# fdiv

fdiv/wires.png
Drawn at 4 px/um.
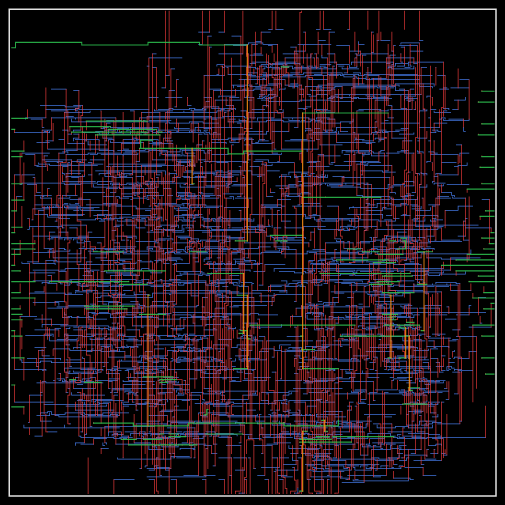

--- config.mk ---
export PLATFORM = sky130hd
export DESIGN_NAME = fdiv
export DESIGN_NICKNAME = d
export VERILOG_FILES = /design/src/rtl/fpu_pkg.sv /design/src/rtl/fdiv_mant.sv /design/src/rtl/fdiv.sv
export SDC_FILE = /design/constraint.sdc
export NUM_CORES = 1
export LEC_CHECK = 0
export CORE_MARGIN = 2
export CORE_UTILIZATION = 57
export DETAILED_ROUTE_END_ITERATION = 10
export PLACE_DENSITY = 0.86
export SETUP_SLACK_MARGIN = 0.05
export SYNTH_ARGS = -nofsm -noshare
export SYNTH_HDL_FRONTEND = slang
export SYNTH_SLANG_ARGS = --single-unit
--- constraint.sdc ---
create_clock -name clk -period 13.3 [get_ports clk]
set_input_delay 2.66 -clock clk [delete_from_list [all_inputs] [get_ports clk]]
set_output_delay 2.66 -clock clk [all_outputs]
set_load 0.01 [all_outputs]
--- src/rtl/fpu_pkg.sv ---
// Shared single-precision field widths, constants and the divider FSM state type.
package fpu_pkg;

   localparam int unsigned EXP_W = 8;
   localparam int unsigned MAN_W = 23;
   localparam int unsigned BIAS  = 127;
   localparam logic [EXP_W-1:0] EXP_MAX = 8'hFF;

   // 25 quotient bits plus one guard bit
   localparam int unsigned ITER  = 26;
   localparam int unsigned Q_W   = ITER;
   localparam int unsigned REM_W = MAN_W + 3;

   typedef enum logic [1:0] {
      IDLE = 2'd0,
      BUSY = 2'd1,
      DONE = 2'd2
   } fdiv_state_t;

   function automatic logic [31:0] pack_fp(input logic s, input logic [EXP_W-1:0] e,
                                           input logic [MAN_W-1:0] m);
      return {s, e, m};
   endfunction

endpackage

--- src/rtl/fdiv_mant.sv ---
// Iterative restoring radix-2 mantissa divider; the first quotient bit is
// produced on the start edge, the last one on the edge that raises done.
module fdiv_mant
   import fpu_pkg::*;
(
   input  logic             clk,
   input  logic             rstn,
   input  logic             start,
   input  logic [MAN_W:0]   m1ex,
   input  logic [MAN_W:0]   m2ex,
   output logic             done,
   output logic [Q_W-1:0]   q,
   output logic             sticky
);

   logic [REM_W-1:0] r_rem;
   logic [MAN_W:0]   r_div;
   logic [Q_W-1:0]   r_q;
   logic [4:0]       r_cnt;
   logic             r_busy;
   logic             r_done;
   logic             r_sticky;

   logic [REM_W-1:0] w_rem_cur;
   logic [REM_W-1:0] w_div_ext;
   logic             w_ge;
   logic [REM_W-1:0] w_diff;

   // On start the first step operates on the incoming operands directly
   assign w_rem_cur = start ? {2'b00, m1ex} : r_rem;
   assign w_div_ext = start ? {2'b00, m2ex} : {2'b00, r_div};
   assign w_ge      = (w_rem_cur >= w_div_ext);
   assign w_diff    = w_ge ? (w_rem_cur - w_div_ext) : w_rem_cur;

   always_ff @(posedge clk) begin
      if (!rstn) begin
         r_rem    <= '0;
         r_div    <= '0;
         r_q      <= '0;
         r_cnt    <= '0;
         r_busy   <= 1'b0;
         r_done   <= 1'b0;
         r_sticky <= 1'b0;
      end else begin
         r_done <= 1'b0;
         if (start) begin
            r_div  <= m2ex;
            r_rem  <= {w_diff[REM_W-2:0], 1'b0};
            r_q    <= Q_W'(w_ge);
            r_cnt  <= 5'd1;
            r_busy <= 1'b1;
         end else if (r_busy) begin
            r_rem <= {w_diff[REM_W-2:0], 1'b0};
            r_q   <= {r_q[Q_W-2:0], w_ge};
            r_cnt <= r_cnt + 5'd1;
            if (r_cnt == 5'(ITER - 1)) begin
               r_busy   <= 1'b0;
               r_done   <= 1'b1;
               r_sticky <= (w_diff != '0);
            end
         end
      end
   end

   assign done   = r_done;
   assign q      = r_q;
   assign sticky = r_sticky;

endmodule

--- src/rtl/fdiv.sv ---
// Single-precision divider: handshake, special cases, exponent and packing.
// Optional FDIV_ROUND_EN selects round-to-nearest-even instead of truncation.
module fdiv
   import fpu_pkg::*;
(
   input  logic        clk,
   input  logic        rstn,
   input  logic        in_valid,
   output logic        in_ready,
   input  logic [31:0] x1,
   input  logic [31:0] x2,
   output logic [31:0] y,
   output logic        out_valid,
   input  logic        out_ready
);

   fdiv_state_t r_state, w_next;

   logic [31:0]      r_y;
   logic             r_sy;
   logic [EXP_W-1:0] r_e1;
   logic [EXP_W-1:0] r_e2;

   logic             w_accept;
   logic             w_x1_zero;
   logic             w_x2_zero;
   logic             w_special;
   logic             w_sy_in;
   logic [31:0]      w_special_y;
   logic             w_done;
   logic [Q_W-1:0]   w_q;
   logic             w_sticky;
   logic [MAN_W-1:0] w_man_t;
   logic             w_guard;
   logic signed [9:0] w_exp_base;
   logic signed [9:0] w_exp;
   logic [MAN_W-1:0] w_man;
   logic [31:0]      w_result;

   assign in_ready  = (r_state == IDLE);
   assign out_valid = (r_state == DONE);
   assign y         = r_y;

   assign w_accept    = in_valid && (r_state == IDLE);
   assign w_x1_zero   = (x1[30:23] == '0);
   assign w_x2_zero   = (x2[30:23] == '0);
   assign w_special   = w_x1_zero || w_x2_zero;
   assign w_sy_in     = x1[31] ^ x2[31];
   // Zero divisor wins, so 0/0 also yields infinity
   assign w_special_y = w_x2_zero ? pack_fp(w_sy_in, EXP_MAX, '0) : {w_sy_in, 31'b0};

   fdiv_mant u_mant (
      .clk    (clk),
      .rstn   (rstn),
      .start  (w_accept && !w_special),
      .m1ex   ({1'b1, x1[22:0]}),
      .m2ex   ({1'b1, x2[22:0]}),
      .done   (w_done),
      .q      (w_q),
      .sticky (w_sticky)
   );

   assign w_man_t    = w_q[Q_W-1] ? w_q[24:2] : w_q[23:1];
   assign w_guard    = w_q[Q_W-1] ? w_q[1]    : w_q[0];
   assign w_exp_base = $signed({2'b00, r_e1}) - $signed({2'b00, r_e2})
                     + $signed(w_q[Q_W-1] ? 10'(BIAS) : 10'(BIAS - 1));

`ifdef FDIV_ROUND_EN
   logic             w_round_up;
   logic [MAN_W:0]   w_man_sum;
   assign w_round_up = w_guard && (w_sticky || w_man_t[0]);
   assign w_man_sum  = {1'b0, w_man_t} + (MAN_W+1)'(w_round_up);
   // Mantissa overflow wraps to zero and bumps the exponent
   assign w_man      = w_man_sum[MAN_W-1:0];
   assign w_exp      = w_exp_base + $signed(10'(w_man_sum[MAN_W]));
`else
   logic             w_unused;
   assign w_unused   = w_guard ^ w_sticky;
   assign w_man      = w_man_t;
   assign w_exp      = w_exp_base;
`endif

   always_comb begin
      w_result = pack_fp(r_sy, w_exp[7:0], w_man);
      if (w_exp <= 10'sd0) begin
         w_result = {r_sy, 31'b0};
      end else if (w_exp >= 10'sd255) begin
         w_result = pack_fp(r_sy, EXP_MAX, '0);
      end
   end

   always_ff @(posedge clk) begin
      if (!rstn) begin
         r_state <= IDLE;
      end else begin
         r_state <= w_next;
      end
   end

   always_comb begin
      w_next = r_state;
      case (r_state)
         IDLE:    if (w_accept) w_next = w_special ? DONE : BUSY;
         BUSY:    if (w_done) w_next = DONE;
         DONE:    if (out_ready) w_next = IDLE;
         default: w_next = IDLE;
      endcase
   end

   always_ff @(posedge clk) begin
      if (!rstn) begin
         r_y  <= '0;
         r_sy <= 1'b0;
         r_e1 <= '0;
         r_e2 <= '0;
      end else begin
         if (w_accept) begin
            r_sy <= w_sy_in;
            r_e1 <= x1[30:23];
            r_e2 <= x2[30:23];
            if (w_special) r_y <= w_special_y;
         end
         if (r_state == BUSY && w_done) r_y <= w_result;
      end
   end

endmodule

# fsm_3_driver

===== src/rtl/fsm_3_driver.sv =====
// Steering/checking agent for the four-state fsm_3. Accepts a target state over a
// valid/ready handshake, drives A/B/C (or the FSM reset) one hop at a time, checks the
// reported state after every hop and reports done/err with the offending state.
module fsm_3_driver #(
  parameter int unsigned RST_CYCLES = 2,
  parameter int unsigned MAX_HOPS   = 4
) (
  input  logic       clk,
  input  logic       rst,
  input  logic       req_valid,
  input  logic [1:0] req_target,
  output logic       req_ready,
  output logic       A,
  output logic       B,
  output logic       C,
  output logic       D,
  output logic       fsm_rst,
  input  logic [1:0] fsm_out,
  output logic       done,
  output logic       err,
  output logic [1:0] err_state
);

  localparam int unsigned HopW = $clog2(MAX_HOPS + 1);
  localparam int unsigned RstW = $clog2(RST_CYCLES + 1);
  localparam logic [HopW-1:0] MaxHops = HopW'(MAX_HOPS);
  localparam logic [RstW-1:0] RstLast = RstW'(RST_CYCLES - 1);

  localparam logic [1:0] S0 = 2'b00;
  localparam logic [1:0] S1 = 2'b01;
  localparam logic [1:0] S2 = 2'b10;
  localparam logic [1:0] S3 = 2'b11;

  typedef enum logic [2:0] {
    StIdle, StPlan, StStep, StReset, StCheck, StDone, StFail
  } state_e;

  typedef enum logic [1:0] {SelNone, SelA, SelB, SelC} sel_e;

  state_e          state_q, state_d;
  sel_e            sel_q, sel_d;
  logic [1:0]      target_q, target_d;
  logic [1:0]      exp_q, exp_d;
  logic [HopW-1:0] hops_q, hops_d;
  logic [RstW-1:0] rcnt_q, rcnt_d;

  logic req_ready_q, req_ready_d;
  logic a_q, a_d, b_q, b_d, c_q, c_d;
  logic fsm_rst_q, fsm_rst_d;
  logic done_q, done_d, err_q, err_d;
  logic [1:0] err_state_q, err_state_d;

  // Next-state: accept, plan one hop from the observed state, drive it, then check.
  always_comb begin
    state_d     = state_q;
    sel_d       = sel_q;
    target_d    = target_q;
    exp_d       = exp_q;
    hops_d      = hops_q;
    rcnt_d      = rcnt_q;
    err_state_d = err_state_q;
    unique case (state_q)
      StIdle: begin
        if (req_valid && req_ready_q) begin
          target_d = req_target;
          hops_d   = '0;
          state_d  = StPlan;
        end
      end
      StPlan: begin
        if (fsm_out == target_q) begin
          state_d = StDone;
        end else if (hops_q == MaxHops) begin
          state_d     = StFail;
          err_state_d = fsm_out;
        end else begin
          hops_d = hops_q + 1'b1;
          // S1 is absorbing, and S0 is only reachable through reset.
          if (fsm_out == S1 || target_q == S0) begin
            state_d = StReset;
            exp_d   = S0;
            rcnt_d  = '0;
          end else begin
            state_d = StStep;
            unique case (fsm_out)
              S0: begin
                if (target_q == S1) begin
                  sel_d = SelB;
                  exp_d = S1;
                end else begin
                  sel_d = SelC;
                  exp_d = S2;
                end
              end
              S2: begin
                if (target_q == S1) begin
                  sel_d = SelB;
                  exp_d = S1;
                end else begin
                  sel_d = SelA;
                  exp_d = S3;
                end
              end
              default: begin
                // S3 decays to S2 with all inputs low.
                sel_d = SelNone;
                exp_d = S2;
              end
            endcase
          end
        end
      end
      StStep: state_d = StCheck;
      StReset: begin
        rcnt_d = rcnt_q + 1'b1;
        if (rcnt_q == RstLast) state_d = StCheck;
      end
      StCheck: begin
        if (fsm_out == exp_q) begin
          state_d = StPlan;
        end else begin
          state_d     = StFail;
          err_state_d = fsm_out;
        end
      end
      StDone:  state_d = StIdle;
      StFail:  state_d = StIdle;
      default: state_d = StIdle;
    endcase
  end

  // Output values for the coming cycle, derived from the next state so all outputs register.
  always_comb begin
    req_ready_d = (state_d == StIdle);
    fsm_rst_d   = (state_d == StReset);
    done_d      = (state_d == StDone) || (state_d == StFail);
    err_d       = (state_d == StFail);
    a_d         = 1'b0;
    b_d         = 1'b0;
    c_d         = 1'b0;
    unique case (state_d)
      StStep: begin
        a_d = (sel_d == SelA);
        b_d = (sel_d == SelB);
        c_d = (sel_d == SelC);
      end
      StReset: ;
      // fsm_out has not moved yet at the edge entering CHECK, so hold the expected state.
      StCheck: a_d = (exp_d == S3);
      // Keep S3 from decaying while idle or deciding.
      default: a_d = (fsm_out == S3);
    endcase
  end

  // State and registered outputs.
  always_ff @(posedge clk or posedge rst) begin
    if (rst) begin
      state_q     <= StIdle;
      sel_q       <= SelNone;
      target_q    <= S0;
      exp_q       <= S0;
      hops_q      <= '0;
      rcnt_q      <= '0;
      req_ready_q <= 1'b0;
      a_q         <= 1'b0;
      b_q         <= 1'b0;
      c_q         <= 1'b0;
      fsm_rst_q   <= 1'b1;
      done_q      <= 1'b0;
      err_q       <= 1'b0;
      err_state_q <= 2'b00;
    end else begin
      state_q     <= state_d;
      sel_q       <= sel_d;
      target_q    <= target_d;
      exp_q       <= exp_d;
      hops_q      <= hops_d;
      rcnt_q      <= rcnt_d;
      req_ready_q <= req_ready_d;
      a_q         <= a_d;
      b_q         <= b_d;
      c_q         <= c_d;
      fsm_rst_q   <= fsm_rst_d;
      done_q      <= done_d;
      err_q       <= err_d;
      err_state_q <= err_state_d;
    end
  end

  assign req_ready = req_ready_q;
  assign A         = a_q;
  assign B         = b_q;
  assign C         = c_q;
  assign D         = 1'b0;
  assign fsm_rst   = fsm_rst_q;
  assign done      = done_q;
  assign err       = err_q;
  assign err_state = err_state_q;

endmodule

===== config.mk =====
export PLATFORM = sky130hd
export DESIGN_NAME = fsm_3_driver
export DESIGN_NICKNAME = d
export VERILOG_FILES = /design/src/rtl/fsm_3_driver.sv
export SDC_FILE = /design/constraint.sdc
export NUM_CORES = 1
export LEC_CHECK = 0
export CORE_ASPECT_RATIO = 0.7
export CORE_MARGIN = 8
export CORE_UTILIZATION = 35
export DETAILED_ROUTE_END_ITERATION = 7
export PLACE_DENSITY_LB_ADDON = 0.05
export SLEW_MARGIN = 20
export SYNTH_ARGS = -nofsm -noshare
export SYNTH_HDL_FRONTEND = slang
export SYNTH_SLANG_ARGS = --single-unit

===== constraint.sdc =====
create_clock -name clk -period 2.5 [get_ports clk]
set_input_delay 0.5 -clock clk [delete_from_list [all_inputs] [get_ports clk]]
set_output_delay 0.5 -clock clk [all_outputs]
set_load 0.1 [all_outputs]

fsm_3_driver/power_grid.png
Drawn at 6 px/um. Pins as bars on the die edge. Tap cells in gray.
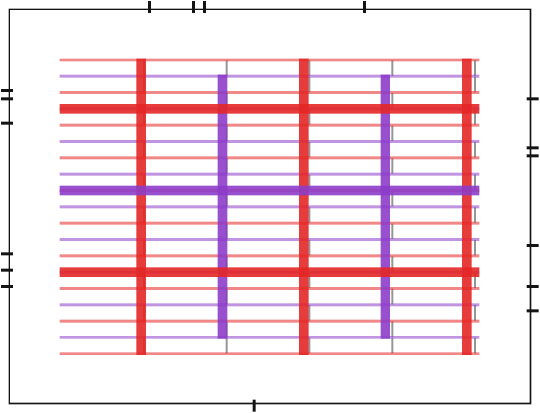
VDD -> purple
VSS -> red
met5 straps = 3
tap cells = 50
signal pins = 17
rows = 18
met4 straps = 5

fsm_3_driver/clk_routes.png
Drawn at 4 px/um.
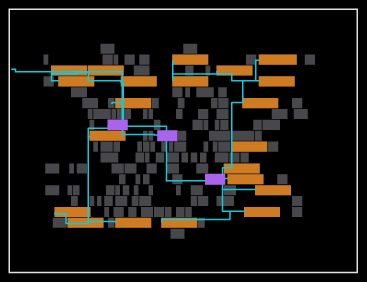
clock wires -> cyan  # length 293 um
clock drivers -> purple  # count 3
flip-flops -> orange  # count 21
routed clock nets = 4

==> reports/metrics.csv, fsm_3_driver <==
metric,value,unit
globalRouteMet3Util,3.99,%
pg_seq,640,uW
avgSynthCellArea,9.40,sq um
synth.cellmix.xorXnorShare,4.30,%
grt_pass1_wl,4600,um
synthAdderAreaFrac,3.07,%
dr.first_iter.drc_count,71,
use_met1,14.6,%
finalCriticalPeriod,2.18,ns
syn_inst,130,
ctsHtreeMaxLevel,1,
min_path_cells,1,
clock-root-buffer,clkbuf_8,
die_y,65.4,um
critPathCapture,B,
startpoint_type,primary input,
top_cells_by_count,"20 x dfrtp_1, 15 x nand2_1, 9 x a21oi_1",
place_congestion,0.863,
instances_no_fill,196,
finalHoldViolations,0,
overflow,0,
status,finished clean,
finalPower,2.05,mW
cp_max_fo,8,
ys_seq_share,43.1,%
met3_length,214,um
vias_per_cell,4.96,
pwr-share-seq,31.2,%
tool_warnings,27,
clkPwrFrac,11.0,%
-- fsm_3_driver: worst max-delay path, delay by kind of cell --
family	cells	cell delay (ns)
xor+xnor	1	0.16
simple gates	2	0.48
compound gates	2	0.60
buf+inv	1	0.64
-- fsm_3_driver: how the worst min path moves through the flow --
| stage | from | to | slack (ns) |
|---|---|---|---|
| floorplan | rcnt_q[0] | rcnt_q[0] | 0.46 |
| global placement | rcnt_q[0] | rcnt_q[0] | 0.47 |
| detailed placement | rcnt_q[0] | rcnt_q[0] | 0.49 |
| CTS | rcnt_q[0] | rcnt_q[0] | 0.50 |
| global route | rcnt_q[0] | rcnt_q[0] | 0.55 |
| finish | rcnt_q[0] | rcnt_q[0] | 0.50 |
-- fsm_3_driver: layout make-up --
type | count | share of cell area [%]
clock buffers | 3 | 2.84
clock inverters | 1 | 0.344
inverters | 8 | 2.07
multi-input cells | 92 | 42.3
flip-flops and latches | 21 | 36.2
well taps | 50 | 4.30
repair buffers | 21 | 11.9
-- fsm_3_driver: flip-flops by register name, summed over array words and instances, names as in the netlist --
register,flops
hops_q,3
req_ready,1
done,1
err_state,2
state_q,3
B,1
A,1
exp_q,2
target_q,2
C,1
fsm_rst,1
err,1
rcnt_q,2
fdiv/clk_routes.png
Drawn at 3 px/um.
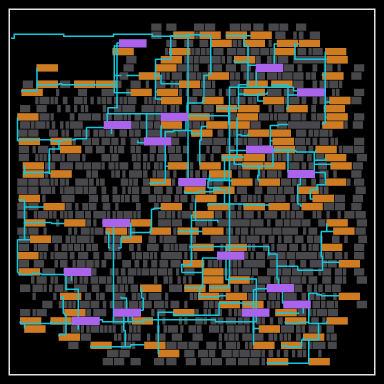
flip-flops -> orange  # count 133
clock wires -> cyan  # length 1,770 um
clock drivers -> purple  # count 17
flops lie = all over the die
routed clock nets = 18

Notes on fdiv/wires.png above:
metal 4 -> orange  # wire length 262 um
metal 3 -> green  # wire length 876 um
metal 2 -> red  # wire length 9,140 um
metal 1 -> blue  # wire length 8,110 um

==> reports/metrics.csv, fdiv <==
metric,value,unit
comb-cell-share,51.1,%
yosysChipArea,7840,sq um
placed_area,8860,sq um
wl_met2,9140,um
grt_pass1_wl,30600,um
route.vias.total,7220,
vias_per_cell,5.84,
timing.rr.start,r_state[1],
period_used_share,58.4,%
clkPwrFrac,35.2,%
cpMaxStageDelayCell,and3_2,
ctsHtreeMaxLevel,4,
power_switching,506,uW
holdCritPathClass,reg2reg,
status,finished clean,
finalPower,1.43,mW
worst_path_most_repeated_cell,a211oi_1,
yosysUniqueCellTypes,68,
dpl.hpwl,12500,um
met1Wirelength,8110,um
drc,0,
slowest_delay,1.07,ns
initial_core_util,58.8,%
pwr-share-seq,31.1,%
numSynthFlops,133,
nets,1153,
overflow,0,
slew_headroom,20.8,%
top_logic_kind,simple AND/OR/NAND/NOR gates,
power_density,150,nW/um^2
fdiv: cells by family after synthesis:
family	after synthesis
AND/OR/NAND/NOR	419
AND-OR/OR-AND	202
flip-flops	133
buffers and inverters	81
multiplexers	77
adder cells (fa/ha/maj)	38
XOR/XNOR	31
fdiv: synthesized netlist by cell type, types with 6 or more instances:
cell and n:
nor4_1 7, nand2_1 189, inv_1 22, a211oi_1 16, clkbuf_1 43, buf_2 9
nor2b_1 6, xor2_1 12, o21ai_0 26, o21ai_2 21, nand3_1 35, o21a_1 10
xnor2_1 17, ha_1 36, a311oi_1 15, o211ai_1 9, nor3_1 31, a21o_1 13
nand4_1 8, dfxtp_1 133, a21oi_1 51, nor2_1 101, mux2i_1 75, or3_1 6
fdiv: power by group through the flow:
| stage | Sequential, mW | Clock, mW | Combinational, mW |
|---|---|---|---|
| CTS | 0.443 | 0.505 | 0.475 |
| detailed placement | 0.451 | 0 | 0.469 |
| global placement | 0.450 | 0 | 0.461 |
| global route | 0.446 | 0.524 | 0.532 |
| finish | 0.443 | 0.502 | 0.480 |
| floorplan | 0.444 | 0 | 0.385 |

# alu_issue_stage

alu_issue_stage/clk_routes.png
Drawn at 3 px/um.
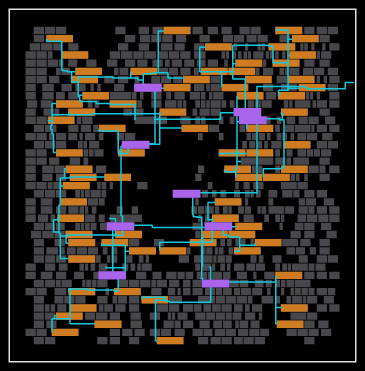

--- src/rtl/alu_issue_stage.sv ---
// ID/EX issue stage feeding the ALU: resolves operand forwarding, extends the
// immediate and holds A/B/Op/destination in a one-entry valid/ready register.
module alu_issue_stage #(
  parameter int DW = 32,
  parameter int RW = 5
) (
  input  logic          Clk,
  input  logic          Rst_n,
  input  logic          In_Valid,
  output logic          In_Ready,
  input  logic [RW-1:0] Rs_Idx,
  input  logic [RW-1:0] Rt_Idx,
  input  logic [DW-1:0] Rs_Data,
  input  logic [DW-1:0] Rt_Data,
  input  logic [15:0]   Imm,
  input  logic [1:0]    Imm_Mode,
  input  logic          B_Sel,
  input  logic [3:0]    Alu_Func,
  input  logic [RW-1:0] Dst_Idx,
  input  logic          Fwd1_We,
  input  logic [RW-1:0] Fwd1_Idx,
  input  logic [DW-1:0] Fwd1_Data,
  input  logic          Fwd2_We,
  input  logic [RW-1:0] Fwd2_Idx,
  input  logic [DW-1:0] Fwd2_Data,
  input  logic          Flush,
  output logic          Out_Valid,
  input  logic          Out_Ready,
  output logic [DW-1:0] A,
  output logic [DW-1:0] B,
  output logic [3:0]    Op,
  output logic [RW-1:0] Out_Dst
);

  logic          valid_q, valid_d;
  logic [DW-1:0] a_q, a_d;
  logic [DW-1:0] b_q, b_d;
  logic [3:0]    op_q, op_d;
  logic [RW-1:0] dst_q, dst_d;

  logic          capture;
  logic [DW-1:0] rsResolved;
  logic [DW-1:0] rtResolved;
  logic [DW-1:0] immExt;
  logic [DW+15:0] immUpper;

  // The slot can take a new instruction when empty or when it drains this cycle.
  assign In_Ready = !valid_q || Out_Ready;
  assign capture  = In_Valid && In_Ready && !Flush;

  // Source 1: register zero is hard-wired, EX/MEM wins over MEM/WB.
  always_comb begin
    rsResolved = Rs_Data;
    if (Rs_Idx == '0) begin
      rsResolved = '0;
    end else if (Fwd1_We && (Fwd1_Idx == Rs_Idx)) begin
      rsResolved = Fwd1_Data;
    end else if (Fwd2_We && (Fwd2_Idx == Rs_Idx)) begin
      rsResolved = Fwd2_Data;
    end
  end

  // Source 2: same resolution as source 1 on the Rt path.
  always_comb begin
    rtResolved = Rt_Data;
    if (Rt_Idx == '0) begin
      rtResolved = '0;
    end else if (Fwd1_We && (Fwd1_Idx == Rt_Idx)) begin
      rtResolved = Fwd1_Data;
    end else if (Fwd2_We && (Fwd2_Idx == Rt_Idx)) begin
      rtResolved = Fwd2_Data;
    end
  end

  assign immUpper = {{DW{1'b0}}, Imm} << 16;

  // Immediate extension: sign, zero, upper-half and shift-amount forms.
  always_comb begin
    immExt = '0;
    unique case (Imm_Mode)
      2'b00:   immExt = {{(DW-16){Imm[15]}}, Imm};
      2'b01:   immExt = {{(DW-16){1'b0}}, Imm};
      2'b10:   immExt = immUpper[DW-1:0];
      default: immExt = {{(DW-5){1'b0}}, Imm[10:6]};
    endcase
  end

  // Next-state for the output slot; flush overrides both capture and hold.
  always_comb begin
    valid_d = valid_q;
    a_d     = a_q;
    b_d     = b_q;
    op_d    = op_q;
    dst_d   = dst_q;
    if (Out_Ready) begin
      valid_d = 1'b0;
    end
    if (capture) begin
      valid_d = 1'b1;
      a_d     = rsResolved;
      b_d     = B_Sel ? immExt : rtResolved;
      op_d    = Alu_Func;
      dst_d   = Dst_Idx;
    end
    if (Flush) begin
      valid_d = 1'b0;
    end
  end

  // Output register; reset empties the slot and clears the operands.
  always_ff @(posedge Clk or negedge Rst_n) begin
    if (!Rst_n) begin
      valid_q <= 1'b0;
      a_q     <= '0;
      b_q     <= '0;
      op_q    <= 4'b0000;
      dst_q   <= '0;
    end else begin
      valid_q <= valid_d;
      a_q     <= a_d;
      b_q     <= b_d;
      op_q    <= op_d;
      dst_q   <= dst_d;
    end
  end

  assign Out_Valid = valid_q;
  assign A         = a_q;
  assign B         = b_q;
  assign Op        = op_q;
  assign Out_Dst   = dst_q;

endmodule

--- config.mk ---
export PLATFORM = sky130hd
export DESIGN_NAME = alu_issue_stage
export DESIGN_NICKNAME = d
export VERILOG_FILES = /design/src/rtl/alu_issue_stage.sv
export SDC_FILE = /design/constraint.sdc
export NUM_CORES = 1
export LEC_CHECK = 0
export CORE_AREA = 5 5 110 112
export CTS_CLUSTER_DIAMETER = 30
export DETAILED_ROUTE_END_ITERATION = 8
export DIE_AREA = 0 0 115 117
export PLACE_DENSITY = 0.85
export SLEW_MARGIN = 20
export SYNTH_ARGS = -nofsm -noshare
export SYNTH_HDL_FRONTEND = slang
export SYNTH_SLANG_ARGS = --single-unit
export TNS_END_PERCENT = 1
--- constraint.sdc ---
create_clock -name Clk -period 4.8 [get_ports Clk]
set_clock_uncertainty 0.2 [all_clocks]
set_input_delay 0.96 -clock Clk [delete_from_list [all_inputs] [get_ports Clk]]
set_output_delay 0.96 -clock Clk [all_outputs]
set_load 0.02 [all_outputs]
# cal_rdata_decoder

--- config.mk ---
export PLATFORM = sky130hd
export DESIGN_NAME = cal_rdata_decoder
export DESIGN_NICKNAME = d
export VERILOG_FILES = /design/src/rtl/cal_rdata_decoder.sv
export SDC_FILE = /design/constraint.sdc
export NUM_CORES = 1
export LEC_CHECK = 0
export CORE_MARGIN = 10
export CORE_UTILIZATION = 25
export DETAILED_ROUTE_END_ITERATION = 16
export HOLD_SLACK_MARGIN = 0.06
export PLACE_DENSITY_LB_ADDON = 0.25
export SKIP_LAST_GASP = 1
export SYNTH_ARGS = -nofsm -noshare
export SYNTH_HDL_FRONTEND = slang
export SYNTH_SLANG_ARGS = --single-unit
--- constraint.sdc ---
create_clock -name clk -period 2.7 [get_ports clk]
set_input_delay 0.81 -clock clk [delete_from_list [all_inputs] [get_ports clk]]
set_output_delay 0.81 -clock clk [all_outputs]
set_load 0.05 [all_outputs]
--- src/rtl/cal_rdata_decoder.sv ---
// cal_rdata_decoder
//   Routes in-order memory read returns to the CPU or accelerator port,
//   using a DEPTH-entry FIFO of one-bit owner tags captured at issue time.
//   Optional macro CAL_RD_ERR_EN adds a sticky protocol-error flag (err);
//   when it is undefined, err is tied low.
//   Owner encodings come from cal_head.v; they are defined locally here only
//   when that header has not already been read.

`ifndef ARB_CPU
`define ARB_CPU 1'b0
`endif
`ifndef ARB_ACC
`define ARB_ACC 1'b1
`endif

module cal_rdata_decoder #(
  parameter int DW    = 16,
  parameter int DEPTH = 4
) (
  input  logic          clk,
  input  logic          rst_n,
  input  logic          arb_res,
  input  logic          rd_issue,
  input  logic          mem_rvalid,
  input  logic [DW-1:0] mem_rdata,
  output logic          cpu_rvalid,
  output logic [DW-1:0] cpu_rdata,
  output logic          acc_rvalid,
  output logic [DW-1:0] acc_rdata,
  output logic          busy,
  output logic          full,
  output logic          err
);

  localparam int            AW      = $clog2(DEPTH);
  localparam logic [AW:0]   DEPTH_C = (AW+1)'(DEPTH);

  typedef enum logic [1:0] {
    ST_IDLE,
    ST_PEND,
    ST_FULL
  } state_t;

  state_t           state_q;
  state_t           state_d;
  logic [AW-1:0]    wr_ptr_q;
  logic [AW-1:0]    rd_ptr_q;
  logic [AW:0]      cnt_q;
  logic [AW:0]      cnt_d;
  logic [DEPTH-1:0] owner_q;
  logic             push;
  logic             pop;
  logic             head_owner;

  // Accept/pop decisions and the next occupancy; a pop in FULL frees the slot a same-cycle push uses.
  always_comb begin
    pop        = mem_rvalid && (state_q != ST_IDLE);
    push       = rd_issue && ((state_q != ST_FULL) || pop);
    head_owner = owner_q[rd_ptr_q];
    cnt_d      = cnt_q;
    if (push && !pop) begin
      cnt_d = cnt_q + 1'b1;
    end else if (pop && !push) begin
      cnt_d = cnt_q - 1'b1;
    end
    if (cnt_d == '0) begin
      state_d = ST_IDLE;
    end else if (cnt_d == DEPTH_C) begin
      state_d = ST_FULL;
    end else begin
      state_d = ST_PEND;
    end
  end

  // Owner FIFO, occupancy state and registered routing of returned data.
  always_ff @(posedge clk or negedge rst_n) begin
    if (!rst_n) begin
      state_q    <= ST_IDLE;
      wr_ptr_q   <= '0;
      rd_ptr_q   <= '0;
      cnt_q      <= '0;
      owner_q    <= '0;
      busy       <= 1'b0;
      full       <= 1'b0;
      cpu_rvalid <= 1'b0;
      acc_rvalid <= 1'b0;
      cpu_rdata  <= '0;
      acc_rdata  <= '0;
    end else begin
      if (push) begin
        owner_q[wr_ptr_q] <= arb_res;
        wr_ptr_q          <= wr_ptr_q + 1'b1;
      end
      if (pop) begin
        rd_ptr_q <= rd_ptr_q + 1'b1;
      end
      cnt_q      <= cnt_d;
      state_q    <= state_d;
      busy       <= (state_d != ST_IDLE);
      full       <= (state_d == ST_FULL);
      cpu_rvalid <= pop && (head_owner == `ARB_CPU);
      acc_rvalid <= pop && (head_owner == `ARB_ACC);
      if (pop && (head_owner == `ARB_CPU)) begin
        cpu_rdata <= mem_rdata;
      end
      if (pop && (head_owner == `ARB_ACC)) begin
        acc_rdata <= mem_rdata;
      end
    end
  end

`ifdef CAL_RD_ERR_EN
  // Sticky error: dropped issue while full, or a return with nothing outstanding.
  always_ff @(posedge clk or negedge rst_n) begin
    if (!rst_n) begin
      err <= 1'b0;
    end else if ((rd_issue && (state_q == ST_FULL) && !pop) ||
                 (mem_rvalid && (state_q == ST_IDLE))) begin
      err <= 1'b1;
    end
  end
`else
  assign err = 1'b0;
`endif

endmodule

alu_issue_stage/power_grid.png
Drawn at 4 px/um. Pins as bars on the die edge. Tap cells in gray.
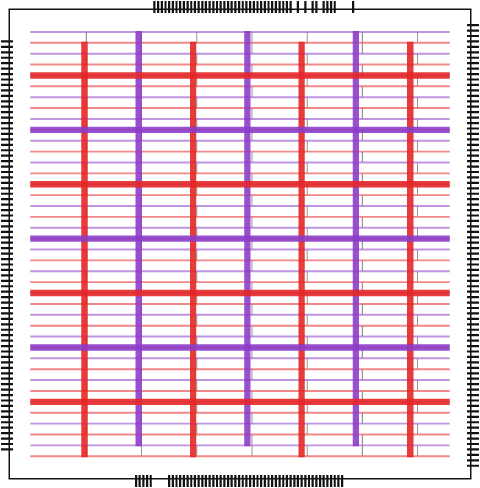
VDD -> purple
VSS -> red
met5 straps = 7
tap cells = 143
signal pins = 258
rows = 39

alu_issue_stage/congestion.png
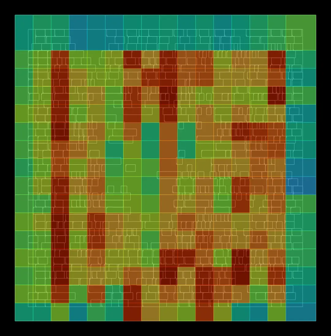
busiest grt layer: met2
WL/cell: 21.8 um
met2 usage: 46.1%
GR Util met1: 32.1%
met3 GRT Util: 8.43%

About alu_issue_stage/clk_routes.png:
flip-flops -> orange  # count 74
clock drivers -> purple  # count 9
clock wires -> cyan  # length 1,060 um
routed clock nets = 10

==> reports/metrics.csv, alu_issue_stage <==
metric,value,unit
largest_cell_class,non-clock buffers,
ff_type,dfrtp_1,
grt_pass1_wl,28900,um
fin_setup_tns,0,ns
lay_top_cells,"256 x clkdlybuf4s50_1, 74 x dfrtp_1, 66 x o21ai_0",
flop-count,74,
area_growth_syn_to_layout,67.6,%
ys_sh_aoi,28.5,%
holdCritPathClass,reg2reg,
die_y,117,um
place_congestion,0.961,
status,finished clean,
route.vias.total,5105,
ys_seq_share,41.3,%
ys.warnings.count,0,
vias_per_cell,5.87,
[alu_issue_stage: through the flow]
step | instance area [sq um] | setup slack [ns] | utilization (%) | instances
2_1_floorplan | 4480 | 2.17 | - | 485
3_3_place_gp | 7160 | 1.13 | 64.3 | 853
3_5_place_dp | 7160 | 1.01 | 64.3 | 853
4_1_cts | 7510 | 1.32 | 67.5 | 869
5_1_grt | 7510 | 1.15 | 67.5 | 869
6_report | 7510 | 1.31 | 67.5 | 869
[alu_issue_stage: sequential cells by signal (all words and copies together) (netlist names)]
register and count:
A 32, B 32, Out_Dst 5, Op 4, Out_Valid 1
[alu_issue_stage: path summary, 6_finish.rpt]
check                           cells after the start          to  slack (ns)  startpoint
worst max-delay path                                6       A[19]        1.31   Rs_Idx[0]
worst min-delay path                                2  Out_Dst[3]        0.28  Out_Dst[3]
worst max register to register                      7       A[19]        2.21   Out_Valid
worst min register to register                      2  Out_Dst[3]        0.28  Out_Dst[3]
max in group asynchronous                           1        A[1]        3.21       Rst_n
min in group asynchronous                           1       A[10]        0.57       Rst_n
cal_rdata_decoder/wires.png
Drawn at 4 px/um.
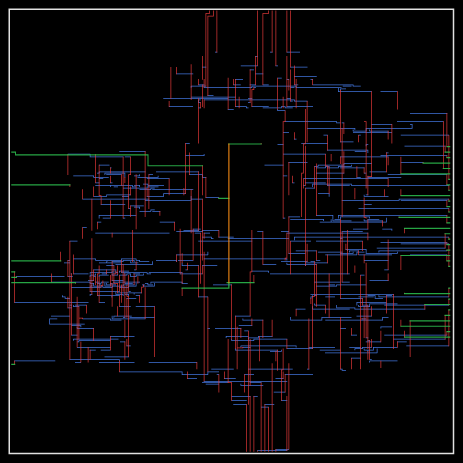
metal 2 -> red  # wire length 1,830 um
metal 4 -> orange  # wire length 34.7 um
metal 3 -> green  # wire length 257 um
metal 1 -> blue  # wire length 2,240 um

cal_rdata_decoder/placement_by_type.png
Drawn at 4 px/um. Fill, decap, tap and diode cells in gray.
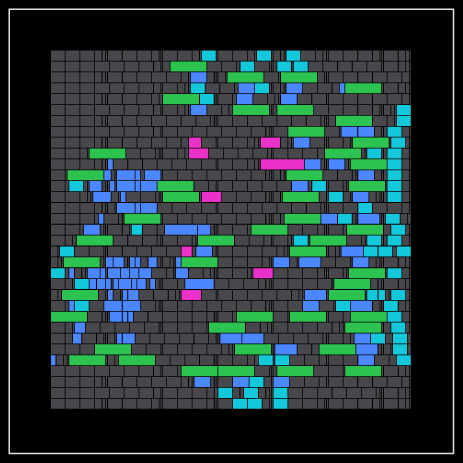
sequential cells -> green  # cells 48
remaining buffers and delay cells -> cyan  # cells 58
clock drivers and dummy loads -> magenta  # cells 8
combinational and other logic -> blue  # cells 90

==> reports/metrics.csv, cal_rdata_decoder <==
metric,value,unit
placedCellCount,301,
grt_setup_unrepaired,no,
clock-root-buffer,clkbuf_8,
ys_cells,141,
tightest_slew,0.619,ns
status,finished clean,
yosysChipArea,2060,sq um
globalRouteMet3Util,2.60,%
grt_pass1_vias,1341,
port_buffers,56,
antenna_found_initial,0,
die-width,111,um
cts_tree,yes,
wirelength,4360,um
clk_latency,0.30,ns
cp_max_fo,6,
wl_met2,1830,um
max_freq,412,MHz
numSynthFlops,48,
worstHoldStart,cnt_q[2],
reg2reg_to,cpu_rdata[2],
fp-row-count,33,
[cal_rdata_decoder: worst reg2reg max path, cell delays in order, from the launching register on]
cell and delay (ns):
dfrtp_1 0.42, mux4_2 0.61, nor2_8 0.34, mux2_2 0.39
[cal_rdata_decoder: flip-flops by register name, indices dropped and copies added, names as in the netlist]
register and count:
acc_rdata 16, owner_q 4, full 1, acc_rvalid 1, state_q 1, rd_ptr_q 2
wr_ptr_q 2, cpu_rvalid 1, cnt_q 3, busy 1, cpu_rdata 16
[cal_rdata_decoder: layout make-up]
| class | count | area [sq um] |
|---|---|---|
| Fill cell | 833 | 5260 |
| Tap cell | 105 | 131 |
| Multi-Input combinational cell | 82 | 782 |
| Timing Repair Buffer | 58 | 571 |
| Sequential cell | 48 | 1200 |
| Clock inverter | 3 | 46.3 |
| Clock buffer | 5 | 68.8 |
| Inverter | 8 | 30.0 |
[cal_rdata_decoder: cell families (layout without fill, tap and decap cells)]
logic type	Yosys count	in the layout	share of synthesized area (%)
flops	48	48	58.4
mux	37	37	22.5
simple gates	22	22	5.84
compound gates	11	11	3.77
buf+inv	11	74	3.53
fa+ha+maj	6	6	3.65
xor+xnor	5	5	2.13
other cells	1	1	0.182

# pdm_cic_decoder

pdm_cic_decoder/placement_by_type.png
Drawn at 3 px/um. Fill, decap, tap and diode cells in gray.
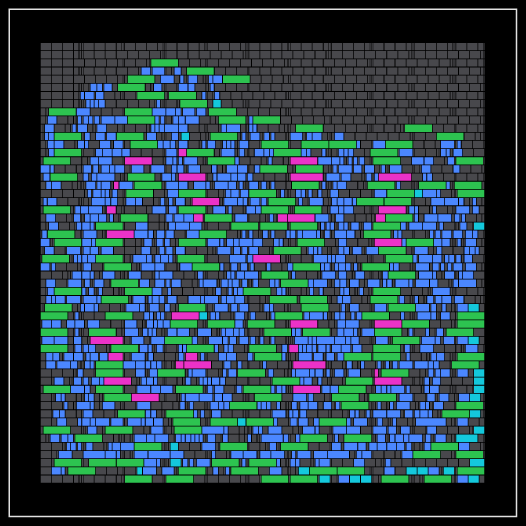

### config.mk
export PLATFORM = sky130hd
export DESIGN_NAME = pdm_cic_decoder
export DESIGN_NICKNAME = d
export VERILOG_FILES = /design/src/rtl/pdm_cic_decoder.sv
export SDC_FILE = /design/constraint.sdc
export NUM_CORES = 1
export LEC_CHECK = 0
export ABC_CLOCK_PERIOD_IN_PS = 4700
export CAP_MARGIN = 15
export CORE_MARGIN = 10
export CORE_UTILIZATION = 50
export CTS_CLUSTER_SIZE = 28
export DETAILED_ROUTE_END_ITERATION = 6
export PLACE_DENSITY = 0.66
export SETUP_SLACK_MARGIN = 0.4
export SYNTH_ARGS = -nofsm -noshare
export SYNTH_HDL_FRONTEND = slang
export SYNTH_SLANG_ARGS = --single-unit
### constraint.sdc
create_clock -name clk -period 4.7 [get_ports clk]
set_input_delay 0.94 -clock clk [delete_from_list [all_inputs] [get_ports clk]]
set_output_delay 0.94 -clock clk [all_outputs]
set_load 0.02 [all_outputs]
### src/rtl/pdm_cic_decoder.sv
// pdm_cic_decoder: 3rd-order CIC decimator, 1-bit PDM in, saturated signed PCM out (latency t+3).
// Define PDM_CIC_INPUT_SYNC_EN to add 2-flop synchronizers on pdm_in/pdm_en (latency t+5).
module pdm_cic_decoder #(
    parameter int WIDTH      = 16,
    parameter int DECIMATION = 64
) (
    input  logic             clk,
    input  logic             reset_n,
    input  logic             pdm_in,
    input  logic             pdm_en,
    output logic [WIDTH-1:0] pcm_out,
    output logic             pcm_valid
);
    localparam int R_LOG2 = $clog2(DECIMATION);
    localparam int ACC_W  = 3 * R_LOG2 + 1;
    localparam int SHIFT  = 3 * R_LOG2 - WIDTH;
    localparam logic [ACC_W-1:0] MID  = ACC_W'(1) << (3 * R_LOG2 - 1);
    localparam logic [ACC_W-1:0] MAXV = MID - ACC_W'(1);

    logic bit_in;
    logic bit_en;

`ifdef PDM_CIC_INPUT_SYNC_EN
    logic [1:0] in_sync;
    logic [1:0] en_sync;

    always_ff @(posedge clk or negedge reset_n) begin
        if (!reset_n) begin
            in_sync <= '0;
            en_sync <= '0;
        end else begin
            in_sync <= {in_sync[0], pdm_in};
            en_sync <= {en_sync[0], pdm_en};
        end
    end

    assign bit_in = in_sync[1];
    assign bit_en = en_sync[1];
`else
    assign bit_in = pdm_in;
    assign bit_en = pdm_en;
`endif

    logic [ACC_W-1:0]  i1, i2, i3;
    logic [ACC_W-1:0]  i3_next;
    logic [R_LOG2-1:0] cnt;
    logic              frame_end;

    logic [ACC_W-1:0]  d1, d2, d3;
    logic [ACC_W-1:0]  c1, c2, c3;
    logic              v1, v2;
    logic [1:0]        prime;

    logic signed [ACC_W-1:0] s;
    logic signed [ACC_W-1:0] s_sat;
    logic [WIDTH-1:0]        pcm_next;

    assign i3_next   = i3 + i2;
    assign frame_end = bit_en && (cnt == {R_LOG2{1'b1}});

    // Third comb stage is folded into the output register to meet t+3.
    assign c3       = c2 - d3;
    assign s        = $signed(c3 - MID);
    assign s_sat    = (s > $signed(MAXV)) ? $signed(MAXV) : s;
    assign pcm_next = WIDTH'(s_sat >>> SHIFT);

    always_ff @(posedge clk or negedge reset_n) begin
        if (!reset_n) begin
            i1        <= '0;
            i2        <= '0;
            i3        <= '0;
            cnt       <= '0;
            d1        <= '0;
            d2        <= '0;
            d3        <= '0;
            c1        <= '0;
            c2        <= '0;
            v1        <= 1'b0;
            v2        <= 1'b0;
            prime     <= '0;
            pcm_out   <= '0;
            pcm_valid <= 1'b0;
        end else begin
            // Integrators wrap modulo 2^ACC_W by design; the combs undo the wrap.
            if (bit_en) begin
                i1  <= i1 + ACC_W'(bit_in);
                i2  <= i2 + i1;
                i3  <= i3_next;
                cnt <= cnt + R_LOG2'(1);
            end

            v1 <= frame_end;
            v2 <= v1;

            if (frame_end) begin
                c1 <= i3_next - d1;
                d1 <= i3_next;
            end

            if (v1) begin
                c2 <= c1 - d2;
                d2 <= c1;
            end

            pcm_valid <= 1'b0;
            if (v2) begin
                d3      <= c2;
                pcm_out <= pcm_next;
                // First two outputs carry start-up transients and are not flagged.
                if (prime == 2'd2)
                    pcm_valid <= 1'b1;
                else
                    prime <= prime + 2'd1;
            end
        end
    end

endmodule

# pwm_sequencer

[config.mk]
export PLATFORM = sky130hd
export DESIGN_NAME = pwm_sequencer
export DESIGN_NICKNAME = d
export VERILOG_FILES = /design/src/rtl/pwm_sequencer.sv
export SDC_FILE = /design/constraint.sdc
export NUM_CORES = 1
export LEC_CHECK = 0
export ABC_CLOCK_PERIOD_IN_PS = 2950
export CAP_MARGIN = 10
export CORE_ASPECT_RATIO = 0.9
export CORE_UTILIZATION = 50
export CTS_BUF_LIST = sky130_fd_sc_hd__clkbuf_4
export CTS_CLUSTER_SIZE = 28
export DETAILED_ROUTE_END_ITERATION = 10
export GPL_TIMING_DRIVEN = 0
export PLACE_DENSITY = 0.82
export SYNTH_ARGS = -nofsm -noshare
export SYNTH_HDL_FRONTEND = slang
export SYNTH_SLANG_ARGS = --single-unit
[constraint.sdc]
create_clock -name clk -period 2.95 [get_ports clk]
set_clock_uncertainty 0.2 [all_clocks]
set_input_delay 0.885 -clock clk [delete_from_list [all_inputs] [get_ports clk]]
set_output_delay 0.885 -clock clk [all_outputs]
set_load 0.005 [all_outputs]
[src/rtl/pwm_sequencer.sv]
// pwm_sequencer: steps through a small table of PWM profiles and drives the
// pwm block's configuration and enable from the active entry. Each entry holds
// a period, a duty cycle, a burst setting and a repeat count.
// Optional feature: define PWM_SEQ_LOOP_EN to wrap from the last step back to
// step 0 forever instead of finishing with a seqDone pulse.
module pwm_sequencer #(
  parameter int DEPTH = 8,
  parameter int AW    = 3
) (
  input  logic          clk,
  input  logic          rst,
  input  logic          wrEn,
  input  logic [AW-1:0] wrAddr,
  input  logic [15:0]   wrPeriod,
  input  logic [7:0]    wrDuty,
  input  logic [1:0]    wrBurst,
  input  logic [7:0]    wrRepeat,
  input  logic [AW:0]   numSteps,
  input  logic          start,
  input  logic          stop,
  input  logic          pwmDone,
  output logic [15:0]   period,
  output logic [7:0]    dutyCycle,
  output logic          modeBurst,
  output logic          typeBurst,
  output logic          pwmEn,
  output logic          busy,
  output logic [AW-1:0] stepIdx,
  output logic          seqDone
);

  typedef enum logic [1:0] {IDLE, LOAD, RUN, DONE} state_t;

  typedef struct packed {
    logic [15:0] period;
    logic [7:0]  duty;
    logic [1:0]  burst;
    logic [7:0]  rep;
  } entry_t;

  localparam logic [AW:0] DepthL = (AW+1)'(DEPTH);

  entry_t        table_q [DEPTH];
  state_t        state_q, state_d;
  logic [15:0]   period_q;
  logic [7:0]    duty_q;
  logic          modeBurst_q, typeBurst_q;
  logic          pwmEn_q, busy_q, seqDone_q;
  logic [AW-1:0] stepIdx_q;
  logic [AW:0]   numSteps_q;
  logic [7:0]    cnt_q;
  entry_t        loadEnt;
  logic          startOk, stepEnd, lastStep;

  // Profile table; never reset, writable at any time, read only in LOAD.
  always_ff @(posedge clk) begin
    if (wrEn && (int'(wrAddr) < DEPTH)) begin
      table_q[wrAddr] <= {wrPeriod, wrDuty, wrBurst, wrRepeat};
    end
  end

  // Next-state decision; stop overrides everything, pwmDone beats start.
  always_comb begin
    loadEnt  = table_q[stepIdx_q];
    startOk  = start && (numSteps != '0) && (numSteps <= DepthL);
    stepEnd  = pwmDone && (cnt_q == 8'd1);
    lastStep = ({1'b0, stepIdx_q} == (numSteps_q - 1'b1));
    state_d  = state_q;
    case (state_q)
      IDLE: if (startOk) state_d = LOAD;
      LOAD: state_d = RUN;
      RUN: begin
        if (stepEnd) begin
`ifdef PWM_SEQ_LOOP_EN
          state_d = LOAD;
`else
          state_d = lastStep ? DONE : LOAD;
`endif
        end
      end
      DONE: state_d = IDLE;
      default: state_d = IDLE;
    endcase
    if (stop) state_d = IDLE;
  end

  // State and registered outputs; pwmEn trails RUN by one cycle so the pwm
  // block sees exactly one idle cycle, carrying the new configuration, per step.
  always_ff @(posedge clk or negedge rst) begin
    if (!rst) begin
      state_q     <= IDLE;
      period_q    <= '0;
      duty_q      <= '0;
      modeBurst_q <= 1'b0;
      typeBurst_q <= 1'b0;
      pwmEn_q     <= 1'b0;
      busy_q      <= 1'b0;
      seqDone_q   <= 1'b0;
      stepIdx_q   <= '0;
      numSteps_q  <= '0;
      cnt_q       <= '0;
    end else begin
      state_q   <= state_d;
      busy_q    <= (state_d == LOAD) || (state_d == RUN);
      pwmEn_q   <= (state_q == RUN) && ((state_d == LOAD) || (state_d == RUN));
      seqDone_q <= (state_d == DONE);
      if ((state_d == IDLE) || (state_d == DONE)) begin
        period_q    <= '0;
        duty_q      <= '0;
        modeBurst_q <= 1'b0;
        typeBurst_q <= 1'b0;
        stepIdx_q   <= '0;
        cnt_q       <= '0;
      end else begin
        case (state_q)
          IDLE: begin
            numSteps_q <= numSteps;
            stepIdx_q  <= '0;
          end
          LOAD: begin
            period_q    <= loadEnt.period;
            duty_q      <= loadEnt.duty;
            modeBurst_q <= loadEnt.burst[1];
            typeBurst_q <= loadEnt.burst[0];
            cnt_q       <= (loadEnt.rep == 8'd0) ? 8'd1 : loadEnt.rep;
          end
          RUN: begin
            if (pwmDone) begin
              cnt_q <= cnt_q - 8'd1;
              if (stepEnd) stepIdx_q <= lastStep ? '0 : stepIdx_q + 1'b1;
            end
          end
          default: ;
        endcase
      end
    end
  end

  assign period    = period_q;
  assign dutyCycle = duty_q;
  assign modeBurst = modeBurst_q;
  assign typeBurst = typeBurst_q;
  assign pwmEn     = pwmEn_q;
  assign busy      = busy_q;
  assign stepIdx   = stepIdx_q;
  assign seqDone   = seqDone_q;

endmodule

# pc_ctrl

### src/rtl/pc_ctrl_pkg.sv
// Shared types and constants for the program-counter sequencing controller.
package pc_ctrl_pkg;

    localparam int INST_ADDR_W = 32;
    typedef logic [INST_ADDR_W-1:0] inst_addr_t;

    // FSM state encodings
    localparam logic [1:0] PCC_RUN   = 2'd0;
    localparam logic [1:0] PCC_FLUSH = 2'd1;
    localparam logic [1:0] PCC_HALT  = 2'd2;

    // Flush counter width (FLUSH_CYCLES must fit: 1..7)
    localparam int CNT_W = 3;

    // Origin of the redirect currently held in the pending slot
    typedef enum logic [1:0] {
        SRC_NONE = 2'd0,
        SRC_EX   = 2'd1,
        SRC_TRAP = 2'd2
    } pend_src_e;

    // An execute redirect may only replace an empty slot or another execute redirect.
    function automatic logic ex_may_write(input logic vld, input pend_src_e src);
        return !vld || (src != SRC_TRAP);
    endfunction

endpackage

### src/rtl/pc_ctrl_redirect_slot.sv
// One-entry pending-redirect latch. Trap requests always win over execute
// requests; the merged view (slot plus this cycle's requests) is presented
// combinationally so the controller can issue a fresh request without delay.
module redirect_slot
    import pc_ctrl_pkg::*;
(
    input  logic                   clk,
    input  logic                   rst_n,
    input  logic                   trap_en_i,
    input  logic [INST_ADDR_W-1:0] trap_addr_i,
    input  logic                   ex_en_i,
    input  logic [INST_ADDR_W-1:0] ex_addr_i,
    input  logic                   consume_i,
    output logic                   merged_vld_o,
    output logic [INST_ADDR_W-1:0] merged_addr_o,
    output logic                   pending_o
);

    logic       vld_q,  vld_d;
    inst_addr_t addr_q, addr_d;
    pend_src_e  src_q,  src_d;

    logic       m_vld;
    inst_addr_t m_addr;
    pend_src_e  m_src;

    // Merge incoming requests into the held entry with trap-over-execute priority.
    always_comb begin
        m_vld  = vld_q;
        m_addr = addr_q;
        m_src  = src_q;
        if (trap_en_i) begin
            m_vld  = 1'b1;
            m_addr = trap_addr_i;
            m_src  = SRC_TRAP;
        end else if (ex_en_i && ex_may_write(vld_q, src_q)) begin
            m_vld  = 1'b1;
            m_addr = ex_addr_i;
            m_src  = SRC_EX;
        end

        if (consume_i) begin
            vld_d  = 1'b0;
            addr_d = addr_q;
            src_d  = SRC_NONE;
        end else begin
            vld_d  = m_vld;
            addr_d = m_addr;
            src_d  = m_src;
        end
    end

    // Slot storage with synchronous active-low reset.
    always_ff @(posedge clk) begin
        if (!rst_n) begin
            vld_q  <= 1'b0;
            addr_q <= '0;
            src_q  <= SRC_NONE;
        end else begin
            vld_q  <= vld_d;
            addr_q <= addr_d;
            src_q  <= src_d;
        end
    end

    assign merged_vld_o  = m_vld;
    assign merged_addr_o = m_addr;
    assign pending_o     = vld_q;

endmodule

### src/rtl/pc_ctrl.sv
// Program-counter front-end controller: collects execute/trap redirects,
// issues them to pc_reg when the bus allows, sequences the post-redirect
// pipeline flush and handles debug halt/resume.
//
//   state     | meaning
//   ----------+-----------------------------------------------------------
//   PCC_RUN   | normal fetch, pending redirect issues when bus is free
//   PCC_FLUSH | redirect recently issued, flush counter running
//   PCC_HALT  | debug halt, requests latched but never issued
module pc_ctrl
    import pc_ctrl_pkg::*;
#(
    parameter int FLUSH_CYCLES = 2
) (
    input  logic                   clk,
    input  logic                   rst_n,
    input  logic                   ex_jmp_en_i,
    input  logic [INST_ADDR_W-1:0] ex_jmp_addr_i,
    input  logic                   trap_en_i,
    input  logic [INST_ADDR_W-1:0] trap_addr_i,
    input  logic                   ex_hold_req_i,
    input  logic                   bus_hold_req_i,
    input  logic                   dbg_halt_req_i,
    input  logic                   dbg_resume_req_i,
    output logic                   jmp_en_o,
    output logic [INST_ADDR_W-1:0] jmp_addr_o,
    output logic                   hold_o,
    output logic                   flush_o,
    output logic                   halted_o,
    output logic                   pending_o
);

    localparam logic [CNT_W-1:0] FLUSH_LOAD = CNT_W'(FLUSH_CYCLES);

    logic [1:0]       state_q, state_d;
    logic [CNT_W-1:0] cnt_q, cnt_d;
    logic             halt_pend_q, halt_pend_d;
    logic             jmp_en_q, jmp_en_d;
    inst_addr_t       jmp_addr_q, jmp_addr_d;
    logic             flush_q, flush_d;

    logic             slot_vld;
    inst_addr_t       slot_addr;
    logic             slot_pending;

    logic             in_halt;
    logic             resume_now;
    logic             issue_ok;
    logic             issue;
    logic             halt_want;

    redirect_slot u_slot (
        .clk           (clk),
        .rst_n         (rst_n),
        .trap_en_i     (trap_en_i),
        .trap_addr_i   (trap_addr_i),
        .ex_en_i       (ex_jmp_en_i),
        .ex_addr_i     (ex_jmp_addr_i),
        .consume_i     (issue),
        .merged_vld_o  (slot_vld),
        .merged_addr_o (slot_addr),
        .pending_o     (slot_pending)
    );

    // Issue decision, FSM next state and flush counter.
    // The resume cycle itself may issue, so a redirect latched during halt
    // reaches pc_reg in the same cycle halted_o drops.
    always_comb begin
        in_halt    = (state_q == PCC_HALT);
        resume_now = in_halt && dbg_resume_req_i;
        issue_ok   = (!in_halt || resume_now) && !bus_hold_req_i;
        issue      = issue_ok && slot_vld;
        halt_want  = dbg_halt_req_i || halt_pend_q;

        state_d     = state_q;
        cnt_d       = cnt_q;
        halt_pend_d = 1'b0;

        case (state_q)
            PCC_RUN, PCC_FLUSH: begin
                if (issue) begin
                    state_d     = PCC_FLUSH;
                    cnt_d       = FLUSH_LOAD;
                    // a halt colliding with an issue is deferred one cycle
                    halt_pend_d = halt_want;
                end else if (halt_want) begin
                    state_d = PCC_HALT;
                    cnt_d   = '0;
                end else if (state_q == PCC_FLUSH) begin
                    cnt_d = cnt_q - CNT_W'(1);
                    if (cnt_d == '0) begin
                        state_d = PCC_RUN;
                    end
                end
            end
            PCC_HALT: begin
                if (resume_now) begin
                    if (issue) begin
                        state_d = PCC_FLUSH;
                        cnt_d   = FLUSH_LOAD;
                    end else begin
                        state_d = PCC_RUN;
                    end
                end
            end
            default: begin
                state_d = PCC_RUN;
                cnt_d   = '0;
            end
        endcase

        jmp_en_d   = issue;
        jmp_addr_d = issue ? slot_addr : jmp_addr_q;
        flush_d    = (state_q == PCC_FLUSH);
    end

    // Controller registers with synchronous active-low reset.
    always_ff @(posedge clk) begin
        if (!rst_n) begin
            state_q     <= PCC_RUN;
            cnt_q       <= '0;
            halt_pend_q <= 1'b0;
            jmp_en_q    <= 1'b0;
            jmp_addr_q  <= '0;
            flush_q     <= 1'b0;
        end else begin
            state_q     <= state_d;
            cnt_q       <= cnt_d;
            halt_pend_q <= halt_pend_d;
            jmp_en_q    <= jmp_en_d;
            jmp_addr_q  <= jmp_addr_d;
            flush_q     <= flush_d;
        end
    end

    assign jmp_en_o   = jmp_en_q;
    assign jmp_addr_o = jmp_addr_q;
    assign flush_o    = flush_q;
    assign halted_o   = in_halt;
    assign pending_o  = slot_pending;
    assign hold_o     = ex_hold_req_i | bus_hold_req_i | in_halt | slot_pending;

endmodule

### config.mk
export PLATFORM = sky130hd
export DESIGN_NAME = pc_ctrl
export DESIGN_NICKNAME = d
export VERILOG_FILES = /design/src/rtl/pc_ctrl_pkg.sv /design/src/rtl/pc_ctrl_redirect_slot.sv /design/src/rtl/pc_ctrl.sv
export SDC_FILE = /design/constraint.sdc
export NUM_CORES = 1
export LEC_CHECK = 0
export CORE_UTILIZATION = 30
export DETAILED_ROUTE_END_ITERATION = 7
export PLACE_DENSITY = 0.67
export RECOVER_POWER = 25
export SYNTH_ARGS = -nofsm -noshare
export SYNTH_HDL_FRONTEND = slang
export SYNTH_SLANG_ARGS = --single-unit
### constraint.sdc
create_clock -name clk -period 1.9 [get_ports clk]
set_input_delay 0.38 -clock clk [delete_from_list [all_inputs] [get_ports clk]]
set_output_delay 0.38 -clock clk [all_outputs]
set_load 0.02 [all_outputs]
pc_ctrl/wires.png
Drawn at 4 px/um.
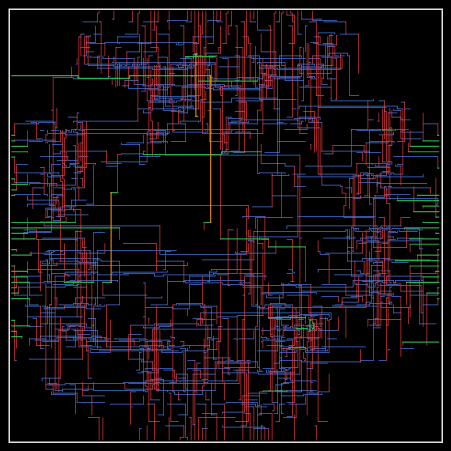
metal 3 -> green  # wire length 393 um
metal 2 -> red  # wire length 4,430 um
metal 1 -> blue  # wire length 4,180 um
metal 4 -> orange  # wire length 74.8 um

==> reports/metrics.csv, pc_ctrl <==
metric,value,unit
status,finished clean,
r2r_slack,0.16,ns
ys_seq_share,44.7,%
fp-row-count,38,
n_antenna_cell,0,
antenna_found_initial,0,
yosysUniqueCellTypes,37,
port_buffers,108,
drive_gt1_share,15.1,%
cp-startpoint,bus_hold_req_i,
vias_per_cell,5.22,
grt_setup_unrepaired,no,
pre_cts_ws,-0.339,ns
async_reset_ff_share,0,%
startpoint_type,primary input,
area_growth_syn_to_layout,47.7,%
mux_area_share,0,%
cts_post_setup_buffers_inserted,0,
tightest_slew,0.375,ns
placedCellCount,561,
grt.total_usage,16.1,%
global_route.peak_usage_layer,met2,
lay_top_cells,"89 x clkdlybuf4s50_1, 75 x dfxtp_1, 34 x a32o_1",
pc_ctrl: path summary, 6_finish.rpt:
path,to
worst min register to register,jmp_addr_o[15]
worst max register to register,u_slot.addr_q[25]
worst max-delay path,hold_o
worst min-delay path,jmp_addr_o[15]
pc_ctrl: layout make-up:
type / count / area share [%]
Timing Repair Buffer: 138 / 27.7
Sequential cell: 75 / 30.2
Tap cell: 140 / 3.53
Multi-Input combinational cell: 204 / 33.2
Inverter: 4 / 0.302
Clock inverter: 4 / 1.97
Clock buffer: 11 / 3.05
pc_ctrl: metrics by stage:
step           power (mW)  hold WS, ns  instance area (sq um)  util [%]
3_3_place_gp         2.59        0.446                   4730      43.5
2_1_floorplan        2.21        0.433                   3360         -
6_report             4.07        0.464                   4970      45.6
5_1_grt              4.25        0.485                   4970      45.6
3_5_place_dp         2.62        0.447                   4730      43.5
4_1_cts              4.13        0.469                   4980      45.7
pc_ctrl: critical path, stage by stage:
cell	delay [ns]
clkdlybuf4s50_1	0.41
or4_1	0.52
buf_2	0.17
pc_ctrl: power breakdown:
group | internal (mW) | switching (mW)
clock | 0.937 | 0.566
sequential | 1.69 | 0.0617
combinational | 0.443 | 0.368
total | 3.07 | 0.995
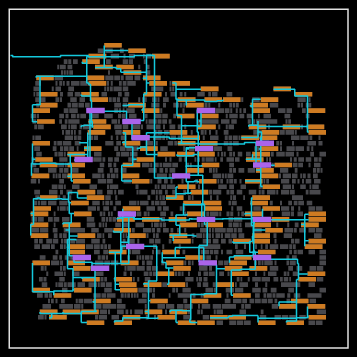
pdm_cic_decoder/clk_routes.png
Drawn at 2 px/um.
clock wires -> cyan  # length 2,200 um
flip-flops -> orange  # count 179
clock drivers -> purple  # count 17
flops lie = all over the die
routed clock nets = 18

## Picture notes: pdm_cic_decoder/placement_by_type.png
combinational and other logic -> blue  # cells 915
clock drivers and dummy loads -> magenta  # cells 32
remaining buffers and delay cells -> cyan  # cells 27
sequential cells -> green  # cells 179

==> reports/metrics.csv, pdm_cic_decoder <==
metric,value,unit
crit_type,reg2reg,
endpoint_kind,flip-flop,
taps,280,
firstDrtPassIters,4,
crit_required,5.00,ns
route.vias.total,7771,
tightest_slew,0.992,ns
comb_power_share,55.5,%
numSynthFlops,179,
cts.clk_slew.worst_paths,0.07,ns
cellLeakagePower,5.73,nW
flop_area,4480,sq um
edf_count,0,
n_fill_cell,1915,
p_clk,1.53,mW
dieArea,28400,sq um
lay_top_cells,"179 x dfrtp_1, 114 x nand2_1, 111 x ha_1",
ys_cells,1123,
critical_path_arrival,4.26,ns
grt.total_usage,14.6,%
fin_area,12200,sq um
ff_type,dfrtp_1,
finalHoldViolations,0,
power_switching,3.25,mW
mux_area_share,4.97,%
placedCellCount,1401,
comb-power,4.48,mW
yosysMostFrequentCell,dfrtp_1,
synthAdderAreaFrac,13.5,%
nets,1260,
place_congestion,0.838,
r2r_slack,0.74,ns
p_int,4.81,mW
grt_setup_unrepaired,no,
min_path_cells,1,
n_all_buffers,27,
ant_nets,0,
avgSynthCellArea,9.83,sq um
slew_headroom,33.9,%
status,finished clean,
drive_gt1_share,10.4,%
netlist_area,11000,sq um
fp_nets,1243,
## pdm_cic_decoder: how the worst max path moves through the flow
| stage | end | depth (start not counted) | slack [ns] | from |
|---|---|---|---|---|
| after floorplan | c1[18] | 17 | 1.10 | i2[0] |
| after global placement | c1[18] | 17 | 0.72 | i2[0] |
| after detailed placement | c1[18] | 17 | 0.69 | i2[0] |
| after CTS | c1[18] | 17 | 0.68 | i2[0] |
| after global routing | c1[18] | 16 | 0.41 | i2[1] |
| final | c1[18] | 17 | 0.74 | i2[0] |
## pdm_cic_decoder: metal layers
metal	vias to the layer above	share of wire [%]	GRT usage (%)	wire length, um
met3	13	2.2	2.89	435
met5	-	0	0	0
met2	64	49	25.3	9740
met1	3668	48	17.9	9520
met4	0	1.0	4.35	202
li1	4026	-	-	-
## pdm_cic_decoder: flip-flops by register name, summed over array words and instances, names as in the netlist
name and cells:
c2 19, prime 2, d3 19, cnt 6, c1 19, v1 1
i2 19, pcm_out 16, pcm_valid 1, v2 1, d1 19, i1 19
i3 19, d2 19
pwm_sequencer/wires.png
Drawn at 3 px/um.
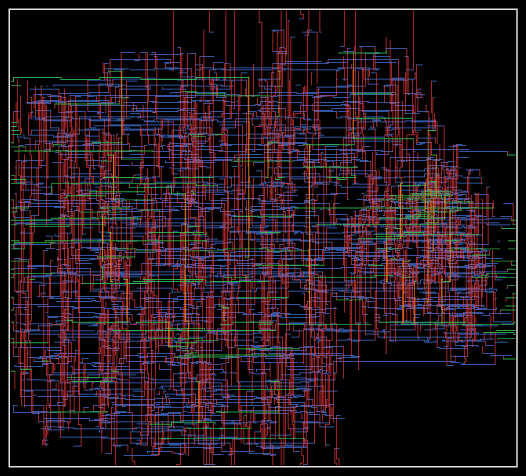
metal 3 -> green  # wire length 2,090 um
metal 4 -> orange  # wire length 584 um
metal 2 -> red  # wire length 14,500 um
metal 1 -> blue  # wire length 11,600 um

==> reports/metrics.csv, pwm_sequencer <==
metric,value,unit
wl_met2,14500,um
drc,0,
setup_viol,8,
status,finished with violations,
port_buffers,78,
period_used_share,105,%
endpoint_kind,flip-flop,
async_reset_ff_share,14.5,%
tool_warnings,31,
ys_sh_aoi,4.13,%
die_y,152,um
violations,negative setup slack,
io_pins,79,
netlist_area,12500,sq um
top_area_share,65.3,%
cts.clk_slew.worst_paths,0.06,ns
ff_type,edfxtp_1,
edf_count,272,
cp_max_fo,6,
setup_slack,-0.151,ns
## pwm_sequencer: state kept, by name, indices dropped and copies added (netlist names)
register,count
busy,1
cnt_q,8
dutyCycle,8
modeBurst,1
numSteps_q,4
period,16
pwmEn,1
seqDone,1
state_q,2
stepIdx,3
table_q,272
typeBurst,1
## pwm_sequencer: final cells by class
type	count	area, sq um
multi-input cells	313	3180
plain buffers	32	238
fillers	1641	8930
diodes	1	2.50
repair buffers	115	1220
clock inverters	21	129
flip-flops and latches	318	9320
clock buffers	121	908
inverters	12	45.0
well taps	336	420
## pwm_sequencer: worst max-delay path, cell delays in order, from the launching register on
cell and delay [ns]:
dfrtp_1 0.39, inv_1 0.06, ha_2 0.17, xor2_1 0.18
nor4_2 0.31, a31oi_2 0.09, o41ai_2 0.36, o311a_1 0.27
ha_4 0.24, buf_6 0.12, nand4_1 0.26, a21oi_1 0.11
o21ai_1 0.17, o21ai_0 0.11
## pwm_sequencer: power groups by stage
stage          combinational, mW  sequential (mW)  clock (mW)
6_report                    1.38             5.24        3.69
5_1_grt                     1.48             5.26        4.00
4_1_cts                     1.18             5.23        3.76
3_5_place_dp                1.04             5.33           0
3_3_place_gp               0.984             5.32           0
2_1_floorplan              0.580             5.29           0

# booth_shift_seq

booth_shift_seq/wires.png
Drawn at 4 px/um.
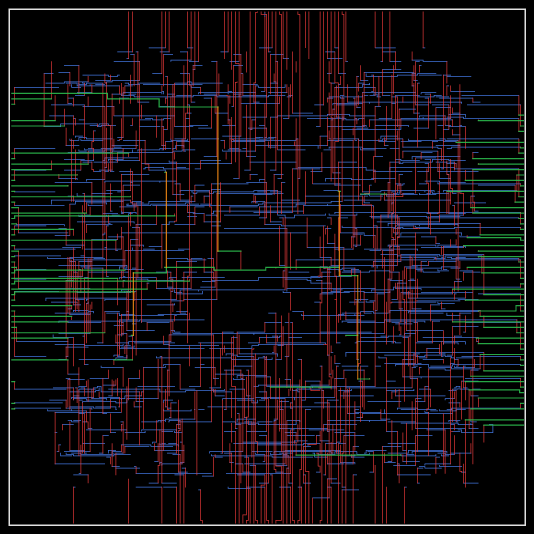

==> src/rtl/booth_shift_seq.sv <==
// Booth multiplier shift sequencer.
// Holds the {A, Q, q_m1} working register for a radix-2 or radix-4 Booth
// multiplier. An external adder supplies the partial sum. Each enabled step
// optionally replaces A with that partial sum. It then arithmetic-shifts
// the whole register right by SHIFT bits.
module booth_shift_seq #(
  parameter int WIDTH = 32,
  parameter int SHIFT = 2,
  localparam int STEPS = WIDTH / SHIFT,
  localparam int CNT_W = $clog2(STEPS + 1)
) (
  input  logic               clk,
  input  logic               n_rst,
  input  logic               i_start,
  input  logic [2*WIDTH:0]   i_data,
  input  logic               i_step_en,
  input  logic               i_upd_valid,
  input  logic [WIDTH-1:0]   i_upd,
  input  logic               i_abort,
  output logic [2*WIDTH:0]   o_data,
  output logic [SHIFT:0]     o_booth_bits,
  output logic [CNT_W-1:0]   o_step_cnt,
  output logic               o_busy,
  output logic               o_done
);

  typedef enum logic [1:0] {
    IDLE = 2'd0,
    RUN  = 2'd1,
    DONE = 2'd2
  } state_t;

  state_t             state_q, state_d;
  logic [2*WIDTH:0]   data_q, data_d;
  logic [CNT_W-1:0]   cnt_q, cnt_d;
  logic [2*WIDTH:0]   step_word;
  logic [2*WIDTH:0]   shifted;

  // State, working register and step counter; reset clears everything at once
  always_ff @(posedge clk or negedge n_rst) begin
    if (!n_rst) begin
      state_q <= IDLE;
      data_q  <= '0;
      cnt_q   <= '0;
    end else begin
      state_q <= state_d;
      data_q  <= data_d;
      cnt_q   <= cnt_d;
    end
  end

  // Next state, next register value and next count; abort outranks stepping
  always_comb begin
    state_d   = state_q;
    data_d    = data_q;
    cnt_d     = cnt_q;
    step_word = {(i_upd_valid ? i_upd : data_q[2*WIDTH:WIDTH+1]), data_q[WIDTH:0]};
    shifted   = $signed(step_word) >>> SHIFT;

    case (state_q)
      IDLE: begin
        if (i_start) begin
          data_d  = i_data;
          cnt_d   = '0;
          state_d = RUN;
        end
      end
      RUN: begin
        if (i_abort) begin
          cnt_d   = '0;
          state_d = IDLE;
        end else if (i_step_en) begin
          data_d = shifted;
          cnt_d  = cnt_q + CNT_W'(1);
          if (cnt_q == CNT_W'(STEPS - 1)) begin
            state_d = DONE;
          end
        end
      end
      DONE: begin
        if (i_abort) begin
          cnt_d = '0;
        end
        state_d = IDLE;
      end
      default: begin
        state_d = IDLE;
      end
    endcase
  end

  assign o_data       = data_q;
  assign o_booth_bits = data_q[SHIFT:0];
  assign o_step_cnt   = cnt_q;
  assign o_busy       = (state_q == RUN);
  assign o_done       = (state_q == DONE);

endmodule
==> config.mk <==
export PLATFORM = sky130hd
export DESIGN_NAME = booth_shift_seq
export DESIGN_NICKNAME = d
export VERILOG_FILES = /design/src/rtl/booth_shift_seq.sv
export SDC_FILE = /design/constraint.sdc
export NUM_CORES = 1
export LEC_CHECK = 0
export ABC_CLOCK_PERIOD_IN_PS = 2200
export CELL_PAD_IN_SITES_DETAIL_PLACEMENT = 1
export CELL_PAD_IN_SITES_GLOBAL_PLACEMENT = 1
export CORE_MARGIN = 8
export CORE_UTILIZATION = 29
export CTS_BUF_LIST = sky130_fd_sc_hd__clkbuf_16
export DETAILED_ROUTE_END_ITERATION = 10
export GPL_TIMING_DRIVEN = 0
export HOLD_SLACK_MARGIN = 0.1
export PLACE_DENSITY_LB_ADDON = 0.1
export SKIP_CTS_REPAIR_TIMING = 1
export SLEW_MARGIN = 20
export SYNTH_ARGS = -nofsm -noshare
export SYNTH_HDL_FRONTEND = slang
export SYNTH_SLANG_ARGS = --single-unit
==> constraint.sdc <==
create_clock -name clk -period 2.2 [get_ports clk]
set_input_delay 0.22 -clock clk [delete_from_list [all_inputs] [get_ports clk]]
set_output_delay 0.22 -clock clk [all_outputs]
set_load 0.05 [all_outputs]
# wb_pix_dma

**src/rtl/wb_pkg.sv**
```systemverilog
// Shared Wishbone constants and state encoding for the pixel-to-Wishbone DMA.
// Addresses are word-granular; the two byte-offset bits are never carried.
package wb_pkg;

   localparam int WB_ADR_W       = 32;
   localparam int WB_DAT_W       = 32;
   localparam int WB_SEL_W       = WB_DAT_W / 8;
   localparam int PIX_BYTES      = WB_DAT_W / 8;
   localparam int WB_TIMEOUT_DEF = 255;

   localparam logic [WB_SEL_W-1:0] WB_SEL_ALL  = '1;
   localparam logic [WB_SEL_W-1:0] WB_SEL_NONE = '0;

   typedef enum logic [1:0] {
      ST_IDLE  = 2'd0,
      ST_FILL  = 2'd1,
      ST_WRITE = 2'd2
   } dma_state_t;

   // Byte address of word idx relative to a word-aligned base; wraps modulo 2^32.
   function automatic logic [WB_ADR_W-1:0] word_adr(input logic [WB_ADR_W-3:0] base_w,
                                                    input logic [15:0]         idx);
      return {base_w, 2'b00} + {{(WB_ADR_W-18){1'b0}}, idx, 2'b00};
   endfunction

endpackage

```
**src/rtl/pix_pack.sv**
```systemverilog
// Collects four pixel bytes into one big-endian 32-bit word.
// last flags the beat that completes the word.
module pix_pack
   import wb_pkg::*;
(
   input  logic                clk,
   input  logic                rst,
   input  logic                clr,
   input  logic                accept,
   input  logic [7:0]          pix_dat,
   output logic [WB_DAT_W-1:0] word,
   output logic                last
);

   logic [1:0] byte_cnt_reg;

   always_ff @(posedge clk) begin
      if (rst || clr) begin
         byte_cnt_reg <= 2'd0;
      end else if (accept) begin
         byte_cnt_reg <= byte_cnt_reg + 2'd1;
      end
   end

   assign last = accept && (byte_cnt_reg == 2'(PIX_BYTES - 1));

   // Lane 0 holds the first byte of the word and maps to the most significant bits.
   genvar gi;
   generate
      for (gi = 0; gi < PIX_BYTES; gi++) begin : g_lane
         logic [7:0] lane_reg;

         always_ff @(posedge clk) begin
            if (rst) begin
               lane_reg <= 8'd0;
            end else if (accept && (byte_cnt_reg == 2'(gi))) begin
               lane_reg <= pix_dat;
            end
         end

         assign word[WB_DAT_W-1-8*gi -: 8] = lane_reg;
      end
   endgenerate

endmodule

```
**src/rtl/wb_pix_dma.sv**
```systemverilog
// Streams camera bytes into 32-bit words and writes them to consecutive
// Wishbone addresses with classic single writes and an ack timeout.
module wb_pix_dma
   import wb_pkg::*;
#(
   parameter int TIMEOUT = WB_TIMEOUT_DEF
) (
   input  logic                clk,
   input  logic                rst,
   input  logic                start,
   input  logic [WB_ADR_W-1:0] base_adr,
   input  logic [15:0]         word_cnt,
   input  logic [7:0]          pix_dat,
   input  logic                pix_valid,
   output logic                pix_ready,
   output logic [WB_ADR_W-1:0] wb_adr_o,
   output logic [WB_DAT_W-1:0] wb_dat_o,
   output logic [WB_SEL_W-1:0] wb_sel_o,
   output logic                wb_we_o,
   output logic                wb_cyc_o,
   output logic                wb_stb_o,
   input  logic                wb_ack_i,
   output logic                busy,
   output logic                done,
   output logic                err
);

   localparam int                WAIT_W    = (TIMEOUT > 1) ? $clog2(TIMEOUT) : 1;
   localparam logic [WAIT_W-1:0] WAIT_LAST = WAIT_W'(TIMEOUT - 1);

   dma_state_t          state_reg, state_next;
   logic [WB_ADR_W-3:0] base_reg;
   logic [15:0]         cnt_reg;
   logic [15:0]         idx_reg;
   logic [WAIT_W-1:0]   wait_reg;
   logic                zero_reg;
   logic                done_reg;
   logic                err_reg;

   logic                in_write;
   logic                pix_accept;
   logic                pack_clr;
   logic                pack_last;
   logic                last_word;
   logic                wait_expired;
   logic                done_set;
   logic                err_set;
   logic [WB_DAT_W-1:0] pack_word;
   logic                adr_lsb_unused;

   assign adr_lsb_unused = ^base_adr[1:0];

   assign in_write     = (state_reg == ST_WRITE);
   assign pix_ready    = (state_reg == ST_FILL) && !zero_reg;
   assign pix_accept   = pix_valid && pix_ready;
   assign last_word    = ((idx_reg + 16'd1) == cnt_reg);
   assign wait_expired = (wait_reg == WAIT_LAST);

   pix_pack u_pack (
      .clk     (clk),
      .rst     (rst),
      .clr     (pack_clr),
      .accept  (pix_accept),
      .pix_dat (pix_dat),
      .word    (pack_word),
      .last    (pack_last)
   );

   // A zero-length request passes through FILL for one cycle with the
   // pixel port closed so that busy is visible while done is pulsed.
   always_comb begin
      state_next = state_reg;
      done_set   = 1'b0;
      err_set    = 1'b0;
      pack_clr   = 1'b0;
      case (state_reg)
         ST_IDLE: begin
            if (start) begin
               state_next = ST_FILL;
               pack_clr   = 1'b1;
               done_set   = (word_cnt == 16'd0);
            end
         end
         ST_FILL: begin
            if (zero_reg) begin
               state_next = ST_IDLE;
            end else if (pack_last) begin
               state_next = ST_WRITE;
            end
         end
         ST_WRITE: begin
            if (wb_ack_i) begin
               state_next = last_word ? ST_IDLE : ST_FILL;
               done_set   = last_word;
            end else if (wait_expired) begin
               state_next = ST_IDLE;
               err_set    = 1'b1;
            end
         end
         default: begin
            state_next = ST_IDLE;
         end
      endcase
   end

   always_ff @(posedge clk) begin
      if (rst) begin
         state_reg <= ST_IDLE;
         base_reg  <= '0;
         cnt_reg   <= 16'd0;
         idx_reg   <= 16'd0;
         wait_reg  <= '0;
         zero_reg  <= 1'b0;
         done_reg  <= 1'b0;
         err_reg   <= 1'b0;
      end else begin
         state_reg <= state_next;
         done_reg  <= done_set;
         err_reg   <= err_set;
         case (state_reg)
            ST_IDLE: begin
               wait_reg <= '0;
               if (start) begin
                  base_reg <= base_adr[WB_ADR_W-1:2];
                  cnt_reg  <= word_cnt;
                  idx_reg  <= 16'd0;
                  zero_reg <= (word_cnt == 16'd0);
               end
            end
            ST_WRITE: begin
               if (wb_ack_i) begin
                  idx_reg  <= idx_reg + 16'd1;
                  wait_reg <= '0;
               end else if (wait_expired) begin
                  wait_reg <= '0;
               end else begin
                  wait_reg <= wait_reg + WAIT_W'(1);
               end
            end
            default: begin
               wait_reg <= '0;
            end
         endcase
      end
   end

   // Bus outputs derive from registered state only, so they hold steady through wait states.
   assign wb_cyc_o = in_write;
   assign wb_stb_o = in_write;
   assign wb_we_o  = in_write;
   assign wb_sel_o = in_write ? WB_SEL_ALL : WB_SEL_NONE;
   assign wb_adr_o = word_adr(base_reg, idx_reg);
   assign wb_dat_o = pack_word;
   assign busy     = (state_reg != ST_IDLE);
   assign done     = done_reg;
   assign err      = err_reg;

endmodule

```
**config.mk**
```make
export PLATFORM = sky130hd
export DESIGN_NAME = wb_pix_dma
export DESIGN_NICKNAME = d
export VERILOG_FILES = /design/src/rtl/wb_pkg.sv /design/src/rtl/pix_pack.sv /design/src/rtl/wb_pix_dma.sv
export SDC_FILE = /design/constraint.sdc
export NUM_CORES = 1
export LEC_CHECK = 0
export CAP_MARGIN = 5
export CELL_PAD_IN_SITES_DETAIL_PLACEMENT = 0
export CELL_PAD_IN_SITES_GLOBAL_PLACEMENT = 1
export CORE_MARGIN = 1
export CORE_UTILIZATION = 39
export DETAILED_ROUTE_END_ITERATION = 12
export PLACE_DENSITY_LB_ADDON = 0.1
export SYNTH_ARGS = -nofsm -noshare
export SYNTH_HDL_FRONTEND = slang
export SYNTH_SLANG_ARGS = --single-unit
```
**constraint.sdc**
```tcl
create_clock -name clk -period 7.1 [get_ports clk]
set_input_delay 0.71 -clock clk [delete_from_list [all_inputs] [get_ports clk]]
set_output_delay 0.71 -clock clk [all_outputs]
set_load 0.01 [all_outputs]
```
# johnson_seq_ctrl

## src/rtl/johnson_seq_ctrl.sv

```systemverilog
// Round-robin sequencing controller for a shared Johnson (twisted-ring) phase register.
// Latency: grant one cycle after a request in IDLE; a burst of S steps holds the grant S+1 cycles.
// Backpressure: none; requests are level-sampled only in IDLE, and bursts always run to completion.
module johnson_seq_ctrl #(
  parameter int WIDTH = 4,
  parameter int N_REQ = 2,
  parameter int CNT_W = 8
) (
  input  logic             i_clk,
  input  logic             i_srst,
  input  logic [N_REQ-1:0] i_req,
  input  logic [CNT_W-1:0] i_steps,
  output logic [N_REQ-1:0] o_gnt,
  output logic             o_busy,
  output logic             o_done,
  output logic [WIDTH-1:0] o_q,
  output logic             o_phase_err
);

  localparam int PTR_W = (N_REQ > 1) ? $clog2(N_REQ) : 1;

  typedef enum logic [1:0] {
    ST_IDLE = 2'd0,
    ST_RUN  = 2'd1,
    ST_DONE = 2'd2
  } state_t;

  state_t             state_q, state_d;
  logic [WIDTH-1:0]   q_q, q_d;
  logic [CNT_W-1:0]   cnt_q, cnt_d;
  logic [N_REQ-1:0]   gnt_q, gnt_d;
  logic [PTR_W-1:0]   ptr_q, ptr_d;
  logic               done_q, done_d;
  logic               perr_q, perr_d;

  logic [WIDTH-1:0]   q_step;
  logic [WIDTH-1:0]   q_trans;
  logic               q_legal;
  logic               win_vld;
  logic [PTR_W-1:0]   win_idx;
  logic [PTR_W-1:0]   arb_idx;
  int                 arb_cand;

  // Johnson step and legality: a legal Johnson word has at most one 0/1 boundary between adjacent bits.
  always_comb begin
    q_step  = {q_q[WIDTH-2:0], ~q_q[WIDTH-1]};
    q_trans = '0;
    for (int i = 0; i < WIDTH - 1; i++) begin
      q_trans[i] = q_q[i] ^ q_q[i+1];
    end
    q_legal = ((q_trans & (q_trans - 1'b1)) == '0);
  end

  // Round-robin search starting one past the last winner, wrapping modulo N_REQ.
  always_comb begin
    win_vld  = 1'b0;
    win_idx  = '0;
    arb_cand = 0;
    arb_idx  = '0;
    for (int i = 1; i <= N_REQ; i++) begin
      arb_cand = (int'(ptr_q) + i) % N_REQ;
      arb_idx  = PTR_W'(arb_cand);
      if (!win_vld && i_req[arb_idx]) begin
        win_vld = 1'b1;
        win_idx = arb_idx;
      end
    end
  end

  // State register plus datapath flops; reset abandons any burst silently.
  always_ff @(posedge i_clk) begin
    if (i_srst) begin
      state_q <= ST_IDLE;
      q_q     <= '0;
      cnt_q   <= '0;
      gnt_q   <= '0;
      ptr_q   <= PTR_W'(N_REQ - 1);
      done_q  <= 1'b0;
      perr_q  <= 1'b0;
    end else begin
      state_q <= state_d;
      q_q     <= q_d;
      cnt_q   <= cnt_d;
      gnt_q   <= gnt_d;
      ptr_q   <= ptr_d;
      done_q  <= done_d;
      perr_q  <= perr_d;
    end
  end

  // Next-state: a zero-length burst goes straight to DONE; RUN ends on the edge where cnt is 1.
  always_comb begin
    state_d = state_q;
    case (state_q)
      ST_IDLE: begin
        if (win_vld) begin
          state_d = (i_steps != '0) ? ST_RUN : ST_DONE;
        end
      end
      ST_RUN: begin
        if (cnt_q == CNT_W'(1)) begin
          state_d = ST_DONE;
        end
      end
      ST_DONE: state_d = ST_IDLE;
      default: state_d = ST_IDLE;
    endcase
  end

  // Datapath next values; illegal-phase correction overrides a RUN step but the count still moves.
  always_comb begin
    q_d    = q_q;
    cnt_d  = cnt_q;
    gnt_d  = gnt_q;
    ptr_d  = ptr_q;
    done_d = 1'b0;
    perr_d = 1'b0;
    case (state_q)
      ST_IDLE: begin
        if (win_vld) begin
          gnt_d = N_REQ'(1) << win_idx;
          ptr_d = win_idx;
          cnt_d = i_steps;
        end
      end
      ST_RUN: begin
        q_d   = q_step;
        cnt_d = cnt_q - 1'b1;
      end
      ST_DONE: gnt_d = '0;
      default: gnt_d = '0;
    endcase
    if (state_d == ST_DONE) begin
      done_d = 1'b1;
    end
    if (!q_legal) begin
      q_d    = '0;
      perr_d = 1'b1;
    end
  end

  // Outputs come straight from flops so pulses are glitch-free and one cycle wide.
  always_comb begin
    o_gnt       = gnt_q;
    o_busy      = |gnt_q;
    o_done      = done_q;
    o_q         = q_q;
    o_phase_err = perr_q;
  end

endmodule

```

## config.mk

```make
export PLATFORM = sky130hd
export DESIGN_NAME = johnson_seq_ctrl
export DESIGN_NICKNAME = d
export VERILOG_FILES = /design/src/rtl/johnson_seq_ctrl.sv
export SDC_FILE = /design/constraint.sdc
export NUM_CORES = 1
export LEC_CHECK = 0
export ABC_AREA = 1
export ABC_CLOCK_PERIOD_IN_PS = 1480
export CORE_ASPECT_RATIO = 0.8
export CORE_MARGIN = 5
export CORE_UTILIZATION = 30
export DETAILED_ROUTE_END_ITERATION = 16
export PLACE_DENSITY = 0.54
export SETUP_SLACK_MARGIN = 0.2
export SLEW_MARGIN = 20
export SYNTH_ARGS = -nofsm -noshare
export SYNTH_HDL_FRONTEND = slang
export SYNTH_SLANG_ARGS = --single-unit
```

## constraint.sdc

```tcl
create_clock -name i_clk -period 1.48 [get_ports i_clk]
set_input_delay 0.296 -clock i_clk [delete_from_list [all_inputs] [get_ports i_clk]]
set_output_delay 0.296 -clock i_clk [all_outputs]
set_load 0.03 [all_outputs]
```

wb_pix_dma/clk_routes.png
Drawn at 3 px/um.
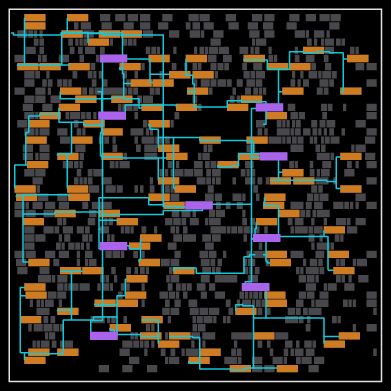
flip-flops -> orange  # count 109
clock drivers -> purple  # count 9
clock wires -> cyan  # length 1,470 um
routed clock nets = 10

==> reports/metrics.csv, wb_pix_dma <==
metric,value,unit
fin_area,7370,sq um
ys_sh_aoi,15.3,%
flop_area,2180,sq um
synth.cellmix.xorXnorShare,8.51,%
pre_cts_ws,3.02,ns
comb-power,160,uW
critical_path_arrival,3.78,ns
switching_share,25.5,%
finalCriticalPeriod,4.49,ns
nets,920,
placed_area,7050,sq um
n_all_buffers,133,
endpoint_kind,output pin,
grt_max_degree,102,
ys_cells,737,
die_y,124,um
n_antenna_cell,0,
nClkBuffers,10,
pg_seq,643,uW
route.vias.total,5403,
coreArea,14500,sq um
setup_viol,0,
top_area_share,37.8,%
ff_type,dfxtp_1,
power_density,182,nW/um^2
lay_top_count,nand2_1,
status,finished clean,
drive_gt1_share,3.93,%
seq_share,29.6,%
largest_reg_flops,32,
firstDrtPassIters,7,
inv_count,11,
global_route.peak_usage_layer,met2,
port_buffers,131,
lay_top_cells,"153 x nand2_1, 130 x clkdlybuf4s50_1, 109 x dfxtp_1",
globalRouteMet3Util,4.67,%
clk_latency,0.35,ns
pwr-share-seq,47.9,%
hold_buffers,0,
clkPwrFrac,40.2,%
grt_pass1_vias,5136,
comb_power_share,11.9,%
taps,184,
[wb_pix_dma: layer usage]
| layer | up-vias | wire (um) |
|---|---|---|
| li1 | 2735 | - |
| met1 | 2499 | 7180 |
| met2 | 151 | 6830 |
| met3 | 18 | 950 |
| met4 | 0 | 277 |
| met5 | - | 0 |
[wb_pix_dma: worst paths after layout]
| check | from | endpoint | depth (start not counted) |
|---|---|---|---|
| worst min-delay path | u_pack.g_lane[2].lane_reg[0] | u_pack.g_lane[2].lane_reg[0] | 2 |
| worst max register to register | idx_reg[0] | done | 8 |
| worst min register to register | u_pack.g_lane[2].lane_reg[0] | u_pack.g_lane[2].lane_reg[0] | 2 |
| worst max-delay path | idx_reg[0] | wb_adr_o[28] | 10 |
[wb_pix_dma: critical path: cells and delay by family, from the launching register on]
kind            cells  cell delay [ns]
buf+inv             1             0.57
simple gates        2             0.30
flops               1             0.40
compound gates      4             1.30
xor+xnor            1             0.15
fa+ha+maj           2             0.72
[wb_pix_dma: logic make-up after synthesis]
logic type | after synthesis
compound gates | 155
simple gates | 326
flops | 109
other cells | 1
mux | 8
fa+ha+maj | 24
buf+inv | 58
xor+xnor | 56
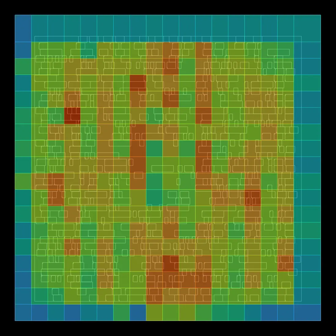
booth_shift_seq/congestion.png
GRT Total Usage: 16.9%
GR Util met1: 21.0%

booth_shift_seq/clk_routes.png
Drawn at 3 px/um.
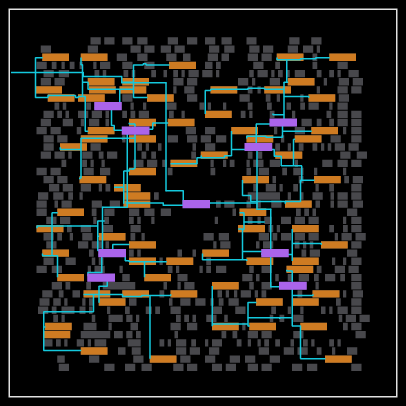
clock wires -> cyan  # length 1,130 um
flip-flops -> orange  # count 72
clock drivers -> purple  # count 9
flops lie = all over the die
routed clock nets = 10

About booth_shift_seq/wires.png:
metal 3 -> green  # wire length 1,170 um
metal 2 -> red  # wire length 6,410 um
metal 4 -> orange  # wire length 122 um
metal 1 -> blue  # wire length 6,170 um

==> reports/metrics.csv, booth_shift_seq <==
metric,value,unit
status,finished clean,
pre_cts_ws,-0.00775,ns
skew,0.00481,ns
cpMaxStageDelayCell,clkdlybuf4s50_1,
numSynthFlops,72,
fp-row-count,41,
placed_area,5680,sq um
ys_seq_share,49.0,%
yosysMostFrequentCell,dfrtp_1,
timing.rr.start,state_q[0],
setup_viol,0,
r2r_cells,6,
vias_per_cell,4.72,
routedWlPerCell,18.1,um
drc,0,
finalPower,6.95,mW
ant_nets,0,
tightest_slew,0.580,ns
instances_no_fill,767,
cellLeakagePower,2.66,nW
avgSynthCellArea,9.17,sq um
clk_path_buf_depth,2,
grt_max_degree,46,
crit_chain,and2b_2 > clkdlybuf4s50_1,
ir_drop,0.516,mV
period_used_share,92.0,%
syn_inst,401,
finalHoldViolations,0,
[booth_shift_seq: metal layers]
metal / wire length [um] / global-route usage (%)
met4: 122 / 4.56
met1: 6170 / 21.0
met2: 6410 / 27.2
met5: 0 / 0
met3: 1170 / 6.29
[booth_shift_seq: layout make-up]
| type | instances | area [sq um] | area share [%] |
|---|---|---|---|
| Buffer | 33 | 158 | 2.63 |
| Clock buffer | 9 | 225 | 3.75 |
| Clock inverter | 7 | 86.3 | 1.44 |
| Inverter | 3 | 11.3 | 0.188 |
| Multi-Input combinational cell | 293 | 1710 | 28.4 |
| Sequential cell | 72 | 1800 | 30.0 |
| Tap cell | 172 | 215 | 3.58 |
| Timing Repair Buffer | 178 | 1800 | 30.0 |
[booth_shift_seq: flip-flops by register name, indices dropped and copies added (netlist names)]
signal,cells
state_q,2
o_data,65
o_step_cnt,5
[booth_shift_seq: cell usage in the layout (no fill, tap or decap), drive strengths merged, types with 2 or more instances in the layout]
cell             n
dfrtp           72
clkdlybuf4s50  174
clkbuf          25
nand2b           4
nand3b           2
nor2            34
mux2i           63
inv              3
or4              2
ha               2
nor3             2
nand3            5
o21ai           66
nand2           71
a21oi           35
clkinv           4
buf             19
a21o             2
bufinv           2
johnson_seq_ctrl/wires.png
Drawn at 6 px/um.
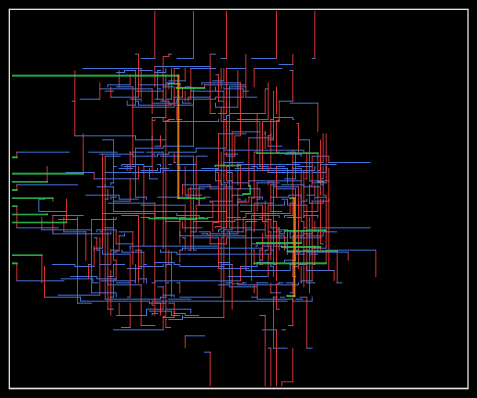
metal 2 -> red  # wire length 1,370 um
metal 1 -> blue  # wire length 1,350 um
metal 3 -> green  # wire length 155 um
metal 4 -> orange  # wire length 36.7 um

==> reports/metrics.csv, johnson_seq_ctrl <==
metric,value,unit
holdWs,0.501,ns
comb-cell-share,43.0,%
instances_no_fill,233,
setup_viol,0,
fin_setup_tns,0,ns
initial_core_util,31.0,%
top_cells_by_count,"40 x nand2_1, 19 x dfxtp_1, 18 x a21oi_1, 18 x inv_1, 15 x nor2_1",
status,finished clean,
holdCritPathClass,reg2reg,
grt.total_usage,11.8,%
skew,0.00420,ns
route.vias.total,1152,
maxCapViolations,0,
grt_pass1_vias,1096,
switching_share,37.5,%
synth.cellmix.xorXnorShare,0,%
[johnson_seq_ctrl: power by group through the flow]
stage	combinational [mW]	sequential [mW]	clock, mW
2_1_floorplan	0.343	0.637	0
3_5_place_dp	0.516	0.636	0
6_report	0.650	0.639	0.382
4_1_cts	0.515	0.628	0.388
3_3_place_gp	0.508	0.635	0
5_1_grt	0.713	0.648	0.404
[johnson_seq_ctrl: stage by stage]
| step | area [sq um] | worst slack [ns] | util [%] | power [mW] |
|---|---|---|---|---|
| after floorplan | 1050 | 0.289 | - | 0.980 |
| after global placement | 1320 | -0.0242 | 38.9 | 1.14 |
| after detailed placement | 1320 | -0.0797 | 38.9 | 1.15 |
| after CTS | 1360 | 0.0265 | 40.1 | 1.53 |
| after global routing | 1520 | 0.155 | 44.7 | 1.77 |
| final | 1520 | 0.221 | 44.7 | 1.67 |
[johnson_seq_ctrl: tightest hold or removal path, cell delays in order (launching register included)]
cell and delay (ns):
dfxtp_1 0.33, nand3_1 0.08, a21oi_1 0.05
[johnson_seq_ctrl: per-layer routing]
layer	vias up	GRT usage, %	share of wire [%]
met1	525	14.6	46
met4	0	3.49	1.2
li1	584	-	-
met3	4	3.46	5.3
met2	39	19.8	47
met5	-	0	0

==> layout pictures side by side <==
Floorplan with the power grid.
shot_01.png
Drawn at 4 px/um. Pins as bars on the die edge. Tap cells in gray.
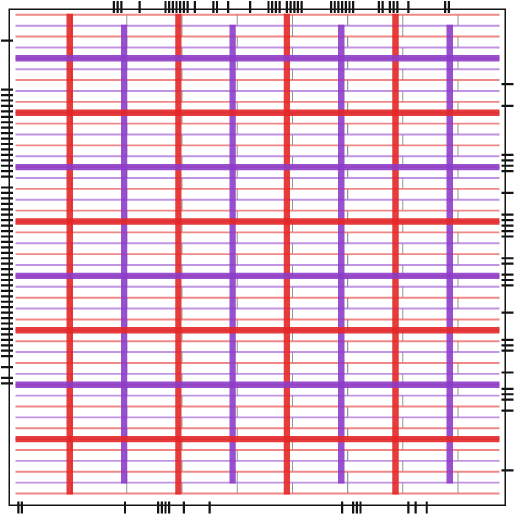
shot_02.png
Drawn at 4 px/um. Pins as bars on the die edge. Tap cells in gray.
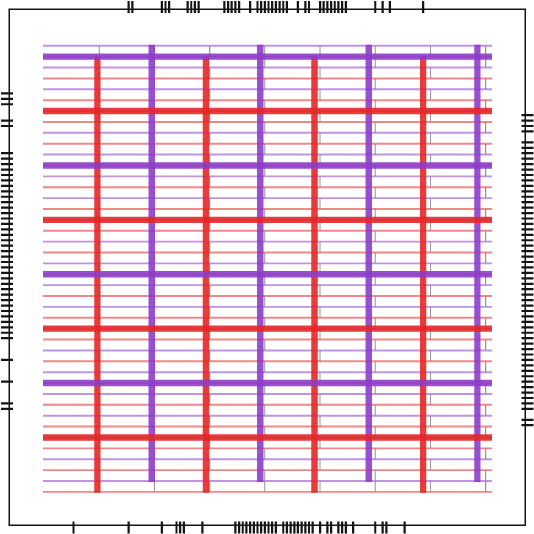
shot_03.png
Drawn at 6 px/um. Pins as bars on the die edge. Tap cells in gray.
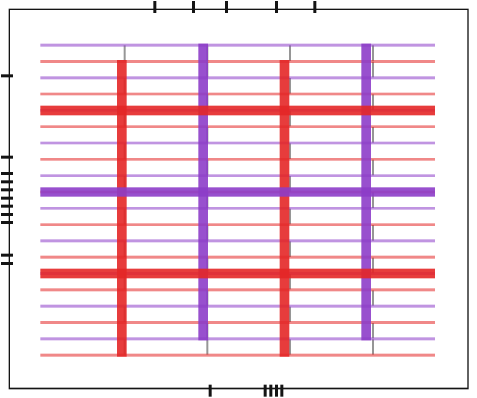
booth_shift_seq: shot_02.png
wb_pix_dma: shot_01.png
johnson_seq_ctrl: shot_03.png
The one with the fewest pins is shot_03.png.

Key to shot_02.png:
VDD -> purple
VSS -> red
tap cells = 172
met5 straps = 8
met1 rails = 42


# operand_loader_flat

operand_loader_flat/wires.png
Drawn at 6 px/um.
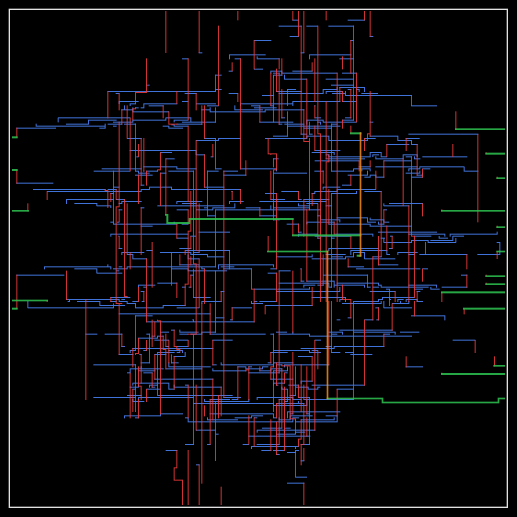

### src/rtl/operand_loader_pkg.sv
// Shared definitions for the serial operand loader:
// FSM state encoding and default operand width.
package operand_loader_pkg;

    localparam int DEF_WIDTH = 8;

    typedef enum logic [1:0] {
        IDLE   = 2'd0,
        LOAD_X = 2'd1,
        LOAD_Y = 2'd2,
        HOLD   = 2'd3
    } state_t;

endpackage

### src/rtl/operand_loader_if.sv
// Handshake and operand bundle between the serial source,
// the operand loader and the downstream consumer.
interface operand_loader_if
    import operand_loader_pkg::*;
#(
    parameter int WIDTH = DEF_WIDTH
);
    logic             start;
    logic             sdata;
    logic             sdata_valid;
    logic             ack;
    logic [WIDTH-1:0] x;
    logic [WIDTH-1:0] y;
    logic             valid;
    logic             busy;
    logic [7:0]       frames;

    modport master (
        output start, sdata, sdata_valid, ack,
        input  x, y, valid, busy, frames
    );

    modport slave (
        input  start, sdata, sdata_valid, ack,
        output x, y, valid, busy, frames
    );
endinterface

### src/rtl/operand_loader_shift_in_reg.sv
// Serial-in parallel-out register; o_next is the value after
// the pending shift so a full word is visible on its last bit.
module shift_in_reg
    import operand_loader_pkg::*;
#(
    parameter int WIDTH     = DEF_WIDTH,
    parameter bit MSB_FIRST = 1'b1
) (
    input  logic             clk,
    input  logic             rst,
    input  logic             i_en,
    input  logic             i_din,
    output logic [WIDTH-1:0] o_q,
    output logic [WIDTH-1:0] o_next
);
    logic [WIDTH-1:0] r_q;
    logic [WIDTH-1:0] w_shift;

    generate
        if (MSB_FIRST) begin : g_msb
            assign w_shift = {r_q[WIDTH-2:0], i_din};
        end else begin : g_lsb
            assign w_shift = {i_din, r_q[WIDTH-1:1]};
        end
    endgenerate

    always_ff @(posedge clk) begin
        if (rst) begin
            r_q <= '0;
        end else if (i_en) begin
            r_q <= w_shift;
        end
    end

    assign o_q    = r_q;
    assign o_next = i_en ? w_shift : r_q;
endmodule

### src/rtl/operand_loader.sv
// Loads two serial operands and presents them together as a
// stable, registered pair until the consumer acknowledges.
module operand_loader
    import operand_loader_pkg::*;
#(
    parameter int WIDTH     = DEF_WIDTH,
    parameter bit MSB_FIRST = 1'b1
) (
    input  logic            clk,
    input  logic            rst,
    operand_loader_if.slave bus
);
    localparam int CW = $clog2(WIDTH + 1);
    localparam logic [CW-1:0] LAST = CW'(WIDTH - 1);

    state_t           r_state;
    state_t           w_next;
    logic [CW-1:0]    r_cnt;
    logic [CW-1:0]    w_cnt_next;
    logic             w_sh_x;
    logic             w_sh_y;
    logic             w_hold_entry;
    logic [WIDTH-1:0] w_xq;
    logic [WIDTH-1:0] w_xn;
    logic [WIDTH-1:0] w_yq;
    logic [WIDTH-1:0] w_yn;
    logic [WIDTH-1:0] r_x;
    logic [WIDTH-1:0] r_y;
    logic             r_valid;
    logic             r_busy;
    logic [7:0]       r_frames;

    shift_in_reg #(.WIDTH(WIDTH), .MSB_FIRST(MSB_FIRST)) u_sx (
        .clk    (clk),
        .rst    (rst),
        .i_en   (w_sh_x),
        .i_din  (bus.sdata),
        .o_q    (w_xq),
        .o_next (w_xn)
    );

    shift_in_reg #(.WIDTH(WIDTH), .MSB_FIRST(MSB_FIRST)) u_sy (
        .clk    (clk),
        .rst    (rst),
        .i_en   (w_sh_y),
        .i_din  (bus.sdata),
        .o_q    (w_yq),
        .o_next (w_yn)
    );

    always_comb begin
        w_next     = r_state;
        w_cnt_next = r_cnt;
        w_sh_x     = 1'b0;
        w_sh_y     = 1'b0;
        unique case (r_state)
            IDLE: begin
                if (bus.start) begin
                    w_next     = LOAD_X;
                    w_cnt_next = '0;
                end
            end
            LOAD_X: begin
                if (bus.start) begin
                    w_next     = LOAD_X;
                    w_cnt_next = '0;
                end else if (bus.sdata_valid) begin
                    w_sh_x = 1'b1;
                    if (r_cnt == LAST) begin
                        w_next     = LOAD_Y;
                        w_cnt_next = '0;
                    end else begin
                        w_cnt_next = r_cnt + 1'b1;
                    end
                end
            end
            LOAD_Y: begin
                if (bus.start) begin
                    w_next     = LOAD_X;
                    w_cnt_next = '0;
                end else if (bus.sdata_valid) begin
                    w_sh_y = 1'b1;
                    if (r_cnt == LAST) begin
                        w_next     = HOLD;
                        w_cnt_next = '0;
                    end else begin
                        w_cnt_next = r_cnt + 1'b1;
                    end
                end
            end
            HOLD: begin
                if (bus.ack) begin
                    w_next     = bus.start ? LOAD_X : IDLE;
                    w_cnt_next = '0;
                end
            end
            default: begin
                w_next     = IDLE;
                w_cnt_next = '0;
            end
        endcase
    end

    // y takes the post-shift value: its last bit lands on this same edge
    assign w_hold_entry = (r_state == LOAD_Y) && (w_next == HOLD);

    always_ff @(posedge clk) begin
        if (rst) begin
            r_state  <= IDLE;
            r_cnt    <= '0;
            r_x      <= '0;
            r_y      <= '0;
            r_valid  <= 1'b0;
            r_busy   <= 1'b0;
            r_frames <= '0;
        end else begin
            r_state <= w_next;
            r_cnt   <= w_cnt_next;
            r_valid <= (w_next == HOLD);
            r_busy  <= (w_next == LOAD_X) || (w_next == LOAD_Y);
            if (w_hold_entry) begin
                r_x      <= w_xq;
                r_y      <= w_yn;
                r_frames <= r_frames + 8'd1;
            end
        end
    end

    assign bus.x      = r_x;
    assign bus.y      = r_y;
    assign bus.valid  = r_valid;
    assign bus.busy   = r_busy;
    assign bus.frames = r_frames;
endmodule

### src/flat_wrapper.sv
// flat-port wrapper written by rule: the top's interface ports become plain ports
module operand_loader_flat import operand_loader_pkg::*;
#(
    parameter int WIDTH     = DEF_WIDTH,
    parameter bit MSB_FIRST = 1'b1
)
  (clk, rst, bus_start, bus_sdata, bus_sdata_valid, bus_ack, bus_x, bus_y, bus_valid, bus_busy, bus_frames);
  operand_loader_if #(.WIDTH(WIDTH)) bus_i ();
  input  logic clk;
  input  logic rst;
  input wire logic [$bits(bus_i.start)-1:0] bus_start;
  input wire logic [$bits(bus_i.sdata)-1:0] bus_sdata;
  input wire logic [$bits(bus_i.sdata_valid)-1:0] bus_sdata_valid;
  input wire logic [$bits(bus_i.ack)-1:0] bus_ack;
  output wire logic [$bits(bus_i.x)-1:0] bus_x;
  output wire logic [$bits(bus_i.y)-1:0] bus_y;
  output wire logic [$bits(bus_i.valid)-1:0] bus_valid;
  output wire logic [$bits(bus_i.busy)-1:0] bus_busy;
  output wire logic [$bits(bus_i.frames)-1:0] bus_frames;
  assign bus_i.start = bus_start;
  assign bus_i.sdata = bus_sdata;
  assign bus_i.sdata_valid = bus_sdata_valid;
  assign bus_i.ack = bus_ack;
  assign bus_x = bus_i.x;
  assign bus_y = bus_i.y;
  assign bus_valid = bus_i.valid;
  assign bus_busy = bus_i.busy;
  assign bus_frames = bus_i.frames;
  operand_loader #(.WIDTH(WIDTH), .MSB_FIRST(MSB_FIRST)) u_core (.clk(clk), .rst(rst), .bus(bus_i));
endmodule
### config.mk
export PLATFORM = sky130hd
export DESIGN_NAME = operand_loader_flat
export DESIGN_NICKNAME = d
export VERILOG_FILES = /design/src/rtl/operand_loader_pkg.sv /design/src/rtl/operand_loader_if.sv /design/src/rtl/operand_loader_shift_in_reg.sv /design/src/rtl/operand_loader.sv /design/src/flat_wrapper.sv
export SDC_FILE = /design/constraint.sdc
export NUM_CORES = 1
export LEC_CHECK = 0
export ABC_CLOCK_PERIOD_IN_PS = 6300
export CORE_UTILIZATION = 30
export DETAILED_ROUTE_END_ITERATION = 6
export MAX_ROUTING_LAYER = met4
export PLACE_DENSITY = 0.56
export SLEW_MARGIN = 5
export SYNTH_ARGS = -nofsm -noshare
export SYNTH_HDL_FRONTEND = slang
export SYNTH_SLANG_ARGS = --single-unit
export TNS_END_PERCENT = 20
### constraint.sdc
create_clock -name clk -period 6.3 [get_ports clk]
set_clock_uncertainty 0.15 [all_clocks]
set_input_delay 1.89 -clock clk [delete_from_list [all_inputs] [get_ports clk]]
set_output_delay 1.89 -clock clk [all_outputs]
set_load 0.05 [all_outputs]
# spi_dev_regbank_flat

### src/rtl/spi_dev_regbank_if.sv
// spi_dev_regbank_if: SPI pin bundle between an SPI host and the register-bank target
interface spi_dev_regbank_if;
  logic spi_sck_i;
  logic spi_csb_i;
  logic spi_mosi_i;
  logic spi_miso_o;
  logic spi_miso_en_o;
  modport master (output spi_sck_i, spi_csb_i, spi_mosi_i, input spi_miso_o, spi_miso_en_o);
  modport slave (input spi_sck_i, spi_csb_i, spi_mosi_i, output spi_miso_o, spi_miso_en_o);
endinterface

### src/rtl/spi_dev_regbank.sv
// spi_dev_regbank: SPI mode-0 target giving a host read/write access to 8-bit registers; define SPI_DEV_AUTOINC_EN for burst address auto-increment
module spi_dev_regbank #(
  parameter int NumRegs    = 16,
  parameter int SyncStages = 2
) (
  input  logic                   soc_clk,
  input  logic                   rst_n,
  spi_dev_regbank_if.slave       spi,
  output logic [8*NumRegs-1:0]   regs_o,
  output logic [NumRegs-1:0]     wr_pulse_o,
  output logic                   frame_active_o
);
  localparam logic [1:0] IDLE  = 2'd0;
  localparam logic [1:0] CMD   = 2'd1;
  localparam logic [1:0] WRITE = 2'd2;
  localparam logic [1:0] READ  = 2'd3;
  logic [SyncStages-1:0] sck_s, csb_s, mosi_s;
  logic sck_d, csb_d, sck_rise, sck_fall, csb_rise, csb_fall, mosi_q, miso_q;
  logic [1:0] state;
  logic [2:0] cnt;
  logic [6:0] addr, next_addr, rx;
  logic [7:0] tx, rx_byte;
  assign rx_byte = {rx, mosi_q};
`ifdef SPI_DEV_AUTOINC_EN
  assign next_addr = (addr == 7'(NumRegs - 1)) ? 7'd0 : addr + 7'd1;
`else
  assign next_addr = addr;
`endif
  assign frame_active_o    = ~csb_s[SyncStages-1];
  assign spi.spi_miso_en_o = state == READ;
  assign spi.spi_miso_o    = (state == READ) & miso_q;
  function automatic logic [7:0] rd(input logic [6:0] a, input logic [8*NumRegs-1:0] r);
    rd = 8'hFF;
    for (int i = 0; i < NumRegs; i++)
      if (a == 7'(i)) rd = r[8*i +: 8];
  endfunction
  // synchronise the SPI pins and register one-cycle edge strobes
  always_ff @(posedge soc_clk or negedge rst_n)
    if (!rst_n) begin
      sck_s    <= '0;
      csb_s    <= '1;
      mosi_s   <= '0;
      sck_d    <= 1'b0;
      csb_d    <= 1'b1;
      sck_rise <= 1'b0;
      sck_fall <= 1'b0;
      csb_rise <= 1'b0;
      csb_fall <= 1'b0;
      mosi_q   <= 1'b0;
    end else begin
      sck_s    <= {sck_s[SyncStages-2:0], spi.spi_sck_i};
      csb_s    <= {csb_s[SyncStages-2:0], spi.spi_csb_i};
      mosi_s   <= {mosi_s[SyncStages-2:0], spi.spi_mosi_i};
      sck_d    <= sck_s[SyncStages-1];
      csb_d    <= csb_s[SyncStages-1];
      sck_rise <= sck_s[SyncStages-1] & ~sck_d;
      sck_fall <= ~sck_s[SyncStages-1] & sck_d;
      csb_rise <= csb_s[SyncStages-1] & ~csb_d;
      csb_fall <= ~csb_s[SyncStages-1] & csb_d;
      mosi_q   <= mosi_s[SyncStages-1];
    end
  // frame FSM: command decode, register writes, read-data shifting
  always_ff @(posedge soc_clk or negedge rst_n)
    if (!rst_n) begin
      state      <= IDLE;
      cnt        <= 3'd0;
      addr       <= 7'd0;
      rx         <= 7'd0;
      tx         <= 8'd0;
      miso_q     <= 1'b0;
      regs_o     <= '0;
      wr_pulse_o <= '0;
    end else begin
      wr_pulse_o <= '0;
      if (csb_rise) begin
        state  <= IDLE;
        miso_q <= 1'b0;
      end else begin
        case (state)
          IDLE: if (csb_fall) begin
            state  <= CMD;
            cnt    <= 3'd0;
            miso_q <= 1'b0;
          end
          CMD: if (sck_rise) begin
            rx  <= rx_byte[6:0];
            cnt <= cnt + 3'd1;
            if (cnt == 3'd7) begin
              addr  <= rx_byte[6:0];
              state <= rx_byte[7] ? READ : WRITE;
              tx    <= rd(rx_byte[6:0], regs_o);
            end
          end
          WRITE: if (sck_rise) begin
            rx  <= rx_byte[6:0];
            cnt <= cnt + 3'd1;
            if (cnt == 3'd7) begin
              addr <= next_addr;
              for (int i = 0; i < NumRegs; i++)
                if (addr == 7'(i)) begin
                  regs_o[8*i +: 8] <= rx_byte;
                  wr_pulse_o[i]    <= 1'b1;
                end
            end
          end
          default: begin
            if (sck_rise) begin
              cnt <= cnt + 3'd1;
              if (cnt == 3'd7) begin
                addr <= next_addr;
                tx   <= rd(next_addr, regs_o);
              end
            end
            if (sck_fall) begin
              miso_q <= tx[7];
              tx     <= {tx[6:0], 1'b0};
            end
          end
        endcase
      end
    end
endmodule

### src/flat_wrapper.sv
// flat-port wrapper written by rule: the top's interface ports become plain ports
module spi_dev_regbank_flat 
#(
  parameter int NumRegs    = 16,
  parameter int SyncStages = 2
)
  (soc_clk, rst_n, regs_o, wr_pulse_o, frame_active_o, spi_spi_sck_i, spi_spi_csb_i, spi_spi_mosi_i, spi_spi_miso_o, spi_spi_miso_en_o);
  spi_dev_regbank_if spi_i ();
  input  logic soc_clk;
  input  logic rst_n;
  output logic [8*NumRegs-1:0] regs_o;
  output logic [NumRegs-1:0] wr_pulse_o;
  output logic frame_active_o;
  input wire logic [$bits(spi_i.spi_sck_i)-1:0] spi_spi_sck_i;
  input wire logic [$bits(spi_i.spi_csb_i)-1:0] spi_spi_csb_i;
  input wire logic [$bits(spi_i.spi_mosi_i)-1:0] spi_spi_mosi_i;
  output wire logic [$bits(spi_i.spi_miso_o)-1:0] spi_spi_miso_o;
  output wire logic [$bits(spi_i.spi_miso_en_o)-1:0] spi_spi_miso_en_o;
  assign spi_i.spi_sck_i = spi_spi_sck_i;
  assign spi_i.spi_csb_i = spi_spi_csb_i;
  assign spi_i.spi_mosi_i = spi_spi_mosi_i;
  assign spi_spi_miso_o = spi_i.spi_miso_o;
  assign spi_spi_miso_en_o = spi_i.spi_miso_en_o;
  spi_dev_regbank #(.NumRegs(NumRegs), .SyncStages(SyncStages)) u_core (.soc_clk(soc_clk), .rst_n(rst_n), .spi(spi_i), .regs_o(regs_o), .wr_pulse_o(wr_pulse_o), .frame_active_o(frame_active_o));
endmodule
### config.mk
export PLATFORM = sky130hd
export DESIGN_NAME = spi_dev_regbank_flat
export DESIGN_NICKNAME = d
export VERILOG_FILES = /design/src/rtl/spi_dev_regbank_if.sv /design/src/rtl/spi_dev_regbank.sv /design/src/flat_wrapper.sv
export SDC_FILE = /design/constraint.sdc
export NUM_CORES = 1
export LEC_CHECK = 0
export CAP_MARGIN = 20
export CORE_MARGIN = 2
export CORE_UTILIZATION = 45
export CTS_CLUSTER_DIAMETER = 150
export DETAILED_ROUTE_END_ITERATION = 16
export GPL_TIMING_DRIVEN = 1
export PLACE_DENSITY = 0.69
export SLEW_MARGIN = 10
export SYNTH_ARGS = -nofsm -noshare
export SYNTH_HDL_FRONTEND = slang
export SYNTH_SLANG_ARGS = --single-unit
### constraint.sdc
create_clock -name soc_clk -period 6.5 [get_ports soc_clk]
set_clock_uncertainty 0.1 [all_clocks]
set_input_delay 1.625 -clock soc_clk [delete_from_list [all_inputs] [get_ports soc_clk]]
set_output_delay 1.625 -clock soc_clk [all_outputs]
set_load 0.02 [all_outputs]
spi_dev_regbank_flat/power_grid.png
Drawn at 3 px/um. Pins as bars on the die edge. Tap cells in gray.
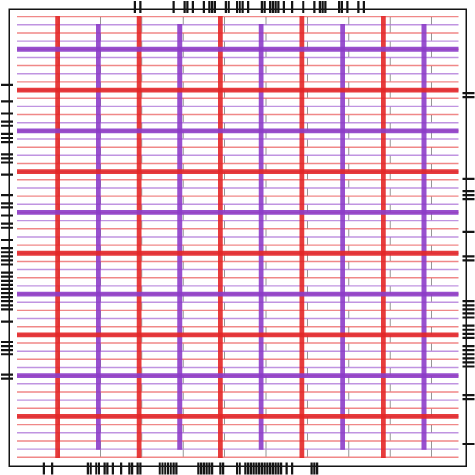
VSS -> red
VDD -> purple
met5 straps = 10
met4 straps = 10

==> reports/metrics.csv, spi_dev_regbank_flat <==
metric,value,unit
status,finished clean,
max_freq,288,MHz
largest_reg_flops,128,
lay_top_cells,"178 x dfrtp_1, 150 x clkdlybuf4s50_1, 140 x mux2_2",
largest_register,u_core.regs_o,
finalPower,3.26,mW
holdCritPathClass,reg2reg,
synthAdderAreaFrac,0.764,%
flop-count,185,
syn_inst,867,
maxCapViolations,0,
n_antenna_cell,0,
largestRegisters,"u_core.regs_o: 128 flops, u_core.wr_pulse_o: 16 flops, u_core.tx: 8 flops",
routedWlPerCell,28.0,um
cts_tree,yes,
top_area_share,46.3,%
## spi_dev_regbank_flat: kinds of logic after synthesis
family	count (synthesis)
and+or+nand+nor	191
adders and majority gates	6
DFF	185
AOI/OAI and AO/OA	202
buffers and inverters	89
muxes	194
## spi_dev_regbank_flat: per-stage QoR
step / setup slack, ns / cells / util (%)
floorplan: 3.83 / 867 / -
global placement: 3.30 / 1246 / 53.0
detailed placement: 3.27 / 1246 / 53.0
CTS: 3.01 / 1278 / 55.8
global route: 2.91 / 1278 / 55.8
finish: 3.03 / 1278 / 55.8
## spi_dev_regbank_flat: worst max path at each step
| stage | from | to | slack [ns] | cells after the start |
|---|---|---|---|---|
| after global placement | rst_n | u_core.rx[2] | 3.30 | 2 |
| after detailed placement | rst_n | u_core.rx[2] | 3.27 | 2 |
| after CTS | u_core.state[1] | spi_spi_miso_o | 3.01 | 3 |
| after global routing | u_core.state[1] | spi_spi_miso_o | 2.91 | 3 |
| final | u_core.state[1] | spi_spi_miso_o | 3.03 | 3 |
| after floorplan | u_core.state[1] | spi_spi_miso_o | 3.83 | 2 |
operand_loader_flat/power_grid.png
Drawn at 6 px/um. Pins as bars on the die edge. Tap cells in gray.
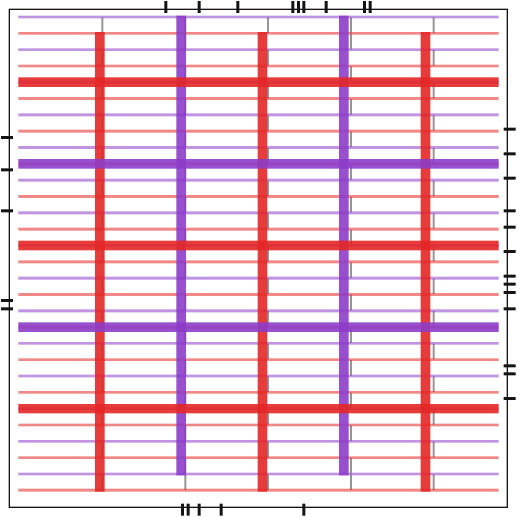
VSS -> red
VDD -> purple
met5 straps = 5
tap cells = 77
rows = 29
met4 straps = 5
met1 rails = 30

## Picture notes: operand_loader_flat/wires.png
metal 4 -> orange  # wire length 44.9 um
metal 3 -> green  # wire length 147 um
metal 1 -> blue  # wire length 1,920 um
metal 2 -> red  # wire length 1,670 um

==> reports/metrics.csv, operand_loader_flat <==
metric,value,unit
crit_type,in2reg,
dr.first_iter.drc_count,111,
port_buffers,31,
maxCapViolations,0,
netlist_area,1960,sq um
reg2reg_to,u_core.bus.frames[6],
crit_family,simple AND/OR/NAND/NOR gates,
ir_drop,0.118,mV
r2r_slack,3.57,ns
switching_share,27.4,%
yosysUniqueCellTypes,37,
finalPower,609,uW
syn_inst,205,
min_path_cells,2,
ys_sh_aoi,11.8,%
n_antenna_cell,0,
synthAdderAreaFrac,5.12,%
status,finished clean,
buf_share,13.3,%
yosysChipArea,1960,sq um
dpl.hpwl,2640,um
comb_power_share,17.5,%
edf_count,0,
largest_cell_class,flip-flops and latches,
numCtsBuffers,5,
cp_max_fo,29,
## operand_loader_flat: layer usage
layer / up-vias / routed length, um / track usage [%]
met3: 5 / 147 / 2.97
met2: 23 / 1670 / 19.2
li1: 765 / - / -
met5: - / 0 / -
met4: 0 / 44 / 4.66
met1: 661 / 1920 / 16.3
## operand_loader_flat: worst max-delay path by stage
stage	from	to	slack [ns]	cells past startpoint
floorplan	bus_ack	u_core.bus.frames[4]	2.75	10
global placement	bus_sdata_valid	u_core.bus.frames[6]	1.98	11
detailed placement	bus_sdata_valid	u_core.bus.frames[6]	1.89	11
CTS	bus_sdata_valid	u_core.bus.frames[6]	2.21	11
global route	bus_sdata_valid	u_core.bus.frames[6]	2.02	11
finish	bus_sdata_valid	u_core.bus.frames[6]	2.20	11
## operand_loader_flat: registers in the layout, summed over array words and instances, names as in the netlist, 2 cells and up
register / count
u_core.u_sx.o_q: 8
u_core.bus.x: 8
u_core.r_state: 2
u_core.u_sy.o_q: 8
u_core.r_cnt: 4
u_core.bus.y: 8
u_core.bus.frames: 8
## operand_loader_flat: worst min-delay path: stages (launching register included)
cell	delay (ns)
dfxtp_1	0.32
nand2_1	0.05
a21oi_1	0.05


==> screenshots <==
Cell classes on the final placement.
Plate I
Drawn at 3 px/um. Fill, decap, tap and diode cells in gray.
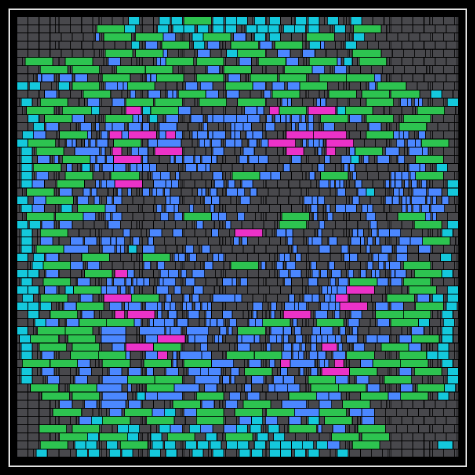
Plate II
Drawn at 6 px/um. Fill, decap, tap and diode cells in gray.
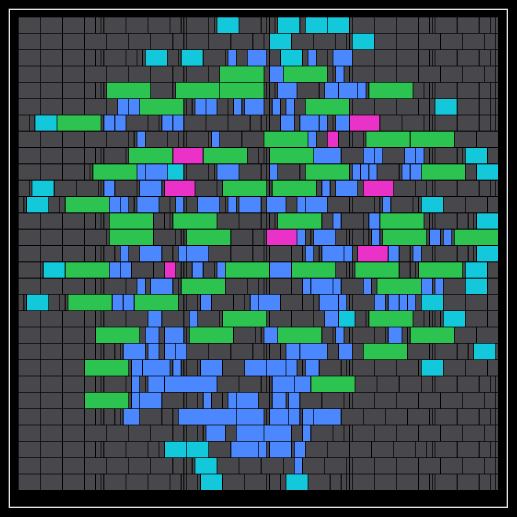
Plate III
Drawn at 4 px/um. Fill, decap, tap and diode cells in gray.
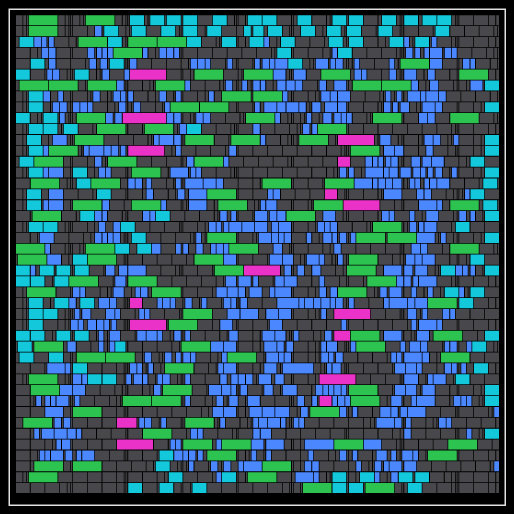
Plate IV
Drawn at 4 px/um. Fill, decap, tap and diode cells in gray.
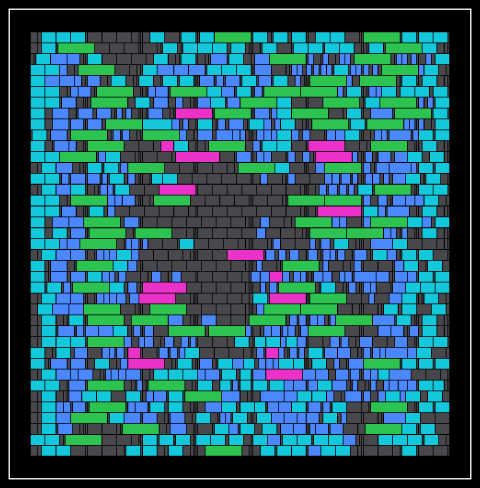
Plate V
Drawn at 4 px/um. Fill, decap, tap and diode cells in gray.
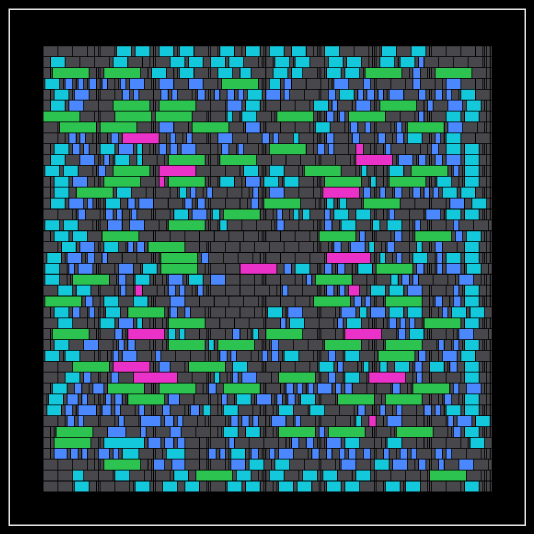
Plate VI
Drawn at 6 px/um. Fill, decap, tap and diode cells in gray.
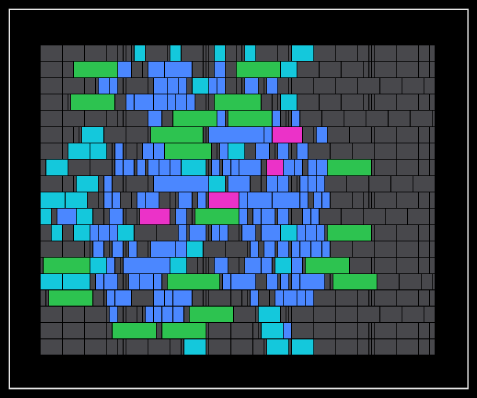
operand_loader_flat: Plate II
alu_issue_stage: Plate IV
johnson_seq_ctrl: Plate VI
spi_dev_regbank_flat: Plate I
wb_pix_dma: Plate III
booth_shift_seq: Plate V


## Gallery

Clock wires, drivers and flops.
picture 1
Drawn at 3 px/um.
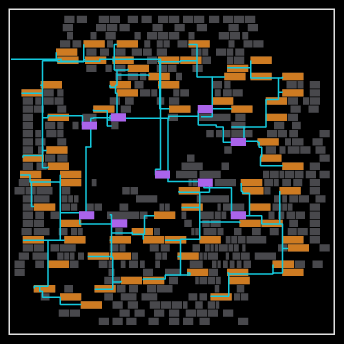
picture 2
Drawn at 2 px/um.
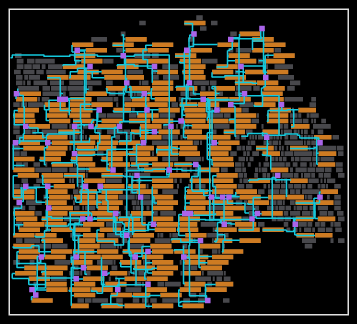
picture 3
Drawn at 4 px/um.
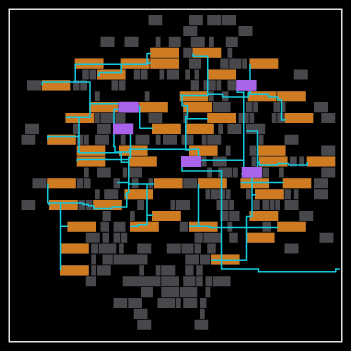
picture 4
Drawn at 3 px/um.
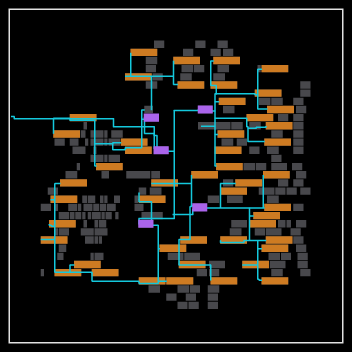
picture 5
Drawn at 2 px/um.
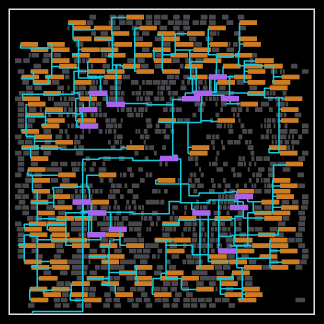
picture 6
Drawn at 4 px/um.
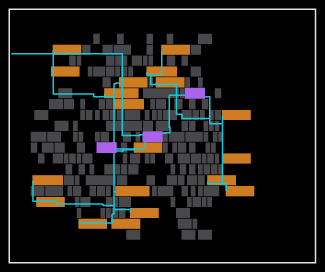
picture 3: operand_loader_flat
picture 4: cal_rdata_decoder
picture 5: spi_dev_regbank_flat
picture 2: pwm_sequencer
picture 6: johnson_seq_ctrl
picture 1: pc_ctrl

Key to picture 6:
flip-flops -> orange  # count 19
clock wires -> cyan  # length 274 um
clock drivers -> purple  # count 3
routed clock nets = 4

Power and IR drop assume default switching activity.
